######## uart_rx_fifo_flat ########
Figure 1. The metal 2 layer (uart_rx_fifo_flat).
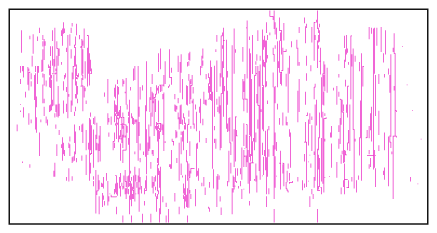

<file path="src/rtl/uart_pkg.sv">
// Shared definitions for the 16x-oversampling UART receive path:
// FSM states, baud constants and the rounded divisor helper.
package uart_pkg;

    localparam int unsigned OVERSAMPLE = 16;

    localparam int unsigned BAUD_4800  = 4800;
    localparam int unsigned BAUD_9600  = 9600;
    localparam int unsigned BAUD_19200 = 19200;
    localparam int unsigned BAUD_38400 = 38400;

    typedef enum logic [2:0] {
        ST_IDLE,
        ST_START,
        ST_DATA,
        ST_PARITY,
        ST_STOP
    } rx_state_e;

    typedef struct packed {
        logic ferr;
        logic perr;
    } rx_flags_t;

    // Rounded clk_hz / (OVERSAMPLE * baud), clamped to 1 so the tick counter always wraps.
    function automatic int unsigned div_of(input int unsigned clk_hz, input int unsigned baud);
        int unsigned den;
        int unsigned q;
        den = OVERSAMPLE * baud;
        q   = (clk_hz + den / 2) / den;
        return (q == 0) ? 1 : q;
    endfunction

endpackage

</file>
<file path="src/rtl/uart_rx_fifo_if.sv">
// Receive-side valid/ready stream: one character plus its error flags per beat.
interface uart_rx_fifo_if #(
    parameter int unsigned DATA_BITS = 8
);

    logic [DATA_BITS-1:0] rx_data;
    logic                 rx_perr;
    logic                 rx_ferr;
    logic                 rx_valid;
    logic                 rx_ready;

    modport master (
        output rx_data,
        output rx_perr,
        output rx_ferr,
        output rx_valid,
        input  rx_ready
    );

    modport slave (
        input  rx_data,
        input  rx_perr,
        input  rx_ferr,
        input  rx_valid,
        output rx_ready
    );

endinterface

</file>
<file path="src/rtl/uart_baud_tick.sv">
// 16x oversample tick generator with a runtime-selectable baud divisor.
module uart_baud_tick
    import uart_pkg::*;
#(
    parameter int unsigned CLK_HZ = 100_000_000
) (
    input  logic       clk,
    input  logic       rst,
    input  logic [1:0] br_cfg,
    output logic       tick
);

    localparam int unsigned DIV_4800  = div_of(CLK_HZ, BAUD_4800);
    localparam int unsigned DIV_9600  = div_of(CLK_HZ, BAUD_9600);
    localparam int unsigned DIV_19200 = div_of(CLK_HZ, BAUD_19200);
    localparam int unsigned DIV_38400 = div_of(CLK_HZ, BAUD_38400);

    // The slowest rate has the largest divisor, so it sets the counter width.
    localparam int unsigned CW = (DIV_4800 > 1) ? $clog2(DIV_4800) : 1;

    logic [CW-1:0] cnt_q;
    logic [CW-1:0] wrap_at;
    logic [1:0]    br_q;

    always_comb begin
        case (br_cfg)
            2'b00:   wrap_at = CW'(DIV_4800 - 1);
            2'b01:   wrap_at = CW'(DIV_9600 - 1);
            2'b10:   wrap_at = CW'(DIV_19200 - 1);
            default: wrap_at = CW'(DIV_38400 - 1);
        endcase
    end

    // NOTE: clocked state is written with non-blocking assignments only, so every
    // always_ff reads the pre-edge value of every other register.
    always_ff @(posedge clk) begin
        if (rst) begin
            cnt_q <= '0;
            br_q  <= br_cfg;
            tick  <= 1'b0;
        end else begin
            br_q <= br_cfg;
            tick <= 1'b0;
            if (br_cfg != br_q) begin
                cnt_q <= '0;
            end else if (cnt_q >= wrap_at) begin
                // >= rather than == so a divisor switch mid-count can never run away.
                cnt_q <= '0;
                tick  <= 1'b1;
            end else begin
                cnt_q <= cnt_q + 1'b1;
            end
        end
    end

endmodule

</file>
<file path="src/rtl/uart_rx_fifo.sv">
// UART receiver: 2-flop synchroniser, 16x oversampling deframer with optional
// parity, and a first-word-fall-through receive FIFO with sticky overrun.
module uart_rx_fifo
    import uart_pkg::*;
#(
    parameter int unsigned CLK_HZ     = 100_000_000,
    parameter int unsigned DATA_BITS  = 8,
    parameter int unsigned PARITY_EN  = 0,
    parameter int unsigned PARITY_ODD = 0,
    parameter int unsigned FIFO_DEPTH = 8
) (
    input  logic                        clk,
    input  logic                        rst,
    input  logic                        rxd,
    input  logic [1:0]                  br_cfg,
    uart_rx_fifo_if.master              rx_if,
    output logic                        overrun,
    input  logic                        clr_err,
    output logic [$clog2(FIFO_DEPTH):0] fifo_count
);

    localparam int unsigned AW       = $clog2(FIFO_DEPTH);
    localparam logic [2:0]  LAST_BIT = 3'(DATA_BITS - 1);
    localparam logic        ODD_BIT  = (PARITY_ODD != 0);
    localparam logic        HAS_PAR  = (PARITY_EN != 0);

    // ---------------- synchroniser ----------------
    logic rx_meta;
    logic rxs;

    always_ff @(posedge clk) begin
        if (rst) begin
            rx_meta <= 1'b1;
            rxs     <= 1'b1;
        end else begin
            rx_meta <= rxd;
            rxs     <= rx_meta;
        end
    end

    // ---------------- oversample tick ----------------
    logic tick;

    uart_baud_tick #(
        .CLK_HZ (CLK_HZ)
    ) u_tick (
        .clk    (clk),
        .rst    (rst),
        .br_cfg (br_cfg),
        .tick   (tick)
    );

    // ---------------- deframer FSM ----------------
    rx_state_e            state_q, state_d;
    logic [3:0]           sc_q, sc_d;
    logic [2:0]           bit_q, bit_d;
    logic [DATA_BITS-1:0] shreg_q, shreg_d;
    logic                 perr_q, perr_d;
    logic                 brk_q, brk_d;
    logic                 push_q, push_d;
    logic [DATA_BITS-1:0] push_data_q, push_data_d;
    rx_flags_t            push_flags_q, push_flags_d;
    logic                 bit_end;

    assign bit_end = tick && (sc_q == 4'd15);

    always_ff @(posedge clk) begin
        if (rst) begin
            state_q      <= ST_IDLE;
            sc_q         <= '0;
            bit_q        <= '0;
            shreg_q      <= '0;
            perr_q       <= 1'b0;
            brk_q        <= 1'b0;
            push_q       <= 1'b0;
            push_data_q  <= '0;
            push_flags_q <= '0;
        end else begin
            state_q      <= state_d;
            sc_q         <= sc_d;
            bit_q        <= bit_d;
            shreg_q      <= shreg_d;
            perr_q       <= perr_d;
            brk_q        <= brk_d;
            push_q       <= push_d;
            push_data_q  <= push_data_d;
            push_flags_q <= push_flags_d;
        end
    end

    always_comb begin
        // NOTE: every output of this block gets a default before any branch, so no
        // path leaves a variable unassigned and no latch is inferred.
        state_d      = state_q;
        sc_d         = sc_q;
        bit_d        = bit_q;
        shreg_d      = shreg_q;
        perr_d       = perr_q;
        brk_d        = brk_q;
        push_d       = 1'b0;
        push_data_d  = push_data_q;
        push_flags_d = push_flags_q;

        if (tick && (state_q != ST_IDLE)) begin
            sc_d = sc_q + 4'd1;
        end

        case (state_q)
            ST_IDLE: begin
                // After a framing error the line must return high before a new start is accepted.
                if (brk_q) begin
                    if (rxs) begin
                        brk_d = 1'b0;
                    end
                end else if (!rxs) begin
                    sc_d    = '0;
                    perr_d  = 1'b0;
                    state_d = ST_START;
                end
            end
            ST_START: begin
                if (tick && (sc_q == 4'd7)) begin
                    if (!rxs) begin
                        sc_d    = '0;
                        bit_d   = '0;
                        state_d = ST_DATA;
                    end else begin
                        state_d = ST_IDLE;
                    end
                end
            end
            ST_DATA: begin
                if (bit_end) begin
                    shreg_d = {rxs, shreg_q[DATA_BITS-1:1]};
                    if (bit_q == LAST_BIT) begin
                        state_d = HAS_PAR ? ST_PARITY : ST_STOP;
                    end else begin
                        bit_d = bit_q + 3'd1;
                    end
                end
            end
            ST_PARITY: begin
                if (bit_end) begin
                    perr_d  = ((^shreg_q) ^ rxs) != ODD_BIT;
                    state_d = ST_STOP;
                end
            end
            ST_STOP: begin
                if (bit_end) begin
                    push_d            = 1'b1;
                    push_data_d       = shreg_q;
                    push_flags_d.ferr = !rxs;
                    push_flags_d.perr = perr_q;
                    brk_d             = !rxs;
                    state_d           = ST_IDLE;
                end
            end
            default: state_d = ST_IDLE;
        endcase
    end

    // ---------------- receive FIFO (FWFT) ----------------
    logic [DATA_BITS-1:0] mem_data  [FIFO_DEPTH];
    rx_flags_t            mem_flags [FIFO_DEPTH];
    logic [AW-1:0]        wr_ptr;
    logic [AW-1:0]        rd_ptr;
    logic [AW:0]          count;
    logic                 empty;
    logic                 full;
    logic                 pop;
    logic                 wr_en;
    logic                 drop;

    assign empty = (count == '0);
    assign full  = (count == (AW + 1)'(FIFO_DEPTH));
    assign pop   = !empty && rx_if.rx_ready;
    assign wr_en = push_q && (!full || pop);
    assign drop  = push_q && full && !pop;

    // NOTE: the storage array has no reset; the pointers and count are reset, and
    // the outputs are gated by empty, so stale contents are never visible.
    always_ff @(posedge clk) begin
        if (wr_en) begin
            mem_data[wr_ptr]  <= push_data_q;
            mem_flags[wr_ptr] <= push_flags_q;
        end
    end

    always_ff @(posedge clk) begin
        if (rst) begin
            wr_ptr  <= '0;
            rd_ptr  <= '0;
            count   <= '0;
            overrun <= 1'b0;
        end else begin
            if (wr_en) begin
                wr_ptr <= wr_ptr + 1'b1;
            end
            if (pop) begin
                rd_ptr <= rd_ptr + 1'b1;
            end
            case ({wr_en, pop})
                2'b10:   count <= count + 1'b1;
                2'b01:   count <= count - 1'b1;
                default: count <= count;
            endcase
            // A new drop wins over a simultaneous clear.
            if (drop) begin
                overrun <= 1'b1;
            end else if (clr_err) begin
                overrun <= 1'b0;
            end
        end
    end

    assign rx_if.rx_valid = !empty;
    assign rx_if.rx_data  = empty ? '0 : mem_data[rd_ptr];
    assign rx_if.rx_perr  = !empty && mem_flags[rd_ptr].perr;
    assign rx_if.rx_ferr  = !empty && mem_flags[rd_ptr].ferr;
    assign fifo_count     = count;

endmodule

</file>
<file path="src/flat_wrapper.sv">
// flat-port wrapper written by rule: the top's interface ports become plain ports
module uart_rx_fifo_flat import uart_pkg::*;
#(
    parameter int unsigned CLK_HZ     = 100_000_000,
    parameter int unsigned DATA_BITS  = 8,
    parameter int unsigned PARITY_EN  = 0,
    parameter int unsigned PARITY_ODD = 0,
    parameter int unsigned FIFO_DEPTH = 8
)
  (clk, rst, rxd, br_cfg, overrun, clr_err, fifo_count, rx_if_rx_data, rx_if_rx_perr, rx_if_rx_ferr, rx_if_rx_valid, rx_if_rx_ready);
  uart_rx_fifo_if #(.DATA_BITS(DATA_BITS)) rx_if_i ();
  input  logic clk;
  input  logic rst;
  input  logic rxd;
  input  logic [1:0] br_cfg;
  output logic overrun;
  input  logic clr_err;
  output logic [$clog2(FIFO_DEPTH):0] fifo_count;
  output wire logic [$bits(rx_if_i.rx_data)-1:0] rx_if_rx_data;
  output wire logic [$bits(rx_if_i.rx_perr)-1:0] rx_if_rx_perr;
  output wire logic [$bits(rx_if_i.rx_ferr)-1:0] rx_if_rx_ferr;
  output wire logic [$bits(rx_if_i.rx_valid)-1:0] rx_if_rx_valid;
  input wire logic [$bits(rx_if_i.rx_ready)-1:0] rx_if_rx_ready;
  assign rx_if_rx_data = rx_if_i.rx_data;
  assign rx_if_rx_perr = rx_if_i.rx_perr;
  assign rx_if_rx_ferr = rx_if_i.rx_ferr;
  assign rx_if_rx_valid = rx_if_i.rx_valid;
  assign rx_if_i.rx_ready = rx_if_rx_ready;
  uart_rx_fifo #(.CLK_HZ(CLK_HZ), .DATA_BITS(DATA_BITS), .PARITY_EN(PARITY_EN), .PARITY_ODD(PARITY_ODD), .FIFO_DEPTH(FIFO_DEPTH)) u_core (.clk(clk), .rst(rst), .rxd(rxd), .br_cfg(br_cfg), .rx_if(rx_if_i), .overrun(overrun), .clr_err(clr_err), .fifo_count(fifo_count));
endmodule
</file>
<file path="config.mk">
export PLATFORM = sky130hd
export DESIGN_NAME = uart_rx_fifo_flat
export DESIGN_NICKNAME = d
export VERILOG_FILES = /design/src/rtl/uart_pkg.sv /design/src/rtl/uart_rx_fifo_if.sv /design/src/rtl/uart_baud_tick.sv /design/src/rtl/uart_rx_fifo.sv /design/src/flat_wrapper.sv
export SDC_FILE = /design/constraint.sdc
export NUM_CORES = 1
export LEC_CHECK = 0
export CAP_MARGIN = 10
export CORE_ASPECT_RATIO = 0.5
export CORE_MARGIN = 2
export CORE_UTILIZATION = 40
export DETAILED_ROUTE_END_ITERATION = 10
export GPL_TIMING_DRIVEN = 0
export HOLD_SLACK_MARGIN = 0.02
export PLACE_DENSITY = 0.6
export SYNTH_ARGS = -nofsm -noshare
export SYNTH_HDL_FRONTEND = slang
export SYNTH_HIERARCHICAL = 1
export SYNTH_SLANG_ARGS = --single-unit
</file>
<file path="constraint.sdc">
create_clock -name clk -period 4.84 [get_ports clk]
set_input_delay 1.452 -clock clk [delete_from_list [all_inputs] [get_ports clk]]
set_output_delay 1.452 -clock clk [all_outputs]
set_load 0.01 [all_outputs]
</file>
######## rf_write_arbiter_flat ########
File: src/rtl/rf_write_arbiter_if.sv
// Bundle of the write-arbiter signals: WB source, long-latency source, ID hazard
// query and the register-file write port.
interface rf_write_arbiter_if #(
    parameter int unsigned WIDTH = 32,
    parameter int unsigned DEPTH = 4
);
    localparam int unsigned CntW = $clog2(DEPTH) + 1;

    logic             a_wb_en;
    logic [3:0]       a_dest;
    logic [WIDTH-1:0] a_value;
    logic             a_stall;

    logic             b_valid;
    logic [3:0]       b_dest;
    logic [WIDTH-1:0] b_value;
    logic             b_ready;

    logic [3:0]       id_src1;
    logic [3:0]       id_src2;
    logic             id_two_src;
    logic             pend_hazard;

    logic             rf_wb_en;
    logic [3:0]       rf_dest;
    logic [WIDTH-1:0] rf_value;
    logic [CntW-1:0]  fifo_count;

    // Arbiter side
    modport slave (
        input  a_wb_en, a_dest, a_value, b_valid, b_dest, b_value,
        input  id_src1, id_src2, id_two_src,
        output a_stall, b_ready, pend_hazard, rf_wb_en, rf_dest, rf_value, fifo_count
    );

    // Pipeline / environment side
    modport master (
        output a_wb_en, a_dest, a_value, b_valid, b_dest, b_value,
        output id_src1, id_src2, id_two_src,
        input  a_stall, b_ready, pend_hazard, rf_wb_en, rf_dest, rf_value, fifo_count
    );
endinterface

File: src/rtl/rf_write_arbiter.sv
// Shares the single register-file write port between the in-order WB stage (A)
// and a long-latency result source (B). B results that lose the port are held
// in a small FIFO; a starvation counter periodically freezes WB so they drain.
module rf_write_arbiter #(
    parameter int unsigned WIDTH        = 32,
    parameter int unsigned DEPTH        = 4,
    parameter int unsigned STARVE_LIMIT = 3
) (
    input logic               clk,
    input logic               rst,
    rf_write_arbiter_if.slave bus
);
    localparam int unsigned PtrW = $clog2(DEPTH);
    localparam int unsigned CntW = PtrW + 1;
    localparam int unsigned StW  = $clog2(STARVE_LIMIT + 1);

    localparam logic [CntW-1:0] DepthC = CntW'(DEPTH);
    localparam logic [StW-1:0]  LimitC = StW'(STARVE_LIMIT);

    typedef enum logic [2:0] {
        GntNone,
        GntForce,
        GntA,
        GntHead,
        GntBypass
    } grant_e;

    logic [3:0]       dest_q [DEPTH];
    logic [WIDTH-1:0] value_q[DEPTH];
    logic [PtrW-1:0]  rd_ptr_q, rd_ptr_d;
    logic [PtrW-1:0]  wr_ptr_q, wr_ptr_d;
    logic [CntW-1:0]  count_q, count_d;
    logic [StW-1:0]   starve_q, starve_d;
    logic             force_q, force_d;

    grant_e grant;
    logic   fifo_empty;
    logic   fifo_full;
    logic   push;
    logic   pop;
    logic   b_live;
    logic   hit1;
    logic   hit2;

    assign fifo_empty = (count_q == '0);
    assign fifo_full  = (count_q == DepthC);

    // Port grant in fixed priority; everything is suppressed while reset is held
    always_comb begin
        grant = GntNone;
        if (!rst) begin
            grant = GntNone;
        end else if (force_q && !fifo_empty) begin
            grant = GntForce;
        end else if (bus.a_wb_en) begin
            grant = GntA;
        end else if (!fifo_empty) begin
            grant = GntHead;
        end else if (bus.b_valid) begin
            grant = GntBypass;
        end
    end

    // Drive the register-file port from the granted source
    always_comb begin
        bus.rf_wb_en = 1'b0;
        bus.rf_dest  = '0;
        bus.rf_value = '0;
        bus.a_stall  = 1'b0;
        pop          = 1'b0;
        unique case (grant)
            GntForce: begin
                bus.rf_wb_en = 1'b1;
                bus.rf_dest  = dest_q[rd_ptr_q];
                bus.rf_value = value_q[rd_ptr_q];
                bus.a_stall  = 1'b1;
                pop          = 1'b1;
            end
            GntA: begin
                bus.rf_wb_en = 1'b1;
                bus.rf_dest  = bus.a_dest;
                bus.rf_value = bus.a_value;
            end
            GntHead: begin
                bus.rf_wb_en = 1'b1;
                bus.rf_dest  = dest_q[rd_ptr_q];
                bus.rf_value = value_q[rd_ptr_q];
                pop          = 1'b1;
            end
            GntBypass: begin
                bus.rf_wb_en = 1'b1;
                bus.rf_dest  = bus.b_dest;
                bus.rf_value = bus.b_value;
            end
            default: begin
                bus.rf_wb_en = 1'b0;
            end
        endcase
    end

    // Ready depends only on registered occupancy, never on this cycle's pop
    assign bus.b_ready    = rst && !fifo_full;
    assign push           = bus.b_valid && bus.b_ready && (grant != GntBypass);
    assign bus.fifo_count = count_q;

    // FIFO pointer/occupancy and starvation next-state
    always_comb begin
        rd_ptr_d = rd_ptr_q;
        wr_ptr_d = wr_ptr_q;
        count_d  = count_q;
        starve_d = '0;
        force_d  = 1'b0;

        if (push) begin
            wr_ptr_d = wr_ptr_q + 1'b1;
        end
        if (pop) begin
            rd_ptr_d = rd_ptr_q + 1'b1;
        end
        unique case ({push, pop})
            2'b10:   count_d = count_q + 1'b1;
            2'b01:   count_d = count_q - 1'b1;
            default: count_d = count_q;
        endcase

        // Counts only cycles where a buffered entry waited behind A
        if (!fifo_empty && (grant == GntA)) begin
            starve_d = (starve_q == LimitC) ? starve_q : starve_q + 1'b1;
        end
        force_d = (starve_d == LimitC) && (count_d != '0);
    end

    // Destination match against live FIFO entries and a non-bypassed B offer
    always_comb begin
        logic [PtrW-1:0] off;
        hit1   = 1'b0;
        hit2   = 1'b0;
        b_live = bus.b_valid && (grant != GntBypass);
        for (int i = 0; i < int'(DEPTH); i++) begin
            off = PtrW'(i) - rd_ptr_q;
            if ({1'b0, off} < count_q) begin
                if (dest_q[i] == bus.id_src1) hit1 = 1'b1;
                if (dest_q[i] == bus.id_src2) hit2 = 1'b1;
            end
        end
        if (b_live && (bus.b_dest == bus.id_src1)) hit1 = 1'b1;
        if (b_live && (bus.b_dest == bus.id_src2)) hit2 = 1'b1;
        bus.pend_hazard = rst && (hit1 || (bus.id_two_src && hit2));
    end

    // Control state registers
    always_ff @(posedge clk or negedge rst) begin
        if (!rst) begin
            rd_ptr_q <= '0;
            wr_ptr_q <= '0;
            count_q  <= '0;
            starve_q <= '0;
            force_q  <= 1'b0;
        end else begin
            rd_ptr_q <= rd_ptr_d;
            wr_ptr_q <= wr_ptr_d;
            count_q  <= count_d;
            starve_q <= starve_d;
            force_q  <= force_d;
        end
    end

    // FIFO storage, written at the tail on accept
    always_ff @(posedge clk or negedge rst) begin
        if (!rst) begin
            for (int i = 0; i < int'(DEPTH); i++) begin
                dest_q[i]  <= '0;
                value_q[i] <= '0;
            end
        end else if (push) begin
            dest_q[wr_ptr_q]  <= bus.b_dest;
            value_q[wr_ptr_q] <= bus.b_value;
        end
    end
endmodule
File: src/flat_wrapper.sv
// flat-port wrapper written by rule: the top's interface ports become plain ports
module rf_write_arbiter_flat 
#(
    parameter int unsigned WIDTH        = 32,
    parameter int unsigned DEPTH        = 4,
    parameter int unsigned STARVE_LIMIT = 3
)
  (clk, rst, bus_a_wb_en, bus_a_dest, bus_a_value, bus_b_valid, bus_b_dest, bus_b_value, bus_id_src1, bus_id_src2, bus_id_two_src, bus_a_stall, bus_b_ready, bus_pend_hazard, bus_rf_wb_en, bus_rf_dest, bus_rf_value, bus_fifo_count);
  rf_write_arbiter_if #(.WIDTH(WIDTH), .DEPTH(DEPTH)) bus_i ();
  input logic clk;
  input logic rst;
  input wire logic [$bits(bus_i.a_wb_en)-1:0] bus_a_wb_en;
  input wire logic [$bits(bus_i.a_dest)-1:0] bus_a_dest;
  input wire logic [$bits(bus_i.a_value)-1:0] bus_a_value;
  input wire logic [$bits(bus_i.b_valid)-1:0] bus_b_valid;
  input wire logic [$bits(bus_i.b_dest)-1:0] bus_b_dest;
  input wire logic [$bits(bus_i.b_value)-1:0] bus_b_value;
  input wire logic [$bits(bus_i.id_src1)-1:0] bus_id_src1;
  input wire logic [$bits(bus_i.id_src2)-1:0] bus_id_src2;
  input wire logic [$bits(bus_i.id_two_src)-1:0] bus_id_two_src;
  output wire logic [$bits(bus_i.a_stall)-1:0] bus_a_stall;
  output wire logic [$bits(bus_i.b_ready)-1:0] bus_b_ready;
  output wire logic [$bits(bus_i.pend_hazard)-1:0] bus_pend_hazard;
  output wire logic [$bits(bus_i.rf_wb_en)-1:0] bus_rf_wb_en;
  output wire logic [$bits(bus_i.rf_dest)-1:0] bus_rf_dest;
  output wire logic [$bits(bus_i.rf_value)-1:0] bus_rf_value;
  output wire logic [$bits(bus_i.fifo_count)-1:0] bus_fifo_count;
  assign bus_i.a_wb_en = bus_a_wb_en;
  assign bus_i.a_dest = bus_a_dest;
  assign bus_i.a_value = bus_a_value;
  assign bus_i.b_valid = bus_b_valid;
  assign bus_i.b_dest = bus_b_dest;
  assign bus_i.b_value = bus_b_value;
  assign bus_i.id_src1 = bus_id_src1;
  assign bus_i.id_src2 = bus_id_src2;
  assign bus_i.id_two_src = bus_id_two_src;
  assign bus_a_stall = bus_i.a_stall;
  assign bus_b_ready = bus_i.b_ready;
  assign bus_pend_hazard = bus_i.pend_hazard;
  assign bus_rf_wb_en = bus_i.rf_wb_en;
  assign bus_rf_dest = bus_i.rf_dest;
  assign bus_rf_value = bus_i.rf_value;
  assign bus_fifo_count = bus_i.fifo_count;
  rf_write_arbiter #(.WIDTH(WIDTH), .DEPTH(DEPTH), .STARVE_LIMIT(STARVE_LIMIT)) u_core (.clk(clk), .rst(rst), .bus(bus_i));
endmodule
File: config.mk
export PLATFORM = sky130hd
export DESIGN_NAME = rf_write_arbiter_flat
export DESIGN_NICKNAME = d
export VERILOG_FILES = /design/src/rtl/rf_write_arbiter_if.sv /design/src/rtl/rf_write_arbiter.sv /design/src/flat_wrapper.sv
export SDC_FILE = /design/constraint.sdc
export NUM_CORES = 1
export LEC_CHECK = 0
export ABC_AREA = 1
export CORE_MARGIN = 2
export CORE_UTILIZATION = 40
export CTS_BUF_LIST = sky130_fd_sc_hd__clkbuf_8
export DETAILED_ROUTE_END_ITERATION = 8
export GPL_TIMING_DRIVEN = 0
export MAX_ROUTING_LAYER = met4
export PLACE_DENSITY_LB_ADDON = 0.15
export SYNTH_ARGS = -nofsm -noshare
export SYNTH_HDL_FRONTEND = slang
export SYNTH_SLANG_ARGS = --single-unit
File: constraint.sdc
create_clock -name clk -period 2.4 [get_ports clk]
set_input_delay 0.24 -clock clk [delete_from_list [all_inputs] [get_ports clk]]
set_output_delay 0.24 -clock clk [all_outputs]
set_load 0.1 [all_outputs]
######## stream_buffer ########
### config.mk
export PLATFORM = sky130hd
export DESIGN_NAME = stream_buffer
export DESIGN_NICKNAME = d
export VERILOG_FILES = /design/src/rtl/stream_buffer_pkg.sv /design/src/rtl/stream_buffer_mem.sv /design/src/rtl/stream_buffer.sv
export SDC_FILE = /design/constraint.sdc
export NUM_CORES = 1
export LEC_CHECK = 0
export ABC_CLOCK_PERIOD_IN_PS = 1600
export CORE_MARGIN = 2
export CORE_UTILIZATION = 30
export DETAILED_ROUTE_END_ITERATION = 8
export SLEW_MARGIN = 20
export SYNTH_ARGS = -nofsm -noshare
export SYNTH_HDL_FRONTEND = slang
export SYNTH_SLANG_ARGS = --single-unit
### constraint.sdc
create_clock -name clk -period 1.6 [get_ports clk]
set_input_delay 0.32 -clock clk [delete_from_list [all_inputs] [get_ports clk]]
set_output_delay 0.32 -clock clk [all_outputs]
set_load 0.02 [all_outputs]
### src/rtl/stream_buffer_pkg.sv
`default_nettype none
// ============================================================================
// Module   : stream_buffer_pkg
// Purpose  : Shared constants, types and helpers for the stream_buffer block.
//            - STATS_CNT_WIDTH : width of the optional statistics counters
//            - buf_state_e     : occupancy state (EMPTY / PARTIAL / FULL)
//            - level_width()   : bit width needed to hold an occupancy 0..depth
// Revision : 1.0 - initial release
// ============================================================================
package stream_buffer_pkg;

  localparam int STATS_CNT_WIDTH = 32;

  typedef enum logic [1:0] {
    ST_EMPTY   = 2'd0,
    ST_PARTIAL = 2'd1,
    ST_FULL    = 2'd2
  } buf_state_e;

  // Occupancy runs 0..depth inclusive, so one bit more than the pointer width.
  function automatic int level_width(input int depth);
    return $clog2(depth) + 1;
  endfunction

endpackage : stream_buffer_pkg
`default_nettype wire

### src/rtl/stream_buffer_mem.sv
`default_nettype none
// ============================================================================
// Module   : stream_buffer_mem
// Purpose  : Storage array for stream_buffer. One synchronous write port and
//            one asynchronous (combinational) read port. Contents are not
//            reset; the control logic guarantees stale entries are never read
//            as valid data.
// Ports    : clk      - clock, write on rising edge
//            wr_en    - write strobe
//            wr_addr  - write index
//            wr_data  - write payload
//            rd_addr  - read index
//            rd_data  - read payload (combinational from rd_addr)
// Revision : 1.0 - initial release
// ============================================================================
module stream_buffer_mem
  import stream_buffer_pkg::*;
#(
  parameter int DATA_WIDTH = 8,
  parameter int DEPTH      = 4
) (
  input  logic                     clk,
  input  logic                     wr_en,
  input  logic [$clog2(DEPTH)-1:0] wr_addr,
  input  logic [DATA_WIDTH-1:0]    wr_data,
  input  logic [$clog2(DEPTH)-1:0] rd_addr,
  output logic [DATA_WIDTH-1:0]    rd_data
);

  logic [DATA_WIDTH-1:0] mem_q [DEPTH];

  always_ff @(posedge clk) begin
    if (wr_en) begin
      mem_q[wr_addr] <= wr_data;
    end
  end

  assign rd_data = mem_q[rd_addr];

endmodule : stream_buffer_mem
`default_nettype wire

### src/rtl/stream_buffer.sv
`default_nettype none
// ============================================================================
// Module   : stream_buffer
// Purpose  : Valid/ready stream FIFO with occupancy level and a registered
//            almost-full flag. One cycle of latency from push to output;
//            no combinational path between the input and output handshakes.
// Ports    : clk              - sole clock, rising edge
//            reset_n          - asynchronous active-low reset
//            stream_in_valid  - upstream word present
//            stream_in_ready  - buffer can accept a word
//            stream_in_data   - upstream payload
//            stream_out_ready - downstream accepts a word
//            stream_out_valid - buffer presents a word
//            stream_out_data  - head-of-buffer payload
//            level            - occupancy 0..DEPTH
//            almost_full      - high when level >= AFULL_LEVEL
//            push_count       - saturating push counter   (STREAM_BUFFER_STATS_EN)
//            stall_count      - saturating stall counter  (STREAM_BUFFER_STATS_EN)
// Config   : define STREAM_BUFFER_STATS_EN to build the statistics counters.
// Revision : 1.0 - initial release
// ============================================================================
module stream_buffer
  import stream_buffer_pkg::*;
#(
  parameter int DATA_WIDTH  = 8,
  parameter int DEPTH       = 4,
  parameter int AFULL_LEVEL = DEPTH - 1
) (
  input  logic                     clk,
  input  logic                     reset_n,
  input  logic                     stream_in_valid,
  output logic                     stream_in_ready,
  input  logic [DATA_WIDTH-1:0]    stream_in_data,
  input  logic                     stream_out_ready,
  output logic                     stream_out_valid,
  output logic [DATA_WIDTH-1:0]    stream_out_data,
  output logic [$clog2(DEPTH):0]   level,
  output logic                     almost_full
`ifdef STREAM_BUFFER_STATS_EN
  ,
  output logic [STATS_CNT_WIDTH-1:0] push_count,
  output logic [STATS_CNT_WIDTH-1:0] stall_count
`endif
);

  localparam int AW = $clog2(DEPTH);
  localparam int LW = level_width(DEPTH);
  localparam logic [LW-1:0] DEPTH_L = LW'(DEPTH);
  localparam logic [LW-1:0] AFULL_L = LW'(AFULL_LEVEL);

  buf_state_e      state_q,       state_d;
  logic [LW-1:0]   level_q,       level_d;
  logic [AW-1:0]   wr_ptr_q,      wr_ptr_d;
  logic [AW-1:0]   rd_ptr_q,      rd_ptr_d;
  logic            in_ready_q,    in_ready_d;
  logic            out_valid_q,   out_valid_d;
  logic            almost_full_q, almost_full_d;

  logic push;
  logic pop;

  // Handshakes use only registered flags, so ready never depends on
  // stream_out_ready: a full buffer refuses a word even if it pops that cycle.
  assign push = stream_in_valid & in_ready_q;
  assign pop  = out_valid_q & stream_out_ready;

  always_comb begin
    state_d       = state_q;
    level_d       = level_q;
    wr_ptr_d      = wr_ptr_q;
    rd_ptr_d      = rd_ptr_q;

    // Power-of-two depth: natural overflow of the pointers is the modulo wrap.
    if (push) begin
      wr_ptr_d = wr_ptr_q + AW'(1);
    end
    if (pop) begin
      rd_ptr_d = rd_ptr_q + AW'(1);
    end

    case ({push, pop})
      2'b10:   level_d = level_q + LW'(1);
      2'b01:   level_d = level_q - LW'(1);
      default: level_d = level_q;
    endcase

    case (state_q)
      ST_EMPTY: begin
        // DEPTH >= 2, so one word never fills the buffer.
        if (push) begin
          state_d = ST_PARTIAL;
        end
      end
      ST_PARTIAL: begin
        if (push && !pop && (level_q == DEPTH_L - LW'(1))) begin
          state_d = ST_FULL;
        end else if (pop && !push && (level_q == LW'(1))) begin
          state_d = ST_EMPTY;
        end
      end
      ST_FULL: begin
        if (pop) begin
          state_d = ST_PARTIAL;
        end
      end
      default: state_d = ST_EMPTY;
    endcase

    in_ready_d    = (state_d != ST_FULL);
    out_valid_d   = (state_d != ST_EMPTY);
    almost_full_d = (level_d >= AFULL_L);
  end

  always_ff @(posedge clk or negedge reset_n) begin
    if (!reset_n) begin
      state_q       <= ST_EMPTY;
      level_q       <= '0;
      wr_ptr_q      <= '0;
      rd_ptr_q      <= '0;
      in_ready_q    <= 1'b0;
      out_valid_q   <= 1'b0;
      almost_full_q <= 1'b0;
    end else begin
      state_q       <= state_d;
      level_q       <= level_d;
      wr_ptr_q      <= wr_ptr_d;
      rd_ptr_q      <= rd_ptr_d;
      in_ready_q    <= in_ready_d;
      out_valid_q   <= out_valid_d;
      almost_full_q <= almost_full_d;
    end
  end

  stream_buffer_mem #(
    .DATA_WIDTH (DATA_WIDTH),
    .DEPTH      (DEPTH)
  ) u_mem (
    .clk     (clk),
    .wr_en   (push),
    .wr_addr (wr_ptr_q),
    .wr_data (stream_in_data),
    .rd_addr (rd_ptr_q),
    .rd_data (stream_out_data)
  );

  assign stream_in_ready  = in_ready_q;
  assign stream_out_valid = out_valid_q;
  assign level            = level_q;
  assign almost_full      = almost_full_q;

`ifdef STREAM_BUFFER_STATS_EN
  logic [STATS_CNT_WIDTH-1:0] push_count_q,  push_count_d;
  logic [STATS_CNT_WIDTH-1:0] stall_count_q, stall_count_d;
  logic                       stall;

  // A stall is a cycle where a word is offered downstream but not taken.
  assign stall = out_valid_q & ~stream_out_ready;

  always_comb begin
    push_count_d  = push_count_q;
    stall_count_d = stall_count_q;
    if (push && (push_count_q != '1)) begin
      push_count_d = push_count_q + STATS_CNT_WIDTH'(1);
    end
    if (stall && (stall_count_q != '1)) begin
      stall_count_d = stall_count_q + STATS_CNT_WIDTH'(1);
    end
  end

  always_ff @(posedge clk or negedge reset_n) begin
    if (!reset_n) begin
      push_count_q  <= '0;
      stall_count_q <= '0;
    end else begin
      push_count_q  <= push_count_d;
      stall_count_q <= stall_count_d;
    end
  end

  assign push_count  = push_count_q;
  assign stall_count = stall_count_q;
`endif

endmodule : stream_buffer
`default_nettype wire

######## up_counter ########
--- src/rtl/up_counter.sv ---
// up_counter: free-running up-counter with sync clear/preset; `UP_COUNTER_TC_EN` adds the tc port
module up_counter #(
    parameter int unsigned           WIDTH        = 17,
    parameter logic [WIDTH-1:0]      MAX_COUNT    = {WIDTH{1'b1}},
    parameter logic [WIDTH-1:0]      PRESET_VALUE = MAX_COUNT
) (
    input  logic             clk,
    input  logic             clr,
    input  logic             pr,
`ifdef UP_COUNTER_TC_EN
    output logic             tc,
`endif
    output logic [WIDTH-1:0] out
);
    logic [WIDTH-1:0] count_q;
    logic [WIDTH-1:0] count_d;
    // next count: clear beats preset, then wrap at the terminal value, else increment
    always_comb begin
        count_d = clr ? '0 :
                  pr ? PRESET_VALUE :
                  (count_q == MAX_COUNT) ? '0 : count_q + 1'b1;
    end
    // count register, updated every edge
    always_ff @(posedge clk) begin
        count_q <= count_d;
    end
    assign out = count_q;
`ifdef UP_COUNTER_TC_EN
    // terminal-count decode from the register only, so it never sees the inputs
    always_comb begin
        tc = (count_q == MAX_COUNT);
    end
`endif
endmodule

--- config.mk ---
export PLATFORM = sky130hd
export DESIGN_NAME = up_counter
export DESIGN_NICKNAME = d
export VERILOG_FILES = /design/src/rtl/up_counter.sv
export SDC_FILE = /design/constraint.sdc
export NUM_CORES = 1
export LEC_CHECK = 0
export CAP_MARGIN = 20
export CORE_UTILIZATION = 46
export DETAILED_ROUTE_END_ITERATION = 12
export PLACE_DENSITY = 0.87
export SLEW_MARGIN = 25
export SYNTH_ARGS = -nofsm -noshare
export SYNTH_HDL_FRONTEND = slang
export SYNTH_SLANG_ARGS = --single-unit
--- constraint.sdc ---
create_clock -name clk -period 5.2 [get_ports clk]
set_clock_uncertainty 0.1 [all_clocks]
set_input_delay 0.78 -clock clk [delete_from_list [all_inputs] [get_ports clk]]
set_output_delay 0.78 -clock clk [all_outputs]
set_load 0.03 [all_outputs]

==> notes/layouts.md <==
Pictures saved along the way, in no particular order.

Routing congestion map.
picture 1
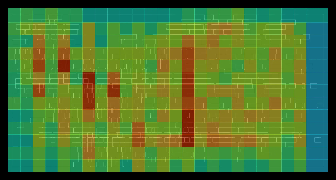
picture 2
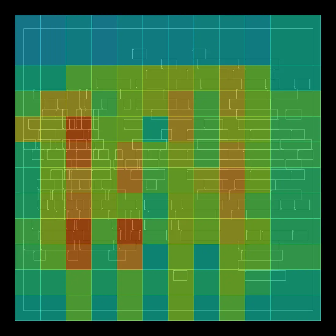
picture 3
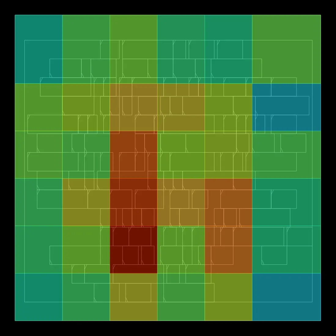
picture 4
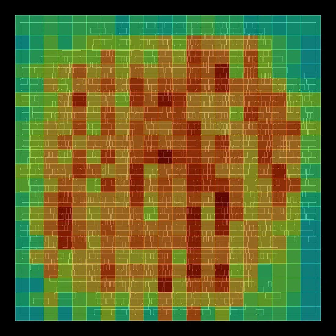
| from | picture |
|---|---|
| stream_buffer | picture 2 |
| rf_write_arbiter_flat | picture 4 |
| uart_rx_fifo_flat | picture 1 |
| up_counter | picture 3 |

Figure 2. The metal 3 layer (uart_rx_fifo_flat).
Cells faint in the background.
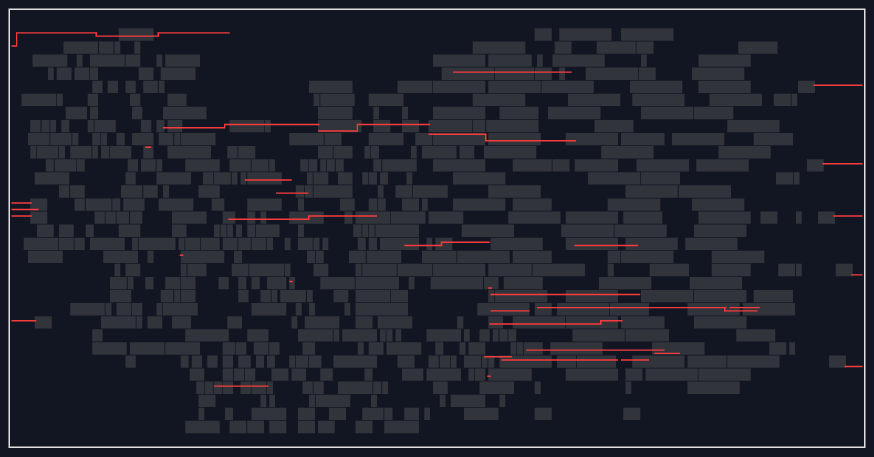
The layer carries 488 um of wire. The longest straight run is 39.1 um. The layer holds 4.3% of the routed length.

Notes on Figure 1 above:
428 nets have wire on it. The layer holds 45% of the routed length. The longest straight run is 59.8 um. The wires run mostly vertical.
grt met2 use: 22.61%
Vias: 3609
Total Wirelength: 11380 um

==> ci_impl_report.md, uart_rx_fifo_flat <==
### Flow metrics

| Metric | Value |
|---|---|
| Outcome | `finished, final reports clean` |
| Final setup TNS | `0 ns` |
| Post-route clock period utilization | `roughly nine tenths` |
| Setup violations, final | `0` |
| Clk sink count | `between 100 and 150` |
| Minimum clock period | `~4.3 ns` |
| Top cell by count, worst path | `clkbuf_1` |
| Area-dominant class | `flip-flops and latches` |
| Xor/xnor share | `4.092%` |
| Worst r2r path cells | `8` |
| Max Freq | `~230 MHz` |
| Cts bufs inserted | `17` |
| Syn Area/Cell | `roughly 13 um2` |
| WHS Endpoint | `u_core/rxs` |
| H-tree Lvls | `4` |
| Io pins | `23` |
| Yosys aoi share | `between 5 and 6%` |
| Final Hold Fails | `0` |
| Inserted Diodes | `0` |
| Pwr Density | `roughly 390 nW/um2` |
| Final design utilization | `about half` |
| R2r setup slk | `roughly 2.0 ns` |
uart_rx_fifo_flat: where the power goes:
part | total [mW] | switching (mW) | internal, mW
Clock | 1.32 | 0.540 | 0.780
Sequential | 1.27 | 0.00760 | 1.26
Combinational | 0.197 | 0.101 | 0.0965
uart_rx_fifo_flat: Yosys cell counts (all sizes together) (2+ instances only):
cell	count
nand3	11
and2	4
clkbuf	16
and3	5
mux2i	26
nand2b	8
xor2	17
nor4	4
dfxtp	61
or3b	2
ha	18
nand3b	4
nor3	5
nor2b	5
a21oi	19
xnor3	2
edfxtp	80
a211oi	2
buf	7
mux4	20
nor2	60
nand4	5
xnor2	6
or3	5
or2	3
nand2	20
o21ai	13
or4b	2
o31a	2
a21o	3
inv	7
uart_rx_fifo_flat: worst max-delay path: cells and delay by family, from the launching register on:
kind	cells	cell delay, ns
flops	1	0.34
buf+inv	3	1.24
simple gates	2	0.85
uart_rx_fifo_flat: metrics by stage:
step	cell area [um2]	std cells	hold WS (ns)
after floorplan	6023	457	0.3895
after global placement	6491	677	0.3926
after detailed placement	6524	679	0.3961
after CTS	7123	711	0.4116
after global routing	7123	711	0.4167
final	7123	711	0.4069
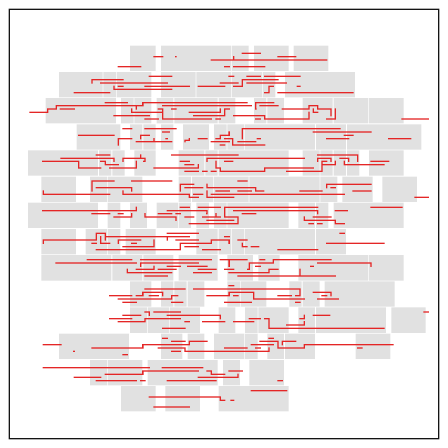
Figure 3: up_counter, M1 wires.
Cells faint in the background.
The wires run mostly horizontal. The layer holds 47% of the routed length. 106 nets have wire on it. The layer carries 806 um of wire. The longest straight run is 13.8 um.
Vias: 764
Total Wirelength: 1707 um

==> ci_impl_report.md, up_counter <==
### Flow metrics

| Metric | Value |
|---|---|
| Outcome | `finished, final reports clean` |
| Critical path's top delay family | `simple AND/OR/NAND/NOR gates` |
| Count leader, synth | `dfxtp_1` |
| Top cells excl fill/tap | `clkdlybuf4s50_1 (19), dfxtp_1 (17), nor2_1 (16)` |
| Clk pwr | `about 0.073 mW` |
| Slew Limit Fails | `0` |
| Area delta synth->final | `28.51%` |
| Max Freq | `~420 MHz` |
| Synthesized instance count | `98` |
| Most numerous logic cell after layout | `clkdlybuf4s50_1` |
| Die height | `approximately 44 um` |
| Post-synth ARST share | `0%` |
| Drt wl/cell | `around 12 um` |
| Logic pwr share | `between 20% and 30%` |
| Ratio of cells with drive above 1 in the final layout | `under 10%` |
| Critical path, cell by cell | `ha_1, nand2_1, or4_4, nor2_1, ha_1, or2_2, nor2_1, nand2_1, o211ai_1` |
| DRT met1 WL | `just over 800 um` |
| Inserted Diodes | `0` |
| Post-CTS Hold Buffers | `0` |
| First-pass GRT wire length | `roughly 2700 um` |
| Die Wd | `about 44 um` |
| Wire length on met3 | `roughly 75 um` |
| GR peak layer | `met2` |
| Worst-skew pair later-pin latency | `about 0.3 ns` |
| Final Hold Fails | `0` |
| Seq pwr | `roughly 0.16 mW` |
| Placeable core area | `~1600 um2` |
| Worst-path clk slew | `about 0.1 ns` |
[up_counter: area by class of cell]
class / instances / area [um2] / share of cell area, %
Multi-Input combinational cell: 75 / 466.7 / 43.78
Timing Repair Buffer: 19 / 190.2 / 17.84
Inverter: 3 / 11.26 / 1.056
Clock buffer: 3 / 22.52 / 2.113
Tap cell: 24 / 30.03 / 2.817
Clock inverter: 1 / 5.005 / 0.4695
Sequential cell: 17 / 340.3 / 31.92
[up_counter: kinds of logic after synthesis]
family	share of synthesized area [%]
and+or+nand+nor	30.62
AOI/OAI and AO/OA	9.502
buffers and inverters	2.715
DFF	41.03
xor gates and xnor gates	11.61
adders and majority gates	4.525
[up_counter: worst register-to-register path: cells and delay by family (launching register included)]
| kind | cells | cell delay (ns) |
|---|---|---|
| simple gates | 6 | 1.24 |
| compound gates | 1 | 0.08 |
| fa+ha+maj | 2 | 0.46 |
| flops | 1 | 0.39 |
[up_counter: worst paths after layout]
check,startpoint,slack [ns],end,cells after the start
worst max register to register,out[0],2.80,out[13],9
worst min-delay path,out[14],0.47,out[14],2
worst max-delay path,out[0],2.80,out[13],9
worst min register to register,out[14],0.47,out[14],2
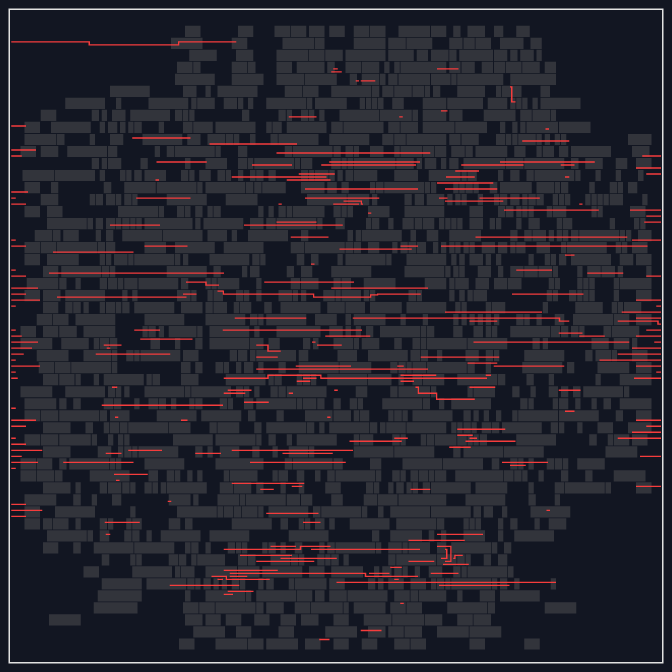
Figure 4: rf_write_arbiter_flat, the metal 3 layer.
Cells faint in the background.
The wires run mostly horizontal. The layer holds 6.7% of the routed length. The layer carries 2070 um of wire.

==> ci_impl_report.md, rf_write_arbiter_flat <==
### Flow metrics

| Metric | Value |
|---|---|
| Overflow after GRT | `0` |
| Comb. pwr | `roughly 9.4 mW` |
| First-pass GRT wire length | `~46000 um` |
| Area delta synth->final | `49.09%` |
| Fillers | `roughly 1800` |
| Vias per cell | `5.386` |
| Root Driver | `clkbuf_8` |
| Adder Area Share | `1.607%` |
| Failing checks | `setup timing` |
| Most numerous logic cell after layout | `nand2_1` |
| Count leader, synth | `nand2_1` |
| GRT Util Overall | `29.08%` |
| Syn Std Cell Area | `between 8000 and 9000 um2` |
| Sequential share of cell area | `between 30% and 40%` |
| Total Power | `between 15 and 20 mW` |
| Minimum clock period | `about 2.6 ns` |
| Port bufs | `roughly 120` |
| Outcome | `finished, violations left` |
| Final WS setup | `-0.2332 ns` |
| Sequential power share | `a little over a quarter` |
| Tightest Pin Transition | `around 0.95 ns` |
| Setup violations, final | `38` |
| Main flop type | `dfrtp_1` |
| Final design utilization | `60.81%` |
| Vias in the first global route | `roughly 8000` |
| Seq pwr | `roughly 4.4 mW` |
| Final clock-cell share | `roughly 3.6%` |
[rf_write_arbiter_flat: worst paths after layout]
path / endpoint / slack, ns / depth (start not counted)
max: u_core.force_q / -0.23 / 15
max in group asynchronous: u_core.value_q[18] / 1.46 / 3
max reg2reg: u_core.force_q / -0.23 / 15
min reg2reg: u_core.starve_q[0] / 0.45 / 1
min in group asynchronous: u_core.value_q[81] / 0.55 / 3
min: u_core.dest_q[9] / 0.14 / 3
[rf_write_arbiter_flat: metal layers]
layer	share of wire, %	vias up	global-route usage (%)
met4	3.9	0	12.98
met3	6.6	67	3.457
li1	-	3811	-
met2	48	361	45.60
met1	42	4013	38.16
met5	0	-	-
[rf_write_arbiter_flat: timing repair]
item                                    4_1_cts  5_1_grt
gates resized                               409      219
pin swaps                                    14       34
gates cloned                                  1        4
endpoints found under the setup margin       43       41
hold buffers                                  2        0
setup buffers                                21       15
endpoints found under the hold margin        68        0
[rf_write_arbiter_flat: worst min-delay path, delay by kind of cell]
kind | cells | cell delay [ns]
buf+inv | 1 | 0.18
simple gates | 1 | 0.11
compound gates | 1 | 0.05
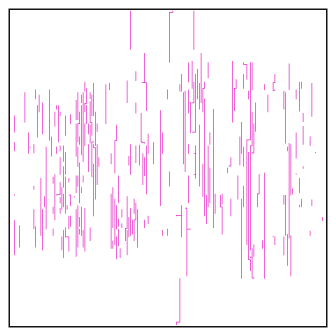
Figure 5: stream_buffer, the metal 2 layer.
The layer carries 1630 um of wire. The wires run mostly vertical.

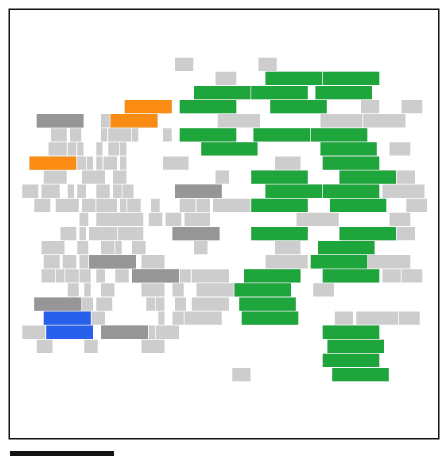
Figure 6: stream_buffer, register map, names as in the netlist.
Bar = 20 um. Other sequential cells in the stronger gray, the rest of the logic in the fainter gray.
Key: orange = level [flops 3]; blue = state_q [flops 2]; green = u_mem.mem_q [flops 32]

==> ci_impl_report.md, stream_buffer <==
### Flow metrics

| Metric | Value |
|---|---|
| Outcome | `finished, violations left` |
| Failing checks | `setup timing` |
| Dpl cells | `between 200 and 250` |
| Finished Layout Cells | `234` |
| Critical path startpoint category | `flop` |
| Slew Limit Fails | `0` |
| Inserted Diodes | `0` |
| Switching pwr | `1.378 mW` |
| Final WS setup | `-0.2058 ns` |
| FP Rows | `28` |
| 1st-iter DRT viols | `just over 40` |
| GRT Util Overall | `between 10% and 20%` |
| Minimum clock period | `between 1.5 and 2 ns` |
| Clk sink count | `about 44` |
| First-pass GRT wire length | `roughly 5400 um` |
| Drt pass-1 iters | `4` |
| Yosys top cell area share | `51.89%` |
| Final hold slack | `between 0.3 and 0.4 ns` |
| Setup violations, final | `8` |
| Worst-path clk slew | `~0.07 ns` |
[stream_buffer: area by class of cell]
type | count | area [um2] | share of cell area [%]
Clock buffer | 5 | 68.82 | 2.781
Clock inverter | 2 | 12.51 | 0.5056
Inverter | 7 | 26.28 | 1.062
Multi-Input combinational cell | 59 | 563.0 | 22.75
Sequential cell | 44 | 1261 | 50.96
Tap cell | 75 | 93.84 | 3.792
Timing Repair Buffer | 42 | 449.2 | 18.15
[stream_buffer: cell families after synthesis]
| kind of cell | synth area share (%) |
|---|---|
| mux | 10.34 |
| buf+inv | 2.568 |
| flops | 68.11 |
| simple gates | 7.162 |
| compound gates | 3.649 |
| xor+xnor | 1.419 |
| fa+ha+maj | 6.757 |
[stream_buffer: path summary, 6_finish.rpt]
path | cells past startpoint | to | start
max in group asynchronous | 1 | rd_ptr_q[1] | reset_n
hold / removal | 1 | level[1] | reset_n
setup reg to reg | 5 | almost_full | level[0]
hold reg to reg | 1 | stream_out_valid | state_q[0]
setup / recovery | 3 | stream_out_data[0] | rd_ptr_q[0]
min in group clk | 4 | rd_ptr_q[0] | stream_out_ready

######## vend_dispenser ########
Figure 7. Routing congestion map (vend_dispenser).
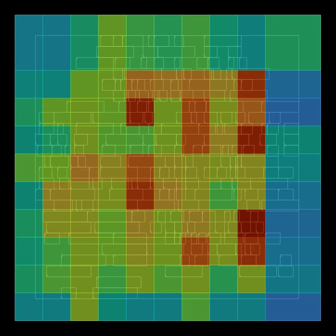

[src/rtl/vend_pkg.sv]
// vend_pkg: shared state encoding and coin constants for the vend dispenser
package vend_pkg;
  typedef enum logic [2:0] {IDLE, VEND, CHG, EJECT, FAULT} state_t;
  localparam int CW = 3;
  localparam logic [CW-1:0] COIN_1 = 3'd1;
  localparam logic [CW-1:0] COIN_2 = 3'd2;
  localparam logic [CW-1:0] COIN_5 = 3'd5;
endpackage

[src/rtl/vend_fifo.sv]
// vend_fifo: DEPTH-entry event queue, wrap-bit pointers, push+pop legal at any fill
module vend_fifo
  import vend_pkg::*;
#(
  parameter int DEPTH = 4,
  parameter int W = CW
) (
  input  logic         clk,
  input  logic         rst,
  input  logic         push,
  input  logic         pop,
  input  logic [W-1:0] din,
  output logic [W-1:0] dout,
  output logic         full,
  output logic         empty
);
  localparam int AW = $clog2(DEPTH);
  logic [W-1:0] mem [DEPTH];
  logic [AW:0] wp, rp;
  logic wr, rd;
  assign empty = wp == rp;
  assign full = (wp[AW] != rp[AW]) && (wp[AW-1:0] == rp[AW-1:0]);
  // a simultaneous pop frees the slot the push needs
  assign wr = push && (!full || pop);
  assign rd = pop && !empty;
  assign dout = mem[rp[AW-1:0]];
  always_ff @(posedge clk or negedge rst)
    if (!rst) begin
      wp <= '0;
      rp <= '0;
    end else begin
      wp <= wr ? wp + 1'b1 : wp;
      rp <= rd ? rp + 1'b1 : rp;
    end
  always_ff @(posedge clk)
    if (wr) mem[wp[AW-1:0]] <= din;
endmodule

[src/rtl/vend_dispenser.sv]
// vend_dispenser: queues vend events, runs motor then greedy 2/1 coin payout with timeout
module vend_dispenser
  import vend_pkg::*;
#(
  parameter int DEPTH = 4,
  parameter int TIMEOUT = 1000,
  parameter int TW = 10
) (
  input  logic          clk,
  input  logic          rst,
  input  logic [2:0]    delivery,
  input  logic [CW-1:0] change,
  output logic          vend_req,
  input  logic          vend_ack,
  output logic          eject_req,
  output logic          eject_sel,
  input  logic          eject_ack,
  output logic          busy,
  output logic          overflow,
  output logic          fault,
  input  logic          clr_fault
);
  state_t state, state_d;
  logic [CW-1:0] rem, rem_d, head;
  logic [TW-1:0] cnt, cnt_d;
  logic vend_req_d, eject_req_d, eject_sel_d, overflow_d;
  logic push, pop, full, empty, expired;
  assign push = |delivery;
  assign pop = (state == IDLE) && !empty;
  assign expired = cnt == TW'(TIMEOUT - 1);
  assign busy = (state != IDLE) || !empty;
  assign fault = state == FAULT;
  vend_fifo #(.DEPTH(DEPTH), .W(CW)) u_fifo (
    .clk(clk), .rst(rst), .push(push), .pop(pop), .din(change),
    .dout(head), .full(full), .empty(empty)
  );
  always_ff @(posedge clk or negedge rst)
    if (!rst) begin
      state <= IDLE;
      rem <= '0;
      cnt <= '0;
      vend_req <= 1'b0;
      eject_req <= 1'b0;
      eject_sel <= 1'b0;
      overflow <= 1'b0;
    end else begin
      state <= state_d;
      rem <= rem_d;
      cnt <= cnt_d;
      vend_req <= vend_req_d;
      eject_req <= eject_req_d;
      eject_sel <= eject_sel_d;
      overflow <= overflow_d;
    end
  always_comb begin
    state_d = state;
    rem_d = rem;
    cnt_d = cnt;
    vend_req_d = vend_req;
    eject_req_d = eject_req;
    eject_sel_d = eject_sel;
    overflow_d = (push && full && !pop) ? 1'b1 : clr_fault ? 1'b0 : overflow;
    case (state)
      IDLE:
        if (!empty) begin
          state_d = VEND;
          rem_d = head;
          cnt_d = '0;
        end
      // first VEND cycle raises the request; acks count only once it is up
      VEND:
        if (!vend_req) vend_req_d = 1'b1;
        else if (vend_ack) begin
          vend_req_d = 1'b0;
          state_d = (rem == '0) ? IDLE : CHG;
        end else if (expired) begin
          vend_req_d = 1'b0;
          state_d = FAULT;
        end else cnt_d = cnt + 1'b1;
      CHG: begin
        eject_sel_d = rem >= COIN_2;
        rem_d = (rem >= COIN_2) ? rem - COIN_2 : rem - COIN_1;
        eject_req_d = 1'b1;
        cnt_d = '0;
        state_d = EJECT;
      end
      EJECT:
        if (eject_ack) begin
          eject_req_d = 1'b0;
          eject_sel_d = 1'b0;
          state_d = (rem != '0) ? CHG : IDLE;
        end else if (expired) begin
          eject_req_d = 1'b0;
          eject_sel_d = 1'b0;
          state_d = FAULT;
        end else cnt_d = cnt + 1'b1;
      FAULT:
        if (clr_fault) begin
          state_d = IDLE;
          rem_d = '0;
        end
      default: state_d = IDLE;
    endcase
  end
endmodule

[config.mk]
export PLATFORM = sky130hd
export DESIGN_NAME = vend_dispenser
export DESIGN_NICKNAME = d
export VERILOG_FILES = /design/src/rtl/vend_pkg.sv /design/src/rtl/vend_fifo.sv /design/src/rtl/vend_dispenser.sv
export SDC_FILE = /design/constraint.sdc
export NUM_CORES = 1
export LEC_CHECK = 0
export CAP_MARGIN = 20
export CORE_MARGIN = 5
export CORE_UTILIZATION = 50
export DETAILED_ROUTE_END_ITERATION = 7
export PLACE_DENSITY = 0.74
export SLEW_MARGIN = 0
export SYNTH_ARGS = -nofsm -noshare
export SYNTH_HDL_FRONTEND = slang
export SYNTH_SLANG_ARGS = --single-unit
[constraint.sdc]
create_clock -name clk -period 2.96 [get_ports clk]
set_input_delay 0.888 -clock clk [delete_from_list [all_inputs] [get_ports clk]]
set_output_delay 0.888 -clock clk [all_outputs]
set_load 0.02 [all_outputs]
######## imem_boot_loader_flat ########
[src/rtl/imem_boot_pkg.sv]
// Shared types and constants for the instruction-memory boot loader.
//   state_e        : loader FSM states
//   BYTES_PER_WORD : stream bytes packed into one instruction word
//   HDR_BYTES      : frame header length (16-bit little-endian word count)
package imem_boot_pkg;

  localparam int unsigned IMEM_WORD_W    = 32;
  localparam int unsigned BYTES_PER_WORD = IMEM_WORD_W / 8;
  localparam int unsigned HDR_BYTES      = 2;

  typedef enum logic [2:0] {
    StIdle,
    StHdr0,
    StHdr1,
    StData,
    StCsum,
    StFill,
    StDone,
    StError
  } state_e;

endpackage

[src/rtl/imem_boot_loader_if.sv]
// Byte-stream and instruction-memory write bus of the boot loader.
//   byte_valid/byte_data/byte_ready : framed byte stream (valid/ready handshake)
//   imem_we/imem_addr/imem_wdata    : word write port into instruction memory
// slave  = loader side, master = stream source which also observes the memory writes.
interface imem_boot_loader_if #(
  parameter int unsigned ADDR_W = 8,
  parameter int unsigned WORD_W = 32
);
  logic              byte_valid;
  logic [7:0]        byte_data;
  logic              byte_ready;
  logic              imem_we;
  logic [ADDR_W-1:0] imem_addr;
  logic [WORD_W-1:0] imem_wdata;

  modport slave (
    input  byte_valid, byte_data,
    output byte_ready, imem_we, imem_addr, imem_wdata
  );

  modport master (
    output byte_valid, byte_data,
    input  byte_ready, imem_we, imem_addr, imem_wdata
  );
endinterface

[src/rtl/imem_word_packer.sv]
// Packs stream bytes little-endian into instruction words.
//   clk_i, rst_i   : clock, async active-high reset
//   clr_i          : restart packing at a frame start
//   push_i         : accept byte_i this cycle
//   last_o         : the next pushed byte completes a word
//   word_valid_o   : one-cycle pulse the cycle after a word completes
//   word_o         : packed word, valid while word_valid_o is high
module imem_word_packer
  import imem_boot_pkg::*;
#(
  parameter int unsigned WORD_W = 32
) (
  input  logic              clk_i,
  input  logic              rst_i,
  input  logic              clr_i,
  input  logic              push_i,
  input  logic [7:0]        byte_i,
  output logic              last_o,
  output logic              word_valid_o,
  output logic [WORD_W-1:0] word_o
);

  logic [1:0]        idx_q, idx_d;
  logic [WORD_W-1:0] word_q, word_d;
  logic              valid_q, valid_d;

  assign last_o       = (idx_q == 2'(BYTES_PER_WORD - 1));
  assign word_valid_o = valid_q;
  assign word_o       = word_q;

  // Bytes enter at the top and shift down, so the first byte ends up in the LSBs.
  always_comb begin
    idx_d   = idx_q;
    word_d  = word_q;
    valid_d = 1'b0;
    if (clr_i) begin
      idx_d  = '0;
      word_d = '0;
    end else if (push_i) begin
      word_d  = {byte_i, word_q[WORD_W-1:8]};
      idx_d   = idx_q + 2'd1;
      valid_d = last_o;
    end
  end

  always_ff @(posedge clk_i or posedge rst_i) begin
    if (rst_i) begin
      idx_q   <= '0;
      word_q  <= '0;
      valid_q <= 1'b0;
    end else begin
      idx_q   <= idx_d;
      word_q  <= word_d;
      valid_q <= valid_d;
    end
  end

endmodule

[src/rtl/imem_boot_loader.sv]
// Hardware boot loader for the CPU instruction memory.
// Receives a frame {LEN_LO, LEN_HI, 4*N payload bytes, XOR checksum}, writes the payload
// words from address 0, zero-fills the rest of memory and releases the CPU on success.
//   clk_i, rst_i   : clock, async active-high reset
//   load_req_i     : start pulse, honoured in idle/done/error
//   bus_io         : byte stream in, instruction-memory writes out
//   cpu_rst_o      : CPU held in reset unless a load completed successfully
//   cpu_start_o    : CPU start after a good load
//   busy_o/done_o/err_o : load status
//   words_loaded_o : word count N from the last accepted header
module imem_boot_loader
  import imem_boot_pkg::*;
#(
  parameter int unsigned ADDR_W = 8,
  parameter int unsigned WORD_W = 32
) (
  input  logic              clk_i,
  input  logic              rst_i,
  input  logic              load_req_i,
  imem_boot_loader_if.slave bus_io,
  output logic              cpu_rst_o,
  output logic              cpu_start_o,
  output logic              busy_o,
  output logic              done_o,
  output logic              err_o,
  output logic [ADDR_W:0]   words_loaded_o
);

  localparam logic [ADDR_W:0] Depth = {1'b1, {ADDR_W{1'b0}}};
  localparam logic [ADDR_W:0] One   = (ADDR_W + 1)'(1);

  state_e          state_q, state_d;
  logic [7:0]      len_lo_q, len_lo_d;
  logic [ADDR_W:0] len_q, len_d;
  logic [ADDR_W:0] wcnt_q, wcnt_d;  // payload words received
  logic [ADDR_W:0] cnt_q, cnt_d;    // next write address; one extra bit so it never wraps
  logic [7:0]      csum_q, csum_d;

  logic              ready;
  logic              fire;
  logic              start;
  logic              we;
  logic              oversize;
  logic [15:0]       len16;
  logic              pk_last;
  logic              pk_valid;
  logic [WORD_W-1:0] pk_word;

  assign fire     = bus_io.byte_valid && ready;
  assign start    = load_req_i && (state_q inside {StIdle, StDone, StError});
  assign len16    = {bus_io.byte_data, len_lo_q};
  assign oversize = (|len16[15:ADDR_W+1]) || (len16[ADDR_W:0] > Depth);

  imem_word_packer #(
    .WORD_W (WORD_W)
  ) u_packer (
    .clk_i        (clk_i),
    .rst_i        (rst_i),
    .clr_i        (start),
    .push_i       (fire && (state_q == StData)),
    .byte_i       (bus_io.byte_data),
    .last_o       (pk_last),
    .word_valid_o (pk_valid),
    .word_o       (pk_word)
  );

  always_ff @(posedge clk_i or posedge rst_i) begin
    if (rst_i) begin
      state_q <= StIdle;
    end else begin
      state_q <= state_d;
    end
  end

  always_comb begin
    state_d = state_q;
    unique case (state_q)
      StIdle, StDone, StError: if (start) state_d = StHdr0;
      StHdr0: if (fire) state_d = StHdr1;
      StHdr1: begin
        if (fire) begin
          if (oversize)                    state_d = StError;
          else if (len16[ADDR_W:0] == '0)  state_d = StCsum;
          else                             state_d = StData;
        end
      end
      StData: if (fire && pk_last && (wcnt_q == len_q - One)) state_d = StCsum;
      StCsum: begin
        if (fire) begin
          if (bus_io.byte_data != csum_q) state_d = StError;
          else if (len_q == Depth)        state_d = StDone;
          else                            state_d = StFill;
        end
      end
      StFill: if (cnt_q == Depth - One) state_d = StDone;
      default: state_d = StIdle;
    endcase
  end

  // The last payload write lands in CSUM, so FILL always starts at address N.
  always_comb begin
    ready       = 1'b0;
    busy_o      = 1'b0;
    done_o      = 1'b0;
    err_o       = 1'b0;
    cpu_rst_o   = 1'b1;
    cpu_start_o = 1'b0;
    unique case (state_q)
      StHdr0, StHdr1, StData, StCsum: begin
        ready  = 1'b1;
        busy_o = 1'b1;
      end
      StFill: busy_o = 1'b1;
      StDone: begin
        done_o      = 1'b1;
        cpu_rst_o   = 1'b0;
        cpu_start_o = 1'b1;
      end
      StError: err_o = 1'b1;
      default: ;
    endcase
    we = pk_valid || (state_q == StFill);
  end

  assign bus_io.byte_ready = ready;
  assign bus_io.imem_we    = we;
  assign bus_io.imem_addr  = cnt_q[ADDR_W-1:0];
  assign bus_io.imem_wdata = (state_q == StFill) ? '0 : pk_word;
  assign words_loaded_o    = len_q;

  always_comb begin
    len_lo_d = len_lo_q;
    len_d    = len_q;
    wcnt_d   = wcnt_q;
    cnt_d    = cnt_q;
    csum_d   = csum_q;
    if (start) begin
      wcnt_d = '0;
      cnt_d  = '0;
      csum_d = '0;
    end else begin
      if (fire) begin
        unique case (state_q)
          StHdr0: len_lo_d = bus_io.byte_data;
          StHdr1: len_d    = len16[ADDR_W:0];
          StData: begin
            csum_d = csum_q ^ bus_io.byte_data;
            if (pk_last) wcnt_d = wcnt_q + One;
          end
          default: ;
        endcase
      end
      if (we) cnt_d = cnt_q + One;
    end
  end

  always_ff @(posedge clk_i or posedge rst_i) begin
    if (rst_i) begin
      len_lo_q <= '0;
      len_q    <= '0;
      wcnt_q   <= '0;
      cnt_q    <= '0;
      csum_q   <= '0;
    end else begin
      len_lo_q <= len_lo_d;
      len_q    <= len_d;
      wcnt_q   <= wcnt_d;
      cnt_q    <= cnt_d;
      csum_q   <= csum_d;
    end
  end

endmodule

[src/flat_wrapper.sv]
// flat-port wrapper written by rule: the top's interface ports become plain ports
module imem_boot_loader_flat import imem_boot_pkg::*;
#(
  parameter int unsigned ADDR_W = 8,
  parameter int unsigned WORD_W = 32
)
  (clk_i, rst_i, load_req_i, cpu_rst_o, cpu_start_o, busy_o, done_o, err_o, words_loaded_o, bus_io_byte_valid, bus_io_byte_data, bus_io_byte_ready, bus_io_imem_we, bus_io_imem_addr, bus_io_imem_wdata);
  imem_boot_loader_if #(.ADDR_W(ADDR_W), .WORD_W(WORD_W)) bus_io_i ();
  input  logic clk_i;
  input  logic rst_i;
  input  logic load_req_i;
  output logic cpu_rst_o;
  output logic cpu_start_o;
  output logic busy_o;
  output logic done_o;
  output logic err_o;
  output logic [ADDR_W:0] words_loaded_o;
  input wire logic [$bits(bus_io_i.byte_valid)-1:0] bus_io_byte_valid;
  input wire logic [$bits(bus_io_i.byte_data)-1:0] bus_io_byte_data;
  output wire logic [$bits(bus_io_i.byte_ready)-1:0] bus_io_byte_ready;
  output wire logic [$bits(bus_io_i.imem_we)-1:0] bus_io_imem_we;
  output wire logic [$bits(bus_io_i.imem_addr)-1:0] bus_io_imem_addr;
  output wire logic [$bits(bus_io_i.imem_wdata)-1:0] bus_io_imem_wdata;
  assign bus_io_i.byte_valid = bus_io_byte_valid;
  assign bus_io_i.byte_data = bus_io_byte_data;
  assign bus_io_byte_ready = bus_io_i.byte_ready;
  assign bus_io_imem_we = bus_io_i.imem_we;
  assign bus_io_imem_addr = bus_io_i.imem_addr;
  assign bus_io_imem_wdata = bus_io_i.imem_wdata;
  imem_boot_loader #(.ADDR_W(ADDR_W), .WORD_W(WORD_W)) u_core (.clk_i(clk_i), .rst_i(rst_i), .load_req_i(load_req_i), .bus_io(bus_io_i), .cpu_rst_o(cpu_rst_o), .cpu_start_o(cpu_start_o), .busy_o(busy_o), .done_o(done_o), .err_o(err_o), .words_loaded_o(words_loaded_o));
endmodule
[config.mk]
export PLATFORM = sky130hd
export DESIGN_NAME = imem_boot_loader_flat
export DESIGN_NICKNAME = d
export VERILOG_FILES = /design/src/rtl/imem_boot_pkg.sv /design/src/rtl/imem_boot_loader_if.sv /design/src/rtl/imem_word_packer.sv /design/src/rtl/imem_boot_loader.sv /design/src/flat_wrapper.sv
export SDC_FILE = /design/constraint.sdc
export NUM_CORES = 1
export LEC_CHECK = 0
export ABC_AREA = 1
export CAP_MARGIN = 20
export CELL_PAD_IN_SITES_DETAIL_PLACEMENT = 0
export CELL_PAD_IN_SITES_GLOBAL_PLACEMENT = 1
export CORE_ASPECT_RATIO = 1.1
export CORE_MARGIN = 2
export CORE_UTILIZATION = 39
export DETAILED_ROUTE_END_ITERATION = 8
export GPL_TIMING_DRIVEN = 0
export MAX_ROUTING_LAYER = met4
export PLACE_DENSITY_LB_ADDON = 0.1
export SLEW_MARGIN = 30
export SYNTH_ARGS = -nofsm -noshare
export SYNTH_HDL_FRONTEND = slang
export SYNTH_SLANG_ARGS = --single-unit
export TNS_END_PERCENT = 5
[constraint.sdc]
create_clock -name clk_i -period 3.1 [get_ports clk_i]
set_clock_uncertainty 0.05 [all_clocks]
set_input_delay 0.775 -clock clk_i [delete_from_list [all_inputs] [get_ports clk_i]]
set_output_delay 0.775 -clock clk_i [all_outputs]
set_load 0.1 [all_outputs]
Figure 8. M1 wires (vend_dispenser).
Cells faint in the background.
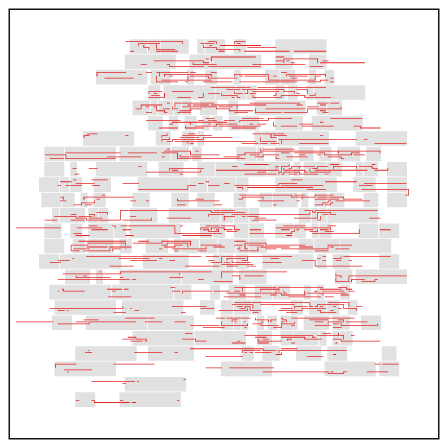
The wires run mostly horizontal. The longest straight run is 21.2 um. The layer holds 47% of the routed length. The layer carries 2050 um of wire. 212 nets have wire on it.
Total Wirelength: 4366 um
Vias: 1664
GRT met1 Usage: 24.48%

Notes on Figure 7 above:
drt wl/cell: 15.99 um
GR peak layer: met2

==> ci_impl_report.md, vend_dispenser <==
### Flow metrics

| Metric | Value |
|---|---|
| Slew Limit Fails | `0` |
| Worst vdd ir | `roughly 460 uV` |
| Log Warnings | `31` |
| Outcome | `finished, final reports clean` |
| Drt pass-1 iters | `4` |
| Reg-to-Reg End | `cnt[9]` |
| Yosys top cell area share | `between 30 and 40%` |
| RSZ-0062 raised after global routing | `false` |
| Synth area leader | `dfrtp_1` |
| Fillers | `384` |
| H-tree Lvls | `2` |
| Pwr Density | `approximately 1000 nW/um2` |
| Crit Path Max Fanout | `3` |
| Chip Area | `approximately 5700 um2` |
| Root Driver | `clkbuf_8` |
| Worst-path clk slew | `0.08 ns` |
| Io pins | `17` |
| # DRC | `0` |
| Worst Setup SP | `state[0]` |
==> vend_dispenser: power breakdown <==
group	internal, mW	switching [mW]	leakage, nW
registers	0.748	0.169	0.436
clock network	0.251	0.198	0.0504
logic	0.561	0.644	0.541
total	1.56	1.01	1.03
==> vend_dispenser: state kept, by name, summed over array words and instances (netlist names) <==
name	flops
u_fifo.mem	12
cnt	10
vend_req	1
u_fifo.rp	3
overflow	1
eject_sel	1
rem	3
eject_req	1
u_fifo.wp	3
state	3
==> vend_dispenser: area by class of cell <==
cell class                 instances  area [um2]  area share (%)
clock inverter                     3       45.04           1.800
clock buffer                       5       68.82           2.750
inverter                           8       30.03           1.200
multi-input combinational        144        1071           42.80
tap                               52       65.06           2.600
sequential                        38        1011           40.40
timing repair buffer              23       211.5           8.450
==> vend_dispenser: per-stage QoR <==
step,total power [mW],setup slack (ns),cell area [um2]
after detailed placement,2.125,0.04946,2390
after global placement,2.089,0.06870,2390
after floorplan,1.820,0.5666,2166
final,2.570,0.1647,2502
after global routing,2.767,0.1072,2502
after CTS,2.585,0.1536,2502
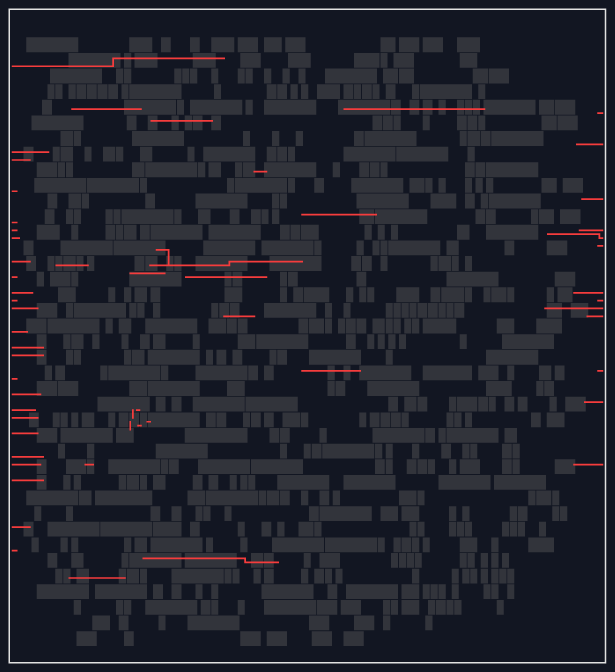
Figure 9: imem_boot_loader_flat, the metal 3 layer.
Cells faint in the background.
50 nets have wire on it. The wires run mostly horizontal. The longest straight run is 24.4 um. The layer holds 3.2% of the routed length. The layer carries 337 um of wire.

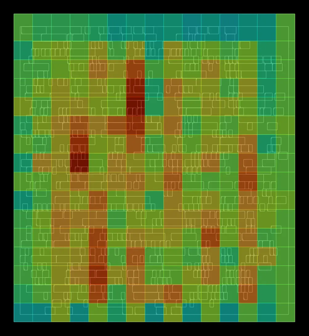
Figure 10: imem_boot_loader_flat, routing congestion map.
grt met2 use: 32.36%
met3 global-route usage: 2.971%

==> ci_impl_report.md, imem_boot_loader_flat <==
### Flow metrics

| Metric | Value |
|---|---|
| Dpl cells | `between 700 and 800` |
| Io pins | `68` |
| Crit Path Max Fanout | `6` |
| Cell Type Count | `27` |
| Post-CTS Hold Buffers | `0` |
| Seq/Total Area, Yosys | `between 40% and 50%` |
| Number of enable flip-flop cells | `0` |
| Vias per cell | `approximately 4.7` |
| Synth area leaders | `dfrtp_1 (48%), nand2_1 (11%), inv_1 (9.3%), nand3_1 (4.8%), o21ai_0 (4.5%)` |
| Final Hold Fails | `0` |
| Chip Area, Yosys | `approximately 4300 um2` |
| Worst-path clk slew | `~0.060 ns` |
| Finished Layout Cells | `776` |
| Worst flop-to-flop path startpoint | `u_core.cnt_q[0]` |
| Vias in the first global route | `~3700` |
| Bufs and invs on worst path | `3` |
| Synthesized instance count | `between 500 and 600` |
| Critical path startpoint category | `flop` |
| Max FFs per register | `32` |
| Leak Pwr | `roughly 2.8 nW` |
| Slowest CP cell | `clkdlybuf4s50_1` |
| Outcome | `finished, final reports clean` |
-- imem_boot_loader_flat: kinds of logic (layout without fill, tap and decap cells) --
group,Yosys count,count (layout),synth area share [%]
and+or+nand+nor,232,232,23.52
buffers and inverters,134,217,12.78
DFF,81,81,47.69
AOI/OAI and AO/OA,79,79,10.27
xor gates and xnor gates,19,19,4.268
adders and majority gates,5,5,1.472
-- imem_boot_loader_flat: through the flow --
stage	setup WS, ns	TNS [ns]
detailed placement	-0.2810	-6.889
floorplan	0.1949	0
CTS	0.001442	0
finish	0.07748	0
global placement	-1.218	-104.78
global route	0.005373	0
-- imem_boot_loader_flat: power breakdown --
group          switching (mW)  internal [mW]  leakage, nW
clock                   0.425          0.643        0.142
sequential              0.257           1.34         1.10
combinational            2.46          0.751         1.57
-- imem_boot_loader_flat: metal layers --
| metal | GRT usage [%] | up-vias |
|---|---|---|
| li1 | - | 1880 |
| met1 | 25.47 | 1711 |
| met2 | 32.36 | 72 |
| met3 | 2.971 | 9 |
| met4 | 7.027 | 0 |
| met5 | - | - |

==> screenshots <==
The metal 2 layer.
Plate I
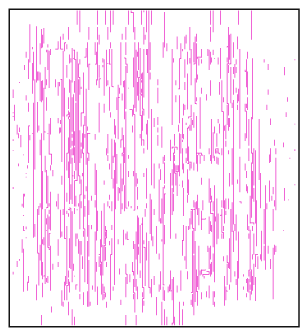
Plate II
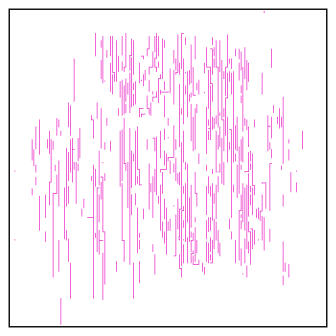
| picture | from |
|---|---|
| Plate II | vend_dispenser |
| Plate I | imem_boot_loader_flat |

Key to Plate II:
The wires run mostly vertical. The layer carries 2040 um of wire. 210 nets have wire on it.


######## niosii_system_sysinfo_flat ########
Figure 11. M1 wires (niosii_system_sysinfo_flat).
Cells faint in the background.
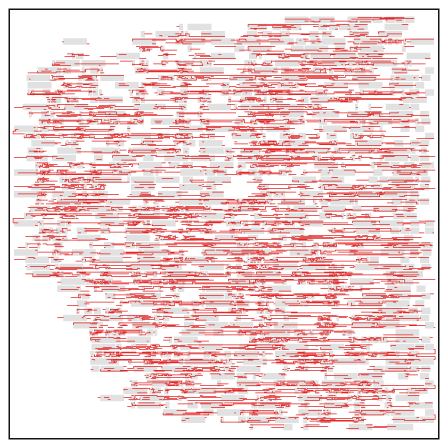

==> src/rtl/niosii_system_sysinfo_if.sv <==
// Avalon-MM slave bus for the system-information block: word-addressed,
// fixed read latency, no waitrequest.
interface niosii_system_sysinfo_if;
    logic [2:0]  address;
    logic        read;
    logic        write;
    logic [31:0] writedata;
    logic [3:0]  byteenable;
    logic [31:0] readdata;
    logic        readdatavalid;

    modport master (
        output address, read, write, writedata, byteenable,
        input  readdata, readdatavalid
    );

    modport slave (
        input  address, read, write, writedata, byteenable,
        output readdata, readdatavalid
    );
endinterface

==> src/rtl/niosii_system_sysinfo.sv <==
// System-information Avalon-MM slave: build ID/timestamp, 64-bit cycle counter with
// atomic high-word snapshot, seconds uptime, scratch and freeze/clear control.
module niosii_system_sysinfo #(
    parameter logic [31:0] ID          = 32'h5A5A0001,
    parameter logic [31:0] TIMESTAMP   = 32'd0,
    parameter int unsigned CLK_FREQ_HZ = 50000000,
    // Reset value of the cycle counter; left at 0 except to reach a word carry quickly.
    parameter logic [63:0] CYCLE_RESET = 64'd0
) (
    input logic                     clock,
    input logic                     reset_n,
    niosii_system_sysinfo_if.slave  bus
);

    localparam int unsigned      PW      = $clog2(CLK_FREQ_HZ);
    localparam logic [PW-1:0]    PRE_MAX = PW'(CLK_FREQ_HZ - 1);

    logic [63:0]   cycle_q;
    logic [PW-1:0] pre_q;
    logic [31:0]   uptime_q;
    logic [31:0]   shadow_q;
    logic [31:0]   scratch_q;
    logic          freeze_q;
    logic [31:0]   readdata_q;
    logic          readdatavalid_q;

    logic          rd_en;
    logic          ctrl_wr;
    logic          scratch_wr;
    logic          clear;
    logic [31:0]   rd_mux;

    // A simultaneous write wins; the read is dropped.
    assign rd_en      = bus.read && !bus.write;
    assign ctrl_wr    = bus.write && (bus.address == 3'd6) && bus.byteenable[0];
    assign scratch_wr = bus.write && (bus.address == 3'd5);
    assign clear      = ctrl_wr && bus.writedata[1];

    always_comb begin
        rd_mux = '0;
        case (bus.address)
            3'd0:    rd_mux = ID;
            3'd1:    rd_mux = TIMESTAMP;
            3'd2:    rd_mux = cycle_q[31:0];
            3'd3:    rd_mux = shadow_q;
            3'd4:    rd_mux = uptime_q;
            3'd5:    rd_mux = scratch_q;
            3'd6:    rd_mux = {31'd0, freeze_q};
            default: rd_mux = '0;
        endcase
    end

    always_ff @(posedge clock or negedge reset_n) begin
        if (!reset_n) begin
            cycle_q         <= CYCLE_RESET;
            pre_q           <= '0;
            uptime_q        <= '0;
            shadow_q        <= '0;
            scratch_q       <= '0;
            freeze_q        <= 1'b0;
            readdata_q      <= '0;
            readdatavalid_q <= 1'b0;
        end else begin
            if (clear) begin
                cycle_q  <= '0;
                pre_q    <= '0;
                uptime_q <= '0;
            end else if (!freeze_q) begin
                cycle_q <= cycle_q + 64'd1;
                if (pre_q == PRE_MAX) begin
                    pre_q    <= '0;
                    uptime_q <= uptime_q + 32'd1;
                end else begin
                    pre_q <= pre_q + PW'(1);
                end
            end

            if (ctrl_wr) begin
                freeze_q <= bus.writedata[0];
            end

            if (scratch_wr) begin
                for (int i = 0; i < 4; i++) begin
                    if (bus.byteenable[i]) begin
                        scratch_q[8*i +: 8] <= bus.writedata[8*i +: 8];
                    end
                end
            end

            readdatavalid_q <= rd_en;
            if (rd_en) begin
                readdata_q <= rd_mux;
                // Snapshot the high word alongside the low word it belongs to.
                if (bus.address == 3'd2) begin
                    shadow_q <= cycle_q[63:32];
                end
            end
        end
    end

    assign bus.readdata      = readdata_q;
    assign bus.readdatavalid = readdatavalid_q;

endmodule
==> src/flat_wrapper.sv <==
// flat-port wrapper written by rule: the top's interface ports become plain ports
module niosii_system_sysinfo_flat 
#(
    parameter logic [31:0] ID          = 32'h5A5A0001,
    parameter logic [31:0] TIMESTAMP   = 32'd0,
    parameter int unsigned CLK_FREQ_HZ = 50000000,
                                                                                        
    parameter logic [63:0] CYCLE_RESET = 64'd0
)
  (clock, reset_n, bus_address, bus_read, bus_write, bus_writedata, bus_byteenable, bus_readdata, bus_readdatavalid);
  niosii_system_sysinfo_if bus_i ();
  input logic clock;
  input logic reset_n;
  input wire logic [$bits(bus_i.address)-1:0] bus_address;
  input wire logic [$bits(bus_i.read)-1:0] bus_read;
  input wire logic [$bits(bus_i.write)-1:0] bus_write;
  input wire logic [$bits(bus_i.writedata)-1:0] bus_writedata;
  input wire logic [$bits(bus_i.byteenable)-1:0] bus_byteenable;
  output wire logic [$bits(bus_i.readdata)-1:0] bus_readdata;
  output wire logic [$bits(bus_i.readdatavalid)-1:0] bus_readdatavalid;
  assign bus_i.address = bus_address;
  assign bus_i.read = bus_read;
  assign bus_i.write = bus_write;
  assign bus_i.writedata = bus_writedata;
  assign bus_i.byteenable = bus_byteenable;
  assign bus_readdata = bus_i.readdata;
  assign bus_readdatavalid = bus_i.readdatavalid;
  niosii_system_sysinfo #(.ID(ID), .TIMESTAMP(TIMESTAMP), .CLK_FREQ_HZ(CLK_FREQ_HZ), .CYCLE_RESET(CYCLE_RESET)) u_core (.clock(clock), .reset_n(reset_n), .bus(bus_i));
endmodule
==> config.mk <==
export PLATFORM = sky130hd
export DESIGN_NAME = niosii_system_sysinfo_flat
export DESIGN_NICKNAME = d
export VERILOG_FILES = /design/src/rtl/niosii_system_sysinfo_if.sv /design/src/rtl/niosii_system_sysinfo.sv /design/src/flat_wrapper.sv
export SDC_FILE = /design/constraint.sdc
export NUM_CORES = 1
export LEC_CHECK = 0
export CAP_MARGIN = 20
export CORE_UTILIZATION = 44
export DETAILED_ROUTE_END_ITERATION = 10
export GPL_TIMING_DRIVEN = 0
export SYNTH_ARGS = -nofsm -noshare
export SYNTH_HDL_FRONTEND = slang
export SYNTH_SLANG_ARGS = --single-unit
export TNS_END_PERCENT = 100
==> constraint.sdc <==
create_clock -name clock -period 2.8 [get_ports clock]
set_clock_uncertainty 0.2 [all_clocks]
set_input_delay 0.56 -clock clock [delete_from_list [all_inputs] [get_ports clock]]
set_output_delay 0.56 -clock clock [all_outputs]
set_load 0.03 [all_outputs]
######## led_tick_counter ########
File: config.mk
export PLATFORM = sky130hd
export DESIGN_NAME = led_tick_counter
export DESIGN_NICKNAME = d
export VERILOG_FILES = /design/src/rtl/led_tick_counter.sv
export SDC_FILE = /design/constraint.sdc
export NUM_CORES = 1
export LEC_CHECK = 0
export ABC_AREA = 1
export CORE_MARGIN = 1
export CORE_UTILIZATION = 35
export CTS_BUF_LIST = sky130_fd_sc_hd__clkbuf_4 sky130_fd_sc_hd__clkbuf_8
export DETAILED_ROUTE_END_ITERATION = 10
export SYNTH_ARGS = -nofsm -noshare
export SYNTH_HDL_FRONTEND = slang
export SYNTH_SLANG_ARGS = --single-unit
File: constraint.sdc
create_clock -name clk -period 1.5 [get_ports clk]
set_input_delay 0.3 -clock clk [delete_from_list [all_inputs] [get_ports clk]]
set_output_delay 0.3 -clock clk [all_outputs]
set_load 0.01 [all_outputs]
File: src/rtl/led_tick_counter.sv
// rtl/led_tick_counter.sv - prescaled LED pattern generator with up/down/bounce/rotate modes
module led_tick_counter #(
  parameter int CLK_FREQ = 25_000_000,
  parameter int TICK_HZ  = 1,
  parameter int WIDTH    = 8
) (
  input  logic             clk,
  input  logic             rst,
  input  logic             en,
  input  logic [1:0]       mode,
  input  logic             load,
  input  logic [WIDTH-1:0] load_val,
  output logic [WIDTH-1:0] leds,
  output logic             tick,
  output logic             wrap
);

  // Clock cycles per LED update; the prescaler counts 0..DIV-1.
  localparam int               DIV        = CLK_FREQ / TICK_HZ;
  localparam logic [31:0]      PRESC_LAST = 32'(DIV - 1);
  localparam logic [WIDTH-1:0] LEDS_MAX   = '1;
  localparam logic [WIDTH-1:0] LEDS_ZERO  = '0;
  localparam logic [WIDTH-1:0] LEDS_ONE   = WIDTH'(1);

  localparam logic [1:0] MODE_UP     = 2'b00;
  localparam logic [1:0] MODE_DOWN   = 2'b01;
  localparam logic [1:0] MODE_BOUNCE = 2'b10;

  logic [31:0]      r_presc;
  logic [WIDTH-1:0] r_leds;
  logic             r_dir;
  logic             r_tick;
  logic             r_wrap;

  logic             w_step;
  logic [WIDTH-1:0] w_nxt_leds;
  logic             w_nxt_dir;
  logic             w_nxt_wrap;

  // A step fires on the last prescaler count of an enabled cycle; with DIV=1 that is every enabled cycle.
  assign w_step = en && (r_presc == PRESC_LAST);

  // Pattern that a step would produce from the current LEDs, direction and mode.
  always_comb begin
    w_nxt_leds = r_leds;
    w_nxt_dir  = r_dir;
    w_nxt_wrap = 1'b0;
    case (mode)
      MODE_UP: begin
        w_nxt_leds = r_leds + LEDS_ONE;
        w_nxt_wrap = (r_leds == LEDS_MAX);
      end
      MODE_DOWN: begin
        w_nxt_leds = r_leds - LEDS_ONE;
        w_nxt_wrap = (r_leds == LEDS_ZERO);
      end
      MODE_BOUNCE: begin
        if (!r_dir) begin
          if (r_leds == LEDS_MAX) begin
            w_nxt_leds = LEDS_MAX - LEDS_ONE;
            w_nxt_dir  = 1'b1;
            w_nxt_wrap = 1'b1;
          end else begin
            w_nxt_leds = r_leds + LEDS_ONE;
          end
        end else begin
          if (r_leds == LEDS_ZERO) begin
            w_nxt_leds = LEDS_ONE;
            w_nxt_dir  = 1'b0;
            w_nxt_wrap = 1'b1;
          end else begin
            w_nxt_leds = r_leds - LEDS_ONE;
          end
        end
      end
      default: begin
        // An all-zero pattern would rotate forever as zero, so seed a single lit LED instead.
        if (r_leds == LEDS_ZERO) begin
          w_nxt_leds = LEDS_ONE;
        end else begin
          w_nxt_leds = {r_leds[WIDTH-2:0], r_leds[WIDTH-1]};
          w_nxt_wrap = r_leds[WIDTH-1];
        end
      end
    endcase
  end

  // Prescaler, LED state and pulse outputs; reset beats load, load beats a coincident step.
  always_ff @(posedge clk) begin
    if (rst) begin
      r_presc <= '0;
      r_leds  <= '0;
      r_dir   <= 1'b0;
      r_tick  <= 1'b0;
      r_wrap  <= 1'b0;
    end else if (load) begin
      r_presc <= '0;
      r_leds  <= load_val;
      r_dir   <= 1'b0;
      r_tick  <= 1'b0;
      r_wrap  <= 1'b0;
    end else if (w_step) begin
      r_presc <= '0;
      r_leds  <= w_nxt_leds;
      r_dir   <= w_nxt_dir;
      r_tick  <= 1'b1;
      r_wrap  <= w_nxt_wrap;
    end else begin
      if (en) begin
        r_presc <= r_presc + 32'd1;
      end
      r_tick <= 1'b0;
      r_wrap <= 1'b0;
    end
  end

  assign leds = r_leds;
  assign tick = r_tick;
  assign wrap = r_wrap;

endmodule

######## fwd_hazard_ctrl_flat ########
--- config.mk ---
export PLATFORM = sky130hd
export DESIGN_NAME = fwd_hazard_ctrl_flat
export DESIGN_NICKNAME = d
export VERILOG_FILES = /design/src/rtl/fwd_hazard_ctrl_pkg.sv /design/src/rtl/fwd_hazard_ctrl_if.sv /design/src/rtl/fwd_hazard_ctrl_md_busy_timer.sv /design/src/rtl/fwd_hazard_ctrl.sv /design/src/flat_wrapper.sv
export SDC_FILE = /design/constraint.sdc
export NUM_CORES = 1
export LEC_CHECK = 0
export ABC_AREA = 1
export CAP_MARGIN = 20
export CORE_MARGIN = 1.5
export CORE_UTILIZATION = 31
export DETAILED_ROUTE_END_ITERATION = 8
export PLACE_DENSITY_LB_ADDON = 0.3
export SLEW_MARGIN = 0
export SYNTH_ARGS = -nofsm -noshare
export SYNTH_HDL_FRONTEND = slang
export SYNTH_SLANG_ARGS = --single-unit
--- constraint.sdc ---
create_clock -name clk -period 1.7 [get_ports clk]
set_input_delay 0.34 -clock clk [delete_from_list [all_inputs] [get_ports clk]]
set_output_delay 0.34 -clock clk [all_outputs]
set_load 0.005 [all_outputs]
--- src/rtl/fwd_hazard_ctrl_pkg.sv ---
// Purpose: shared bypass-select encodings and mult/div timer states for the hazard controller.
// Latency: n/a (types, constants and a pure helper function only).
// Backpressure: n/a.
package pipe_hazard_pkg;

  // Bypass select encodings driven onto fwd_sel per EX source operand.
  localparam logic [1:0] FWD_RF  = 2'b00;
  localparam logic [1:0] FWD_WB  = 2'b01;
  localparam logic [1:0] FWD_MEM = 2'b10;

  // Mult/div timer states.
  typedef enum logic {
    MD_IDLE = 1'b0,
    MD_BUSY = 1'b1
  } mdState_e;

  // Priority pick for one operand: the younger MEM result shadows WB.
  function automatic logic [1:0] fwdPick(input logic memHit, input logic wbHit);
    if (memHit) begin
      return FWD_MEM;
    end
    if (wbHit) begin
      return FWD_WB;
    end
    return FWD_RF;
  endfunction

endpackage

--- src/rtl/fwd_hazard_ctrl_if.sv ---
// Purpose: bundles the pipeline-side inputs and control outputs of the hazard controller.
// Latency: n/a (wiring only).
// Backpressure: n/a; stall outputs are the only throttle.
interface fwd_hazard_ctrl_if #(
  parameter int AW   = 5,
  parameter int NSRC = 2,
  parameter int SCW  = 16
);
  // Pipeline observation
  logic [NSRC*AW-1:0] src_ex;
  logic [NSRC*AW-1:0] src_id;
  logic [NSRC-1:0]    src_id_vld;
  logic               ex_memrd;
  logic [AW-1:0]      ex_dst;
  logic               mem_regwr;
  logic [AW-1:0]      mem_dst;
  logic               wb_regwr;
  logic [AW-1:0]      wb_dst;
  logic               md_start;
  logic               id_uses_md;
  // Control results
  logic [2*NSRC-1:0]  fwd_sel;
  logic               stall_if;
  logic               stall_id;
  logic               flush_ex;
  logic               md_busy;
  logic [SCW-1:0]     stall_cnt;

  // Pipeline side: drives observations, consumes controls.
  modport master (
    output src_ex, src_id, src_id_vld, ex_memrd, ex_dst,
           mem_regwr, mem_dst, wb_regwr, wb_dst, md_start, id_uses_md,
    input  fwd_sel, stall_if, stall_id, flush_ex, md_busy, stall_cnt
  );

  // Controller side.
  modport slave (
    input  src_ex, src_id, src_id_vld, ex_memrd, ex_dst,
           mem_regwr, mem_dst, wb_regwr, wb_dst, md_start, id_uses_md,
    output fwd_sel, stall_if, stall_id, flush_ex, md_busy, stall_cnt
  );
endinterface

--- src/rtl/fwd_hazard_ctrl_md_busy_timer.sv ---
// Purpose: tracks an in-flight multi-cycle mult/div; busy for exactly MD_LAT cycles after launch.
// Latency: busy rises the cycle after md_start is sampled, falls MD_LAT cycles later.
// Backpressure: none; a launch while busy simply restarts the full count.
module md_busy_timer
  import pipe_hazard_pkg::*;
#(
  parameter int MD_LAT = 4
) (
  input  logic clk,
  input  logic rst_n,
  input  logic mdStart,
  output logic busy
);

  localparam int            CW   = $clog2(MD_LAT + 1);
  localparam logic [CW-1:0] LOAD = CW'(MD_LAT);
  localparam logic [CW-1:0] LAST = CW'(1);

  mdState_e      state, stateNxt;
  logic [CW-1:0] cnt, cntNxt;

  // State and remaining-cycle register.
  always_ff @(posedge clk or negedge rst_n) begin
    if (!rst_n) begin
      state <= MD_IDLE;
      cnt   <= '0;
    end else begin
      state <= stateNxt;
      cnt   <= cntNxt;
    end
  end

  // Next state: load on launch, count down while busy, drop out when the count hits zero.
  always_comb begin
    stateNxt = state;
    cntNxt   = cnt;
    case (state)
      MD_IDLE: begin
        if (mdStart) begin
          stateNxt = MD_BUSY;
          cntNxt   = LOAD;
        end
      end
      MD_BUSY: begin
        if (mdStart) begin
          cntNxt = LOAD;
        end else begin
          cntNxt = cnt - 1'b1;
          if (cnt == LAST) begin
            stateNxt = MD_IDLE;
          end
        end
      end
      default: begin
        stateNxt = MD_IDLE;
        cntNxt   = '0;
      end
    endcase
  end

  assign busy = (state == MD_BUSY);

endmodule

--- src/rtl/fwd_hazard_ctrl.sv ---
// Purpose: EX operand bypass selection plus load-use and mult/div stall generation.
// Latency: forwarding and stalls are combinational (0 cycles); stall_cnt updates on the stalled edge.
// Backpressure: stall_if/stall_id hold the front end and flush_ex bubbles EX for one cycle per hazard cycle.
module fwd_hazard_ctrl
  import pipe_hazard_pkg::*;
#(
  parameter int AW     = 5,
  parameter int NSRC   = 2,
  parameter int MD_LAT = 4,
  parameter int SCW    = 16
) (
  input logic clk,
  input logic rst_n,
  fwd_hazard_ctrl_if.slave hz
);

  logic [2*NSRC-1:0] fwdSel;
  logic [NSRC-1:0]   idLoadHit;
  logic              memLive, wbLive, exLoad;
  logic              loadUse, mdHazard, stall;
  logic              mdBusy;
  logic [SCW-1:0]    stallCnt;

  // Register 0 is hard-wired, so a write to it never produces a bypass or hazard.
  assign memLive = hz.mem_regwr && (hz.mem_dst != '0);
  assign wbLive  = hz.wb_regwr  && (hz.wb_dst  != '0);
  assign exLoad  = hz.ex_memrd  && (hz.ex_dst  != '0);

  for (genvar i = 0; i < NSRC; i++) begin : gSrc
    logic [AW-1:0] srcEx, srcId;
    assign srcEx        = hz.src_ex[i*AW +: AW];
    assign srcId        = hz.src_id[i*AW +: AW];
    assign fwdSel[2*i +: 2] = fwdPick(memLive && (srcEx == hz.mem_dst),
                                      wbLive  && (srcEx == hz.wb_dst));
    // Only operands the ID instruction really reads can create a load-use stall.
    assign idLoadHit[i] = hz.src_id_vld[i] && exLoad && (srcId == hz.ex_dst);
  end

  md_busy_timer #(
    .MD_LAT (MD_LAT)
  ) uMdTimer (
    .clk     (clk),
    .rst_n   (rst_n),
    .mdStart (hz.md_start),
    .busy    (mdBusy)
  );

  // A launch this cycle counts as busy for the ID instruction so it cannot slip past.
  assign loadUse  = |idLoadHit;
  assign mdHazard = hz.id_uses_md && (mdBusy || hz.md_start);
  assign stall    = rst_n && (loadUse || mdHazard);

  // Saturating count of stalled edges; holds at all-ones.
  always_ff @(posedge clk or negedge rst_n) begin
    if (!rst_n) begin
      stallCnt <= '0;
    end else if (stall && (stallCnt != '1)) begin
      stallCnt <= stallCnt + 1'b1;
    end
  end

  assign hz.fwd_sel   = rst_n ? fwdSel : '0;
  assign hz.stall_if  = stall;
  assign hz.stall_id  = stall;
  assign hz.flush_ex  = stall;
  assign hz.md_busy   = mdBusy;
  assign hz.stall_cnt = stallCnt;

endmodule

--- src/flat_wrapper.sv ---
// flat-port wrapper written by rule: the top's interface ports become plain ports
module fwd_hazard_ctrl_flat import pipe_hazard_pkg::*;
#(
  parameter int AW     = 5,
  parameter int NSRC   = 2,
  parameter int MD_LAT = 4,
  parameter int SCW    = 16
)
  (clk, rst_n, hz_src_ex, hz_src_id, hz_src_id_vld, hz_ex_memrd, hz_ex_dst, hz_mem_regwr, hz_mem_dst, hz_wb_regwr, hz_wb_dst, hz_md_start, hz_id_uses_md, hz_fwd_sel, hz_stall_if, hz_stall_id, hz_flush_ex, hz_md_busy, hz_stall_cnt);
  fwd_hazard_ctrl_if #(.AW(AW), .NSRC(NSRC), .SCW(SCW)) hz_i ();
  input logic clk;
  input logic rst_n;
  input wire logic [$bits(hz_i.src_ex)-1:0] hz_src_ex;
  input wire logic [$bits(hz_i.src_id)-1:0] hz_src_id;
  input wire logic [$bits(hz_i.src_id_vld)-1:0] hz_src_id_vld;
  input wire logic [$bits(hz_i.ex_memrd)-1:0] hz_ex_memrd;
  input wire logic [$bits(hz_i.ex_dst)-1:0] hz_ex_dst;
  input wire logic [$bits(hz_i.mem_regwr)-1:0] hz_mem_regwr;
  input wire logic [$bits(hz_i.mem_dst)-1:0] hz_mem_dst;
  input wire logic [$bits(hz_i.wb_regwr)-1:0] hz_wb_regwr;
  input wire logic [$bits(hz_i.wb_dst)-1:0] hz_wb_dst;
  input wire logic [$bits(hz_i.md_start)-1:0] hz_md_start;
  input wire logic [$bits(hz_i.id_uses_md)-1:0] hz_id_uses_md;
  output wire logic [$bits(hz_i.fwd_sel)-1:0] hz_fwd_sel;
  output wire logic [$bits(hz_i.stall_if)-1:0] hz_stall_if;
  output wire logic [$bits(hz_i.stall_id)-1:0] hz_stall_id;
  output wire logic [$bits(hz_i.flush_ex)-1:0] hz_flush_ex;
  output wire logic [$bits(hz_i.md_busy)-1:0] hz_md_busy;
  output wire logic [$bits(hz_i.stall_cnt)-1:0] hz_stall_cnt;
  assign hz_i.src_ex = hz_src_ex;
  assign hz_i.src_id = hz_src_id;
  assign hz_i.src_id_vld = hz_src_id_vld;
  assign hz_i.ex_memrd = hz_ex_memrd;
  assign hz_i.ex_dst = hz_ex_dst;
  assign hz_i.mem_regwr = hz_mem_regwr;
  assign hz_i.mem_dst = hz_mem_dst;
  assign hz_i.wb_regwr = hz_wb_regwr;
  assign hz_i.wb_dst = hz_wb_dst;
  assign hz_i.md_start = hz_md_start;
  assign hz_i.id_uses_md = hz_id_uses_md;
  assign hz_fwd_sel = hz_i.fwd_sel;
  assign hz_stall_if = hz_i.stall_if;
  assign hz_stall_id = hz_i.stall_id;
  assign hz_flush_ex = hz_i.flush_ex;
  assign hz_md_busy = hz_i.md_busy;
  assign hz_stall_cnt = hz_i.stall_cnt;
  fwd_hazard_ctrl #(.AW(AW), .NSRC(NSRC), .MD_LAT(MD_LAT), .SCW(SCW)) u_core (.clk(clk), .rst_n(rst_n), .hz(hz_i));
endmodule
######## link_arbiter ########
### src/rtl/link_arbiter.sv
// Round-robin arbiter sharing one req/ack byte link to a slave among NUM_REQ masters.
// A slave that never acks is abandoned after TIMEOUT cycles and the next master is served.
module link_arbiter #(
   parameter int unsigned NUM_REQ = 4,
   parameter int unsigned DATA_W  = 8,
   parameter int unsigned TIMEOUT = 16,
   parameter int unsigned CNT_W   = 16,
   localparam int unsigned ID_W   = $clog2(NUM_REQ)
) (
   input  logic                        clk,
   input  logic                        rst,
   input  logic [NUM_REQ-1:0]          m_req,
   input  logic [NUM_REQ*DATA_W-1:0]   m_data,
   output logic [NUM_REQ-1:0]          m_ack,
   output logic                        s_req,
   output logic [DATA_W-1:0]           s_data,
   input  logic                        s_ack,
   output logic                        busy,
   output logic [ID_W-1:0]             grant_id,
   output logic                        done,
   output logic                        err,
   output logic [ID_W-1:0]             err_id,
   output logic [CNT_W-1:0]            xfer_count
);

   localparam int unsigned TW = (TIMEOUT > 1) ? $clog2(TIMEOUT) : 1;

   localparam logic [2:0] StIdle    = 3'd0;
   localparam logic [2:0] StReq     = 3'd1;
   localparam logic [2:0] StAck     = 3'd2;
   localparam logic [2:0] StRelease = 3'd3;
   localparam logic [2:0] StAbort   = 3'd4;

   logic [2:0]          state_q, state_d;
   logic [ID_W-1:0]     ptr_q, ptr_d;
   logic [ID_W-1:0]     grant_id_q, grant_id_d;
   logic [ID_W-1:0]     err_id_q, err_id_d;
   logic [NUM_REQ-1:0]  m_ack_q, m_ack_d;
   logic [DATA_W-1:0]   s_data_q, s_data_d;
   logic                done_q, done_d;
   logic                err_q, err_d;
   logic [CNT_W-1:0]    xfer_count_q, xfer_count_d;
   logic [TW-1:0]       timer_q, timer_d;

   logic                pick_valid;
   logic [ID_W-1:0]     pick_id;
   logic [ID_W-1:0]     scan_idx;
   logic [ID_W-1:0]     grant_next;

   // First requester at or after ptr, wrapping.
   always_comb begin
      pick_valid = 1'b0;
      pick_id    = ptr_q;
      scan_idx   = ptr_q;
      for (int unsigned i = 0; i < NUM_REQ; i++) begin
         scan_idx = ID_W'((32'(ptr_q) + i) % NUM_REQ);
         if (!pick_valid && m_req[scan_idx]) begin
            pick_valid = 1'b1;
            pick_id    = scan_idx;
         end
      end
   end

   assign grant_next = (grant_id_q == ID_W'(NUM_REQ - 1)) ? '0 : grant_id_q + 1'b1;

   always_comb begin
      state_d      = state_q;
      ptr_d        = ptr_q;
      grant_id_d   = grant_id_q;
      err_id_d     = err_id_q;
      m_ack_d      = m_ack_q;
      s_data_d     = s_data_q;
      done_d       = 1'b0;
      err_d        = 1'b0;
      xfer_count_d = xfer_count_q;
      timer_d      = timer_q;
      case (state_q)
         StIdle: begin
            if (pick_valid) begin
               grant_id_d = pick_id;
               s_data_d   = m_data[pick_id*DATA_W +: DATA_W];
               timer_d    = '0;
               state_d    = StReq;
            end
         end
         StReq: begin
            timer_d = timer_q + 1'b1;
            // An ack arriving on the timeout cycle still completes the transfer.
            if (s_ack) begin
               m_ack_d = NUM_REQ'(1) << grant_id_q;
               state_d = StAck;
            end else if (TIMEOUT != 0 && timer_q == TW'(TIMEOUT - 1)) begin
               err_d    = 1'b1;
               err_id_d = grant_id_q;
               ptr_d    = grant_next;
               state_d  = StAbort;
            end
         end
         StAck: begin
            if (!m_req[grant_id_q]) begin
               m_ack_d      = '0;
               done_d       = 1'b1;
               xfer_count_d = xfer_count_q + 1'b1;
               ptr_d        = grant_next;
               state_d      = StRelease;
            end
         end
         StRelease: begin
            if (!s_ack) begin
               state_d = StIdle;
            end
         end
         StAbort: state_d = StIdle;
         default: state_d = StIdle;
      endcase
   end

   always_ff @(posedge clk) begin
      if (rst) begin
         state_q      <= StIdle;
         ptr_q        <= '0;
         grant_id_q   <= '0;
         err_id_q     <= '0;
         m_ack_q      <= '0;
         s_data_q     <= '0;
         done_q       <= 1'b0;
         err_q        <= 1'b0;
         xfer_count_q <= '0;
         timer_q      <= '0;
      end else begin
         state_q      <= state_d;
         ptr_q        <= ptr_d;
         grant_id_q   <= grant_id_d;
         err_id_q     <= err_id_d;
         m_ack_q      <= m_ack_d;
         s_data_q     <= s_data_d;
         done_q       <= done_d;
         err_q        <= err_d;
         xfer_count_q <= xfer_count_d;
         timer_q      <= timer_d;
      end
   end

   assign m_ack      = m_ack_q;
   assign s_req      = (state_q == StReq) || (state_q == StAck);
   assign s_data     = s_data_q;
   assign busy       = (state_q != StIdle);
   assign grant_id   = grant_id_q;
   assign done       = done_q;
   assign err        = err_q;
   assign err_id     = err_id_q;
   assign xfer_count = xfer_count_q;

endmodule

### config.mk
export PLATFORM = sky130hd
export DESIGN_NAME = link_arbiter
export DESIGN_NICKNAME = d
export VERILOG_FILES = /design/src/rtl/link_arbiter.sv
export SDC_FILE = /design/constraint.sdc
export NUM_CORES = 1
export LEC_CHECK = 0
export CORE_MARGIN = 3
export CORE_UTILIZATION = 45
export CTS_BUF_LIST = sky130_fd_sc_hd__clkbuf_16
export DETAILED_ROUTE_END_ITERATION = 8
export GPL_TIMING_DRIVEN = 0
export HOLD_SLACK_MARGIN = 0.08
export PLACE_DENSITY = 0.82
export SLEW_MARGIN = 0
export SYNTH_ARGS = -nofsm -noshare
export SYNTH_HDL_FRONTEND = slang
export SYNTH_SLANG_ARGS = --single-unit
### constraint.sdc
create_clock -name clk -period 2.4 [get_ports clk]
set_input_delay 0.48 -clock clk [delete_from_list [all_inputs] [get_ports clk]]
set_output_delay 0.48 -clock clk [all_outputs]
set_load 0.005 [all_outputs]
Figure 12. The metal 2 layer (led_tick_counter).
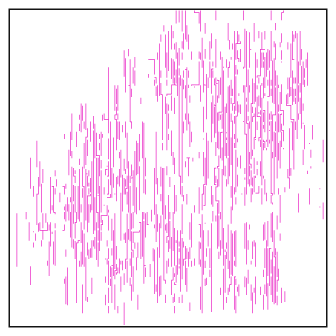
The wires run mostly vertical. The layer holds 47% of the routed length. The longest straight run is 33.6 um.
grt met2 use: 34.95%
Total Wirelength: 9476 um
Vias: 3558

==> ci_impl_report.md, led_tick_counter <==
### Flow metrics

| Metric | Value |
|---|---|
| Adder Area Share | `approximately 1.2%` |
| CTS tree | `done` |
| Logic pwr share | `approximately 23%` |
| CTS resizes | `around 66` |
| Met3 global-route usage | `between 3 and 4%` |
| Outcome | `finished, violations left` |
| Setup violations, final | `roughly 44` |
| Area delta synth->final | `51.10%` |
| Final Hold Fails | `0` |
| Cell Type Count | `32` |
| Pre-CTS setup slack | `-0.2967 ns` |
| Setup Crit Path Kind | `reg2out` |
| Worst flop-to-flop path startpoint | `r_presc[0]` |
| Floorplan Nets | `519` |
| Worst Path Required | `1.20 ns` |
| Final WS setup | `-0.1655 ns` |
| Max Freq | `600.4 MHz` |
| Tap Cells | `105` |
| Main logic family | `simple AND/OR/NAND/NOR gates` |
| Slew Limit Fails | `0` |
| Drt wl/cell | `13.05 um` |
| Chip Area, Yosys | `a little over 3000 um2` |
| Worst-path clk slew | `around 0.08 ns` |
| Drt pass-1 iters | `5` |
| Failing checks | `setup timing` |
| Clk buf depth | `2` |
| DRT met1 WL | `4495 um` |
==> led_tick_counter: path summary, 6_finish.rpt <==
| kind | to | slack (ns) | cells after the start |
|---|---|---|---|
| setup / recovery | leds[5] | -0.17 | 2 |
| hold / removal | leds[7] | 0.48 | 2 |
| setup reg to reg | r_presc[31] | -0.15 | 11 |
| hold reg to reg | leds[7] | 0.48 | 2 |
==> led_tick_counter: registers in the layout (all words and copies together), names as in the netlist <==
| signal | count |
|---|---|
| leds | 8 |
| r_dir | 1 |
| r_presc | 32 |
| tick | 1 |
| wrap | 1 |
==> led_tick_counter: critical path: cells and delay by family, from the launching register on <==
family	cells	cell delay [ns]
buffers and inverters	2	0.66
flip-flops	1	0.41
==> led_tick_counter: per-stage QoR <==
step | total power [mW] | instances | utilization [%] | setup TNS, ns
final | 2.835 | 726 | 55.06 | -4.709
after global routing | 2.971 | 726 | 55.06 | -8.753
after CTS | 2.819 | 718 | 52.33 | -2.579
after detailed placement | 1.790 | 702 | 47.85 | -10.24
after global placement | 1.785 | 702 | 47.85 | -9.221
after floorplan | 1.519 | 502 | - | -0.02523
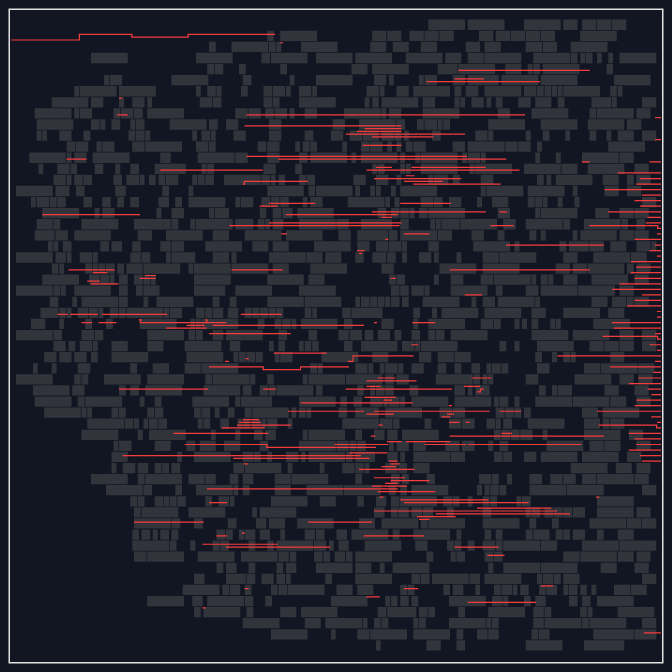
Figure 13: niosii_system_sysinfo_flat, the metal 3 layer.
Cells faint in the background.
The longest straight run is 68.1 um. 159 nets have wire on it. The layer holds 7.2% of the routed length. The layer carries 2340 um of wire.
Total Wirelength: 32350 um
met3 global-route usage: 4.961%
Vias: 9212

## Picture notes: Figure 11
The layer carries 14200 um of wire. The layer holds 44% of the routed length. The wires run mostly horizontal. The longest straight run is 63.9 um. 1155 nets have wire on it.

==> ci_impl_report.md, niosii_system_sysinfo_flat <==
### Flow metrics

| Metric | Value |
|---|---|
| Invs w/o clock | `25` |
| CP endpoint | `u_core.bus.readdata[18]` |
| Largest net degree at the start of global routing | `about 100` |
| Outcome | `finished, final reports clean` |
| Top sig layer | `met4` |
| Logic share of the area | `39.71%` |
| R2r setup slk | `0.14 ns` |
| Worst-skew pair later-pin latency | `around 0.53 ns` |
| Total Power | `~9.7 mW` |
| Nets | `about 1200` |
| Area-dominant class | `flip-flops and latches` |
| Max-Cap Viols | `0` |
| DRT met1 WL | `14160 um` |
| Most numerous logic cell after layout | `dfrtp_1` |
| Overflow after GRT | `0` |
[niosii_system_sysinfo_flat: report_power, final]
| part | internal, mW | switching [mW] |
|---|---|---|
| combinational | 0.829 | 1.01 |
| sequential | 3.85 | 0.776 |
| clock | 1.92 | 1.31 |
| total | 6.60 | 3.10 |
[niosii_system_sysinfo_flat: synthesized netlist by cell type (24+ instances only)]
cell / count / area [um2]
dfrtp_1: 220 / 5505
nand2_1: 86 / 322.8
nor2_1: 77 / 289.0
o21ai_0: 73 / 365.4
mux2_2: 64 / 720.7
a21oi_1: 62 / 310.3
nand3_1: 53 / 265.3
or3_1: 43 / 269.0
clkbuf_1: 40 / 150.1
nand4_1: 40 / 250.2
xnor2_1: 32 / 280.3
a22o_1: 30 / 262.8
inv_1: 25 / 93.84
a221oi_1: 24 / 210.2
[niosii_system_sysinfo_flat: worst max-delay path: stages]
cell	delay [ns]
clkdlybuf4s50_1	0.49
nand2b_1	0.25
nor2_1	0.51
clkbuf_1	0.57
a22o_1	0.30
a221oi_1	0.07
o21ai_0	0.17
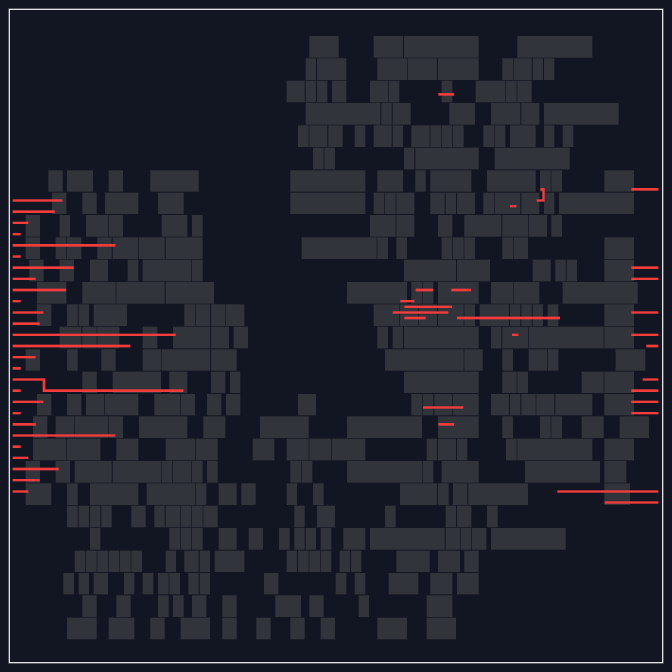
Figure 14: fwd_hazard_ctrl_flat, the metal 3 layer.
Cells faint in the background.
The longest straight run is 19.6 um. The layer holds 4.7% of the routed length. The layer carries 226 um of wire. 48 nets have wire on it. The wires run mostly horizontal.

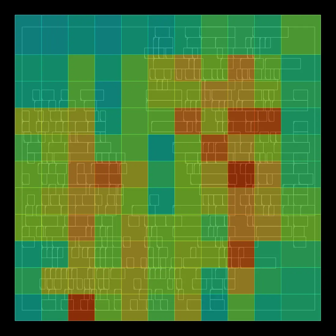
Figure 15: fwd_hazard_ctrl_flat, routing congestion map.
final design utilization: 48.73%
grt met2 use: 26.67%

==> ci_impl_report.md, fwd_hazard_ctrl_flat <==
### Flow metrics

| Metric | Value |
|---|---|
| Pint | `approximately 1.1 mW` |
| Reg-to-Reg End | `u_core.hz.stall_cnt[4]` |
| Failing checks | `setup timing` |
| Final clock-cell share | `under 10%` |
| Worst vdd ir | `between 400 and 500 uV` |
| Ratio of cells with drive above 1 in the final layout | `between 30% and 40%` |
| Xor/xnor share | `a little over an eighth` |
| Top power group | `combinational cells` |
| Leak Pwr | `between 1 and 1.5 nW` |
| Vias per cell | `about 4.6` |
| Setup violations, final | `1` |
| Seq/Total Area, Yosys | `between 20 and 30%` |
| Outcome | `finished, violations left` |
| Post-CTS Hold Buffers | `0` |
| Worst-skew pair later-pin latency | `0.26 ns` |
| Final WS setup | `-0.07610 ns` |
| Syn Area/Cell | `between 6 and 7 um2` |
| Syn Std Cell Area | `~1800 um2` |
fwd_hazard_ctrl_flat: worst max-delay path: stages:
cell	delay (ns)
clkdlybuf4s50_1	0.48
o21ai_2	0.07
buf_4	0.13
nor4_2	0.25
buf_2	0.15
fwd_hazard_ctrl_flat: how the worst max path moves through the flow:
stage	slack, ns	endpoint
after floorplan	0.24	hz_stall_id
after global placement	-0.78	hz_flush_ex
after detailed placement	-0.81	hz_stall_if
after CTS	0.0003	hz_stall_if
after global routing	-0.13	hz_fwd_sel[3]
final	-0.08	hz_fwd_sel[3]
fwd_hazard_ctrl_flat: state kept, by name, indices dropped and copies added (netlist names):
register              cells
u_core.uMdTimer.busy      1
u_core.uMdTimer.cnt       3
u_core.hz.stall_cnt      16
fwd_hazard_ctrl_flat: layer usage:
metal | track usage, % | up-vias | part of all wire [%]
met4 | 5.263 | 0 | 1.6
met5 | 0 | - | 0
li1 | - | 1009 | -
met2 | 26.67 | 59 | 48
met1 | 19.48 | 866 | 45
met3 | 2.529 | 7 | 4.7
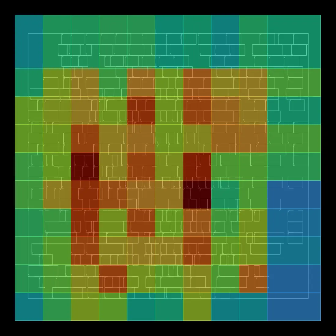
Figure 16: link_arbiter, routing congestion map.
GRT met1 Usage: 26.97%
grt met2 use: 35.11%
GR peak layer: met2

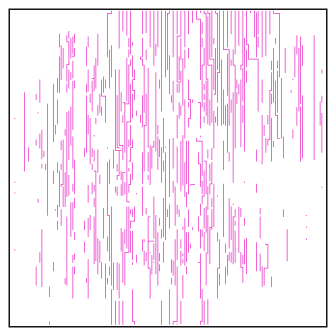
Figure 17: link_arbiter, the metal 2 layer.
The layer holds 51% of the routed length. The longest straight run is 29.6 um. The layer carries 2910 um of wire.
Vias: 2044
Total Wirelength: 5698 um

==> ci_impl_report.md, link_arbiter <==
### Flow metrics

| Metric | Value |
|---|---|
| Finished Layout Cells | `375` |
| Setup Crit Path Kind | `reg2out` |
| Logic area | `1231 um2` |
| FP Rows | `24` |
| Syn Area/Cell | `~9.0 um2` |
| Pwr Density | `approximately 550 nW/um2` |
| Max Clock Skew | `about 0.0053 ns` |
| Yosys reg bits | `between 40 and 50` |
| Layout sequential cell count | `about 43` |
| Invs w/o clock | `6` |
| Hold Crit Depth | `2` |
| Synth mux share | `between 10% and 20%` |
| Cell Type Count | `42` |
| Min-delay worst type | `reg2reg` |
| Outcome | `finished, final reports clean` |
| # DRC | `0` |
| Critical path startpoint category | `flop` |
| Post-route antenna net violation count | `0` |
| Max-Cap Viols | `0` |
| RePlAce Congestion | `slightly below 0.9` |
link_arbiter: critical path, cell delays in order, from the launching register on:
cell and delay, ns:
dfxtp_1 0.39, or3b_1 0.39, clkbuf_2 0.18, nand2_1 0.09, clkdlybuf4s50_1 0.50
link_arbiter: where the power goes:
| group | internal [mW] | switching (mW) | leakage, nW |
|---|---|---|---|
| clock | 0.374 | 0.262 | 0.0701 |
| sequential | 0.743 | 0.0248 | 0.350 |
| combinational | 0.165 | 0.128 | 0.701 |
link_arbiter: repair_timing:
item,CTS,global route
gates cloned,0,0
setup endpoints to repair,22,5
setup buffers,2,0
hold endpoints to repair,0,0
gates resized,6,4
link_arbiter: cells in the final DEF, fill, tap and decap left out, types with 4 or more instances in the layout:
cell              n
nor2_1           30
ha_1              6
xnor2_1           8
nand2_1          17
o221ai_1          8
clkdlybuf4s50_1  69
a22oi_1           4
o21ai_0           6
dfxtp_1          41
or3_1             5
xor2_1            5
nor3_1            6
mux2i_1          21
clkbuf_1          7
dlygate4sd2_1     4
nand3_1           6
inv_1             7
nand3b_1         10
clkbuf_16         5
a21oi_1           9
nand4_1           5
nand2b_1          5
nor4_1            6


==> notes/layouts.md <==
Pictures saved along the way, in no particular order.

M1 wires.
Cells faint in the background.
panel A
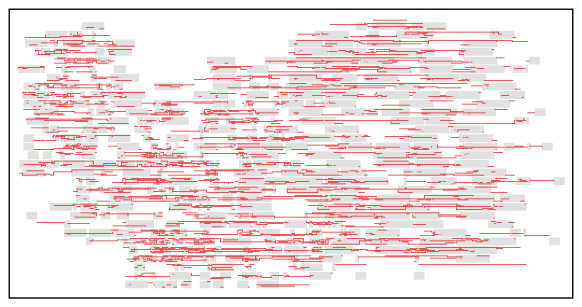
panel B
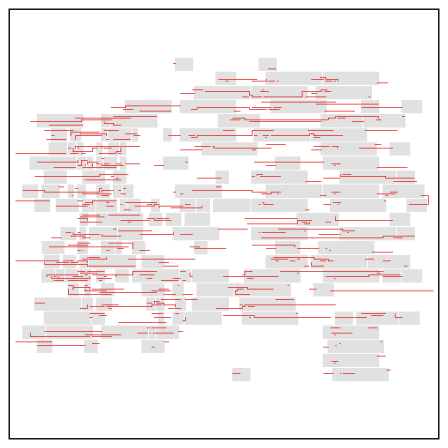
panel C
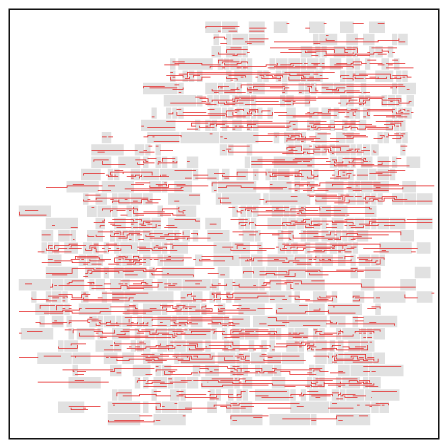
panel D
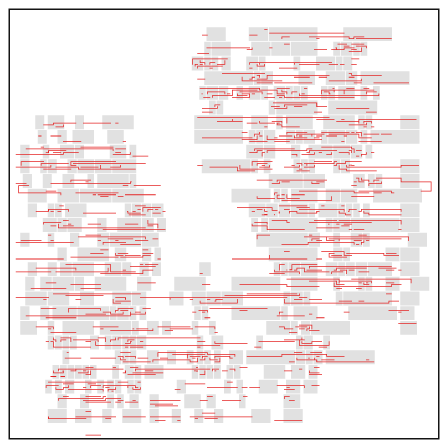
panel E
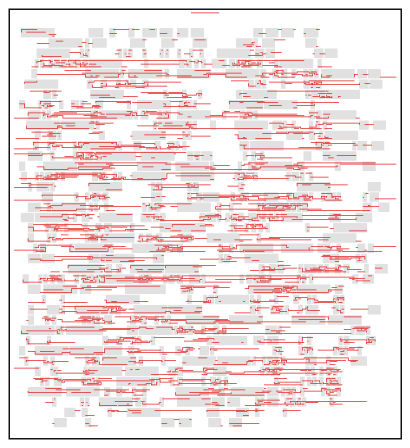
panel F
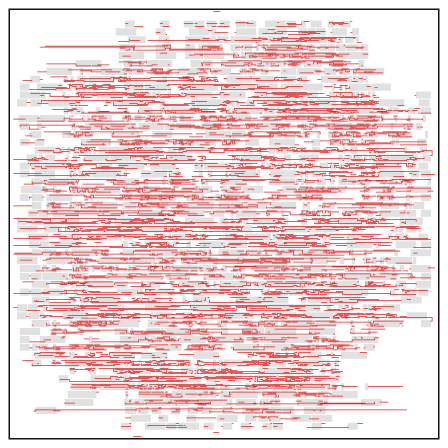
stream_buffer: panel B
imem_boot_loader_flat: panel E
uart_rx_fifo_flat: panel A
led_tick_counter: panel C
rf_write_arbiter_flat: panel F
fwd_hazard_ctrl_flat: panel D


==> layout pictures side by side <==
The metal 3 layer.
Cells faint in the background.
(a)
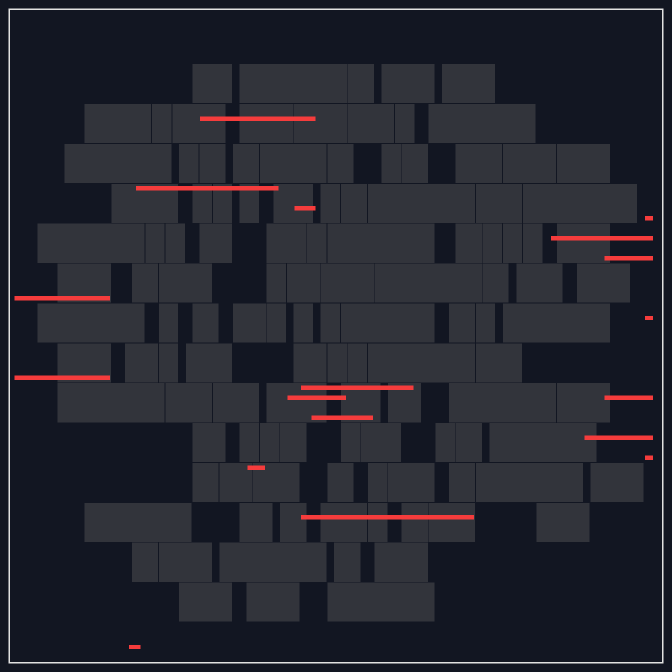
(b)
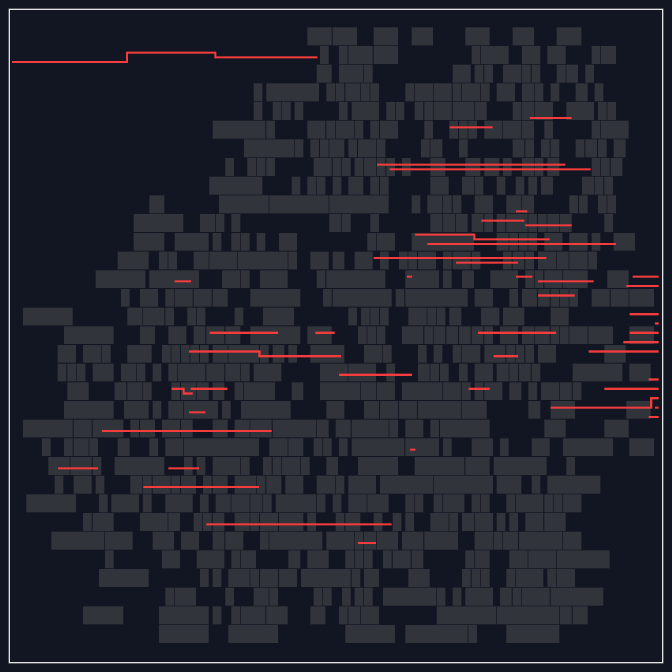
(c)
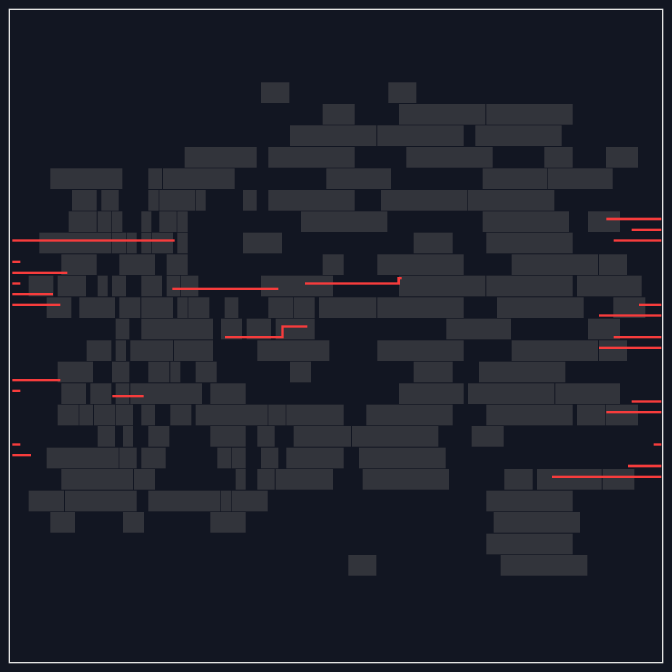
(d)
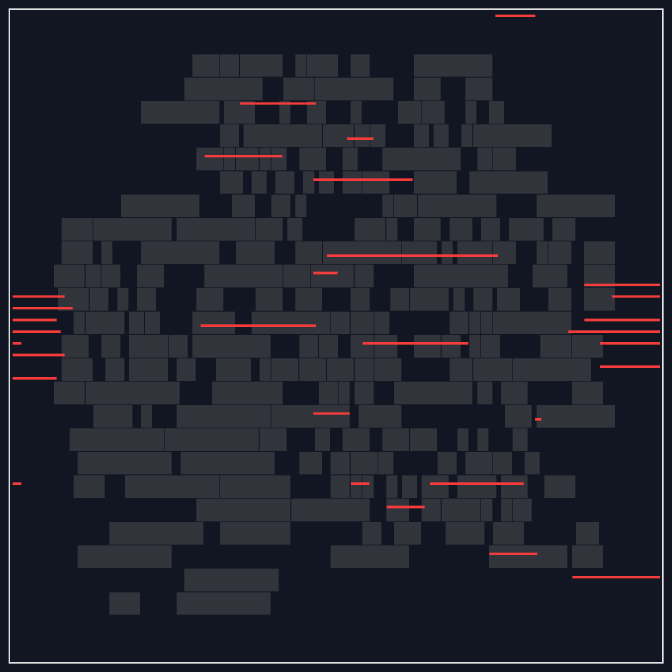
(e)
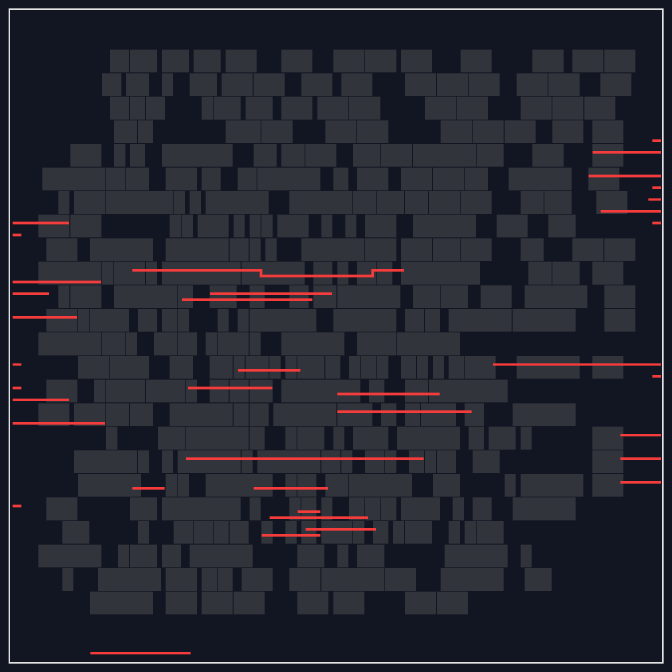
(a): up_counter
(b): led_tick_counter
(d): vend_dispenser
(c): stream_buffer
(e): link_arbiter

Key to (c):
The layer carries 157 um of wire. The wires run mostly horizontal. 24 nets have wire on it.

Power figures rest on the tool's default switching activity, not on a simulated workload.
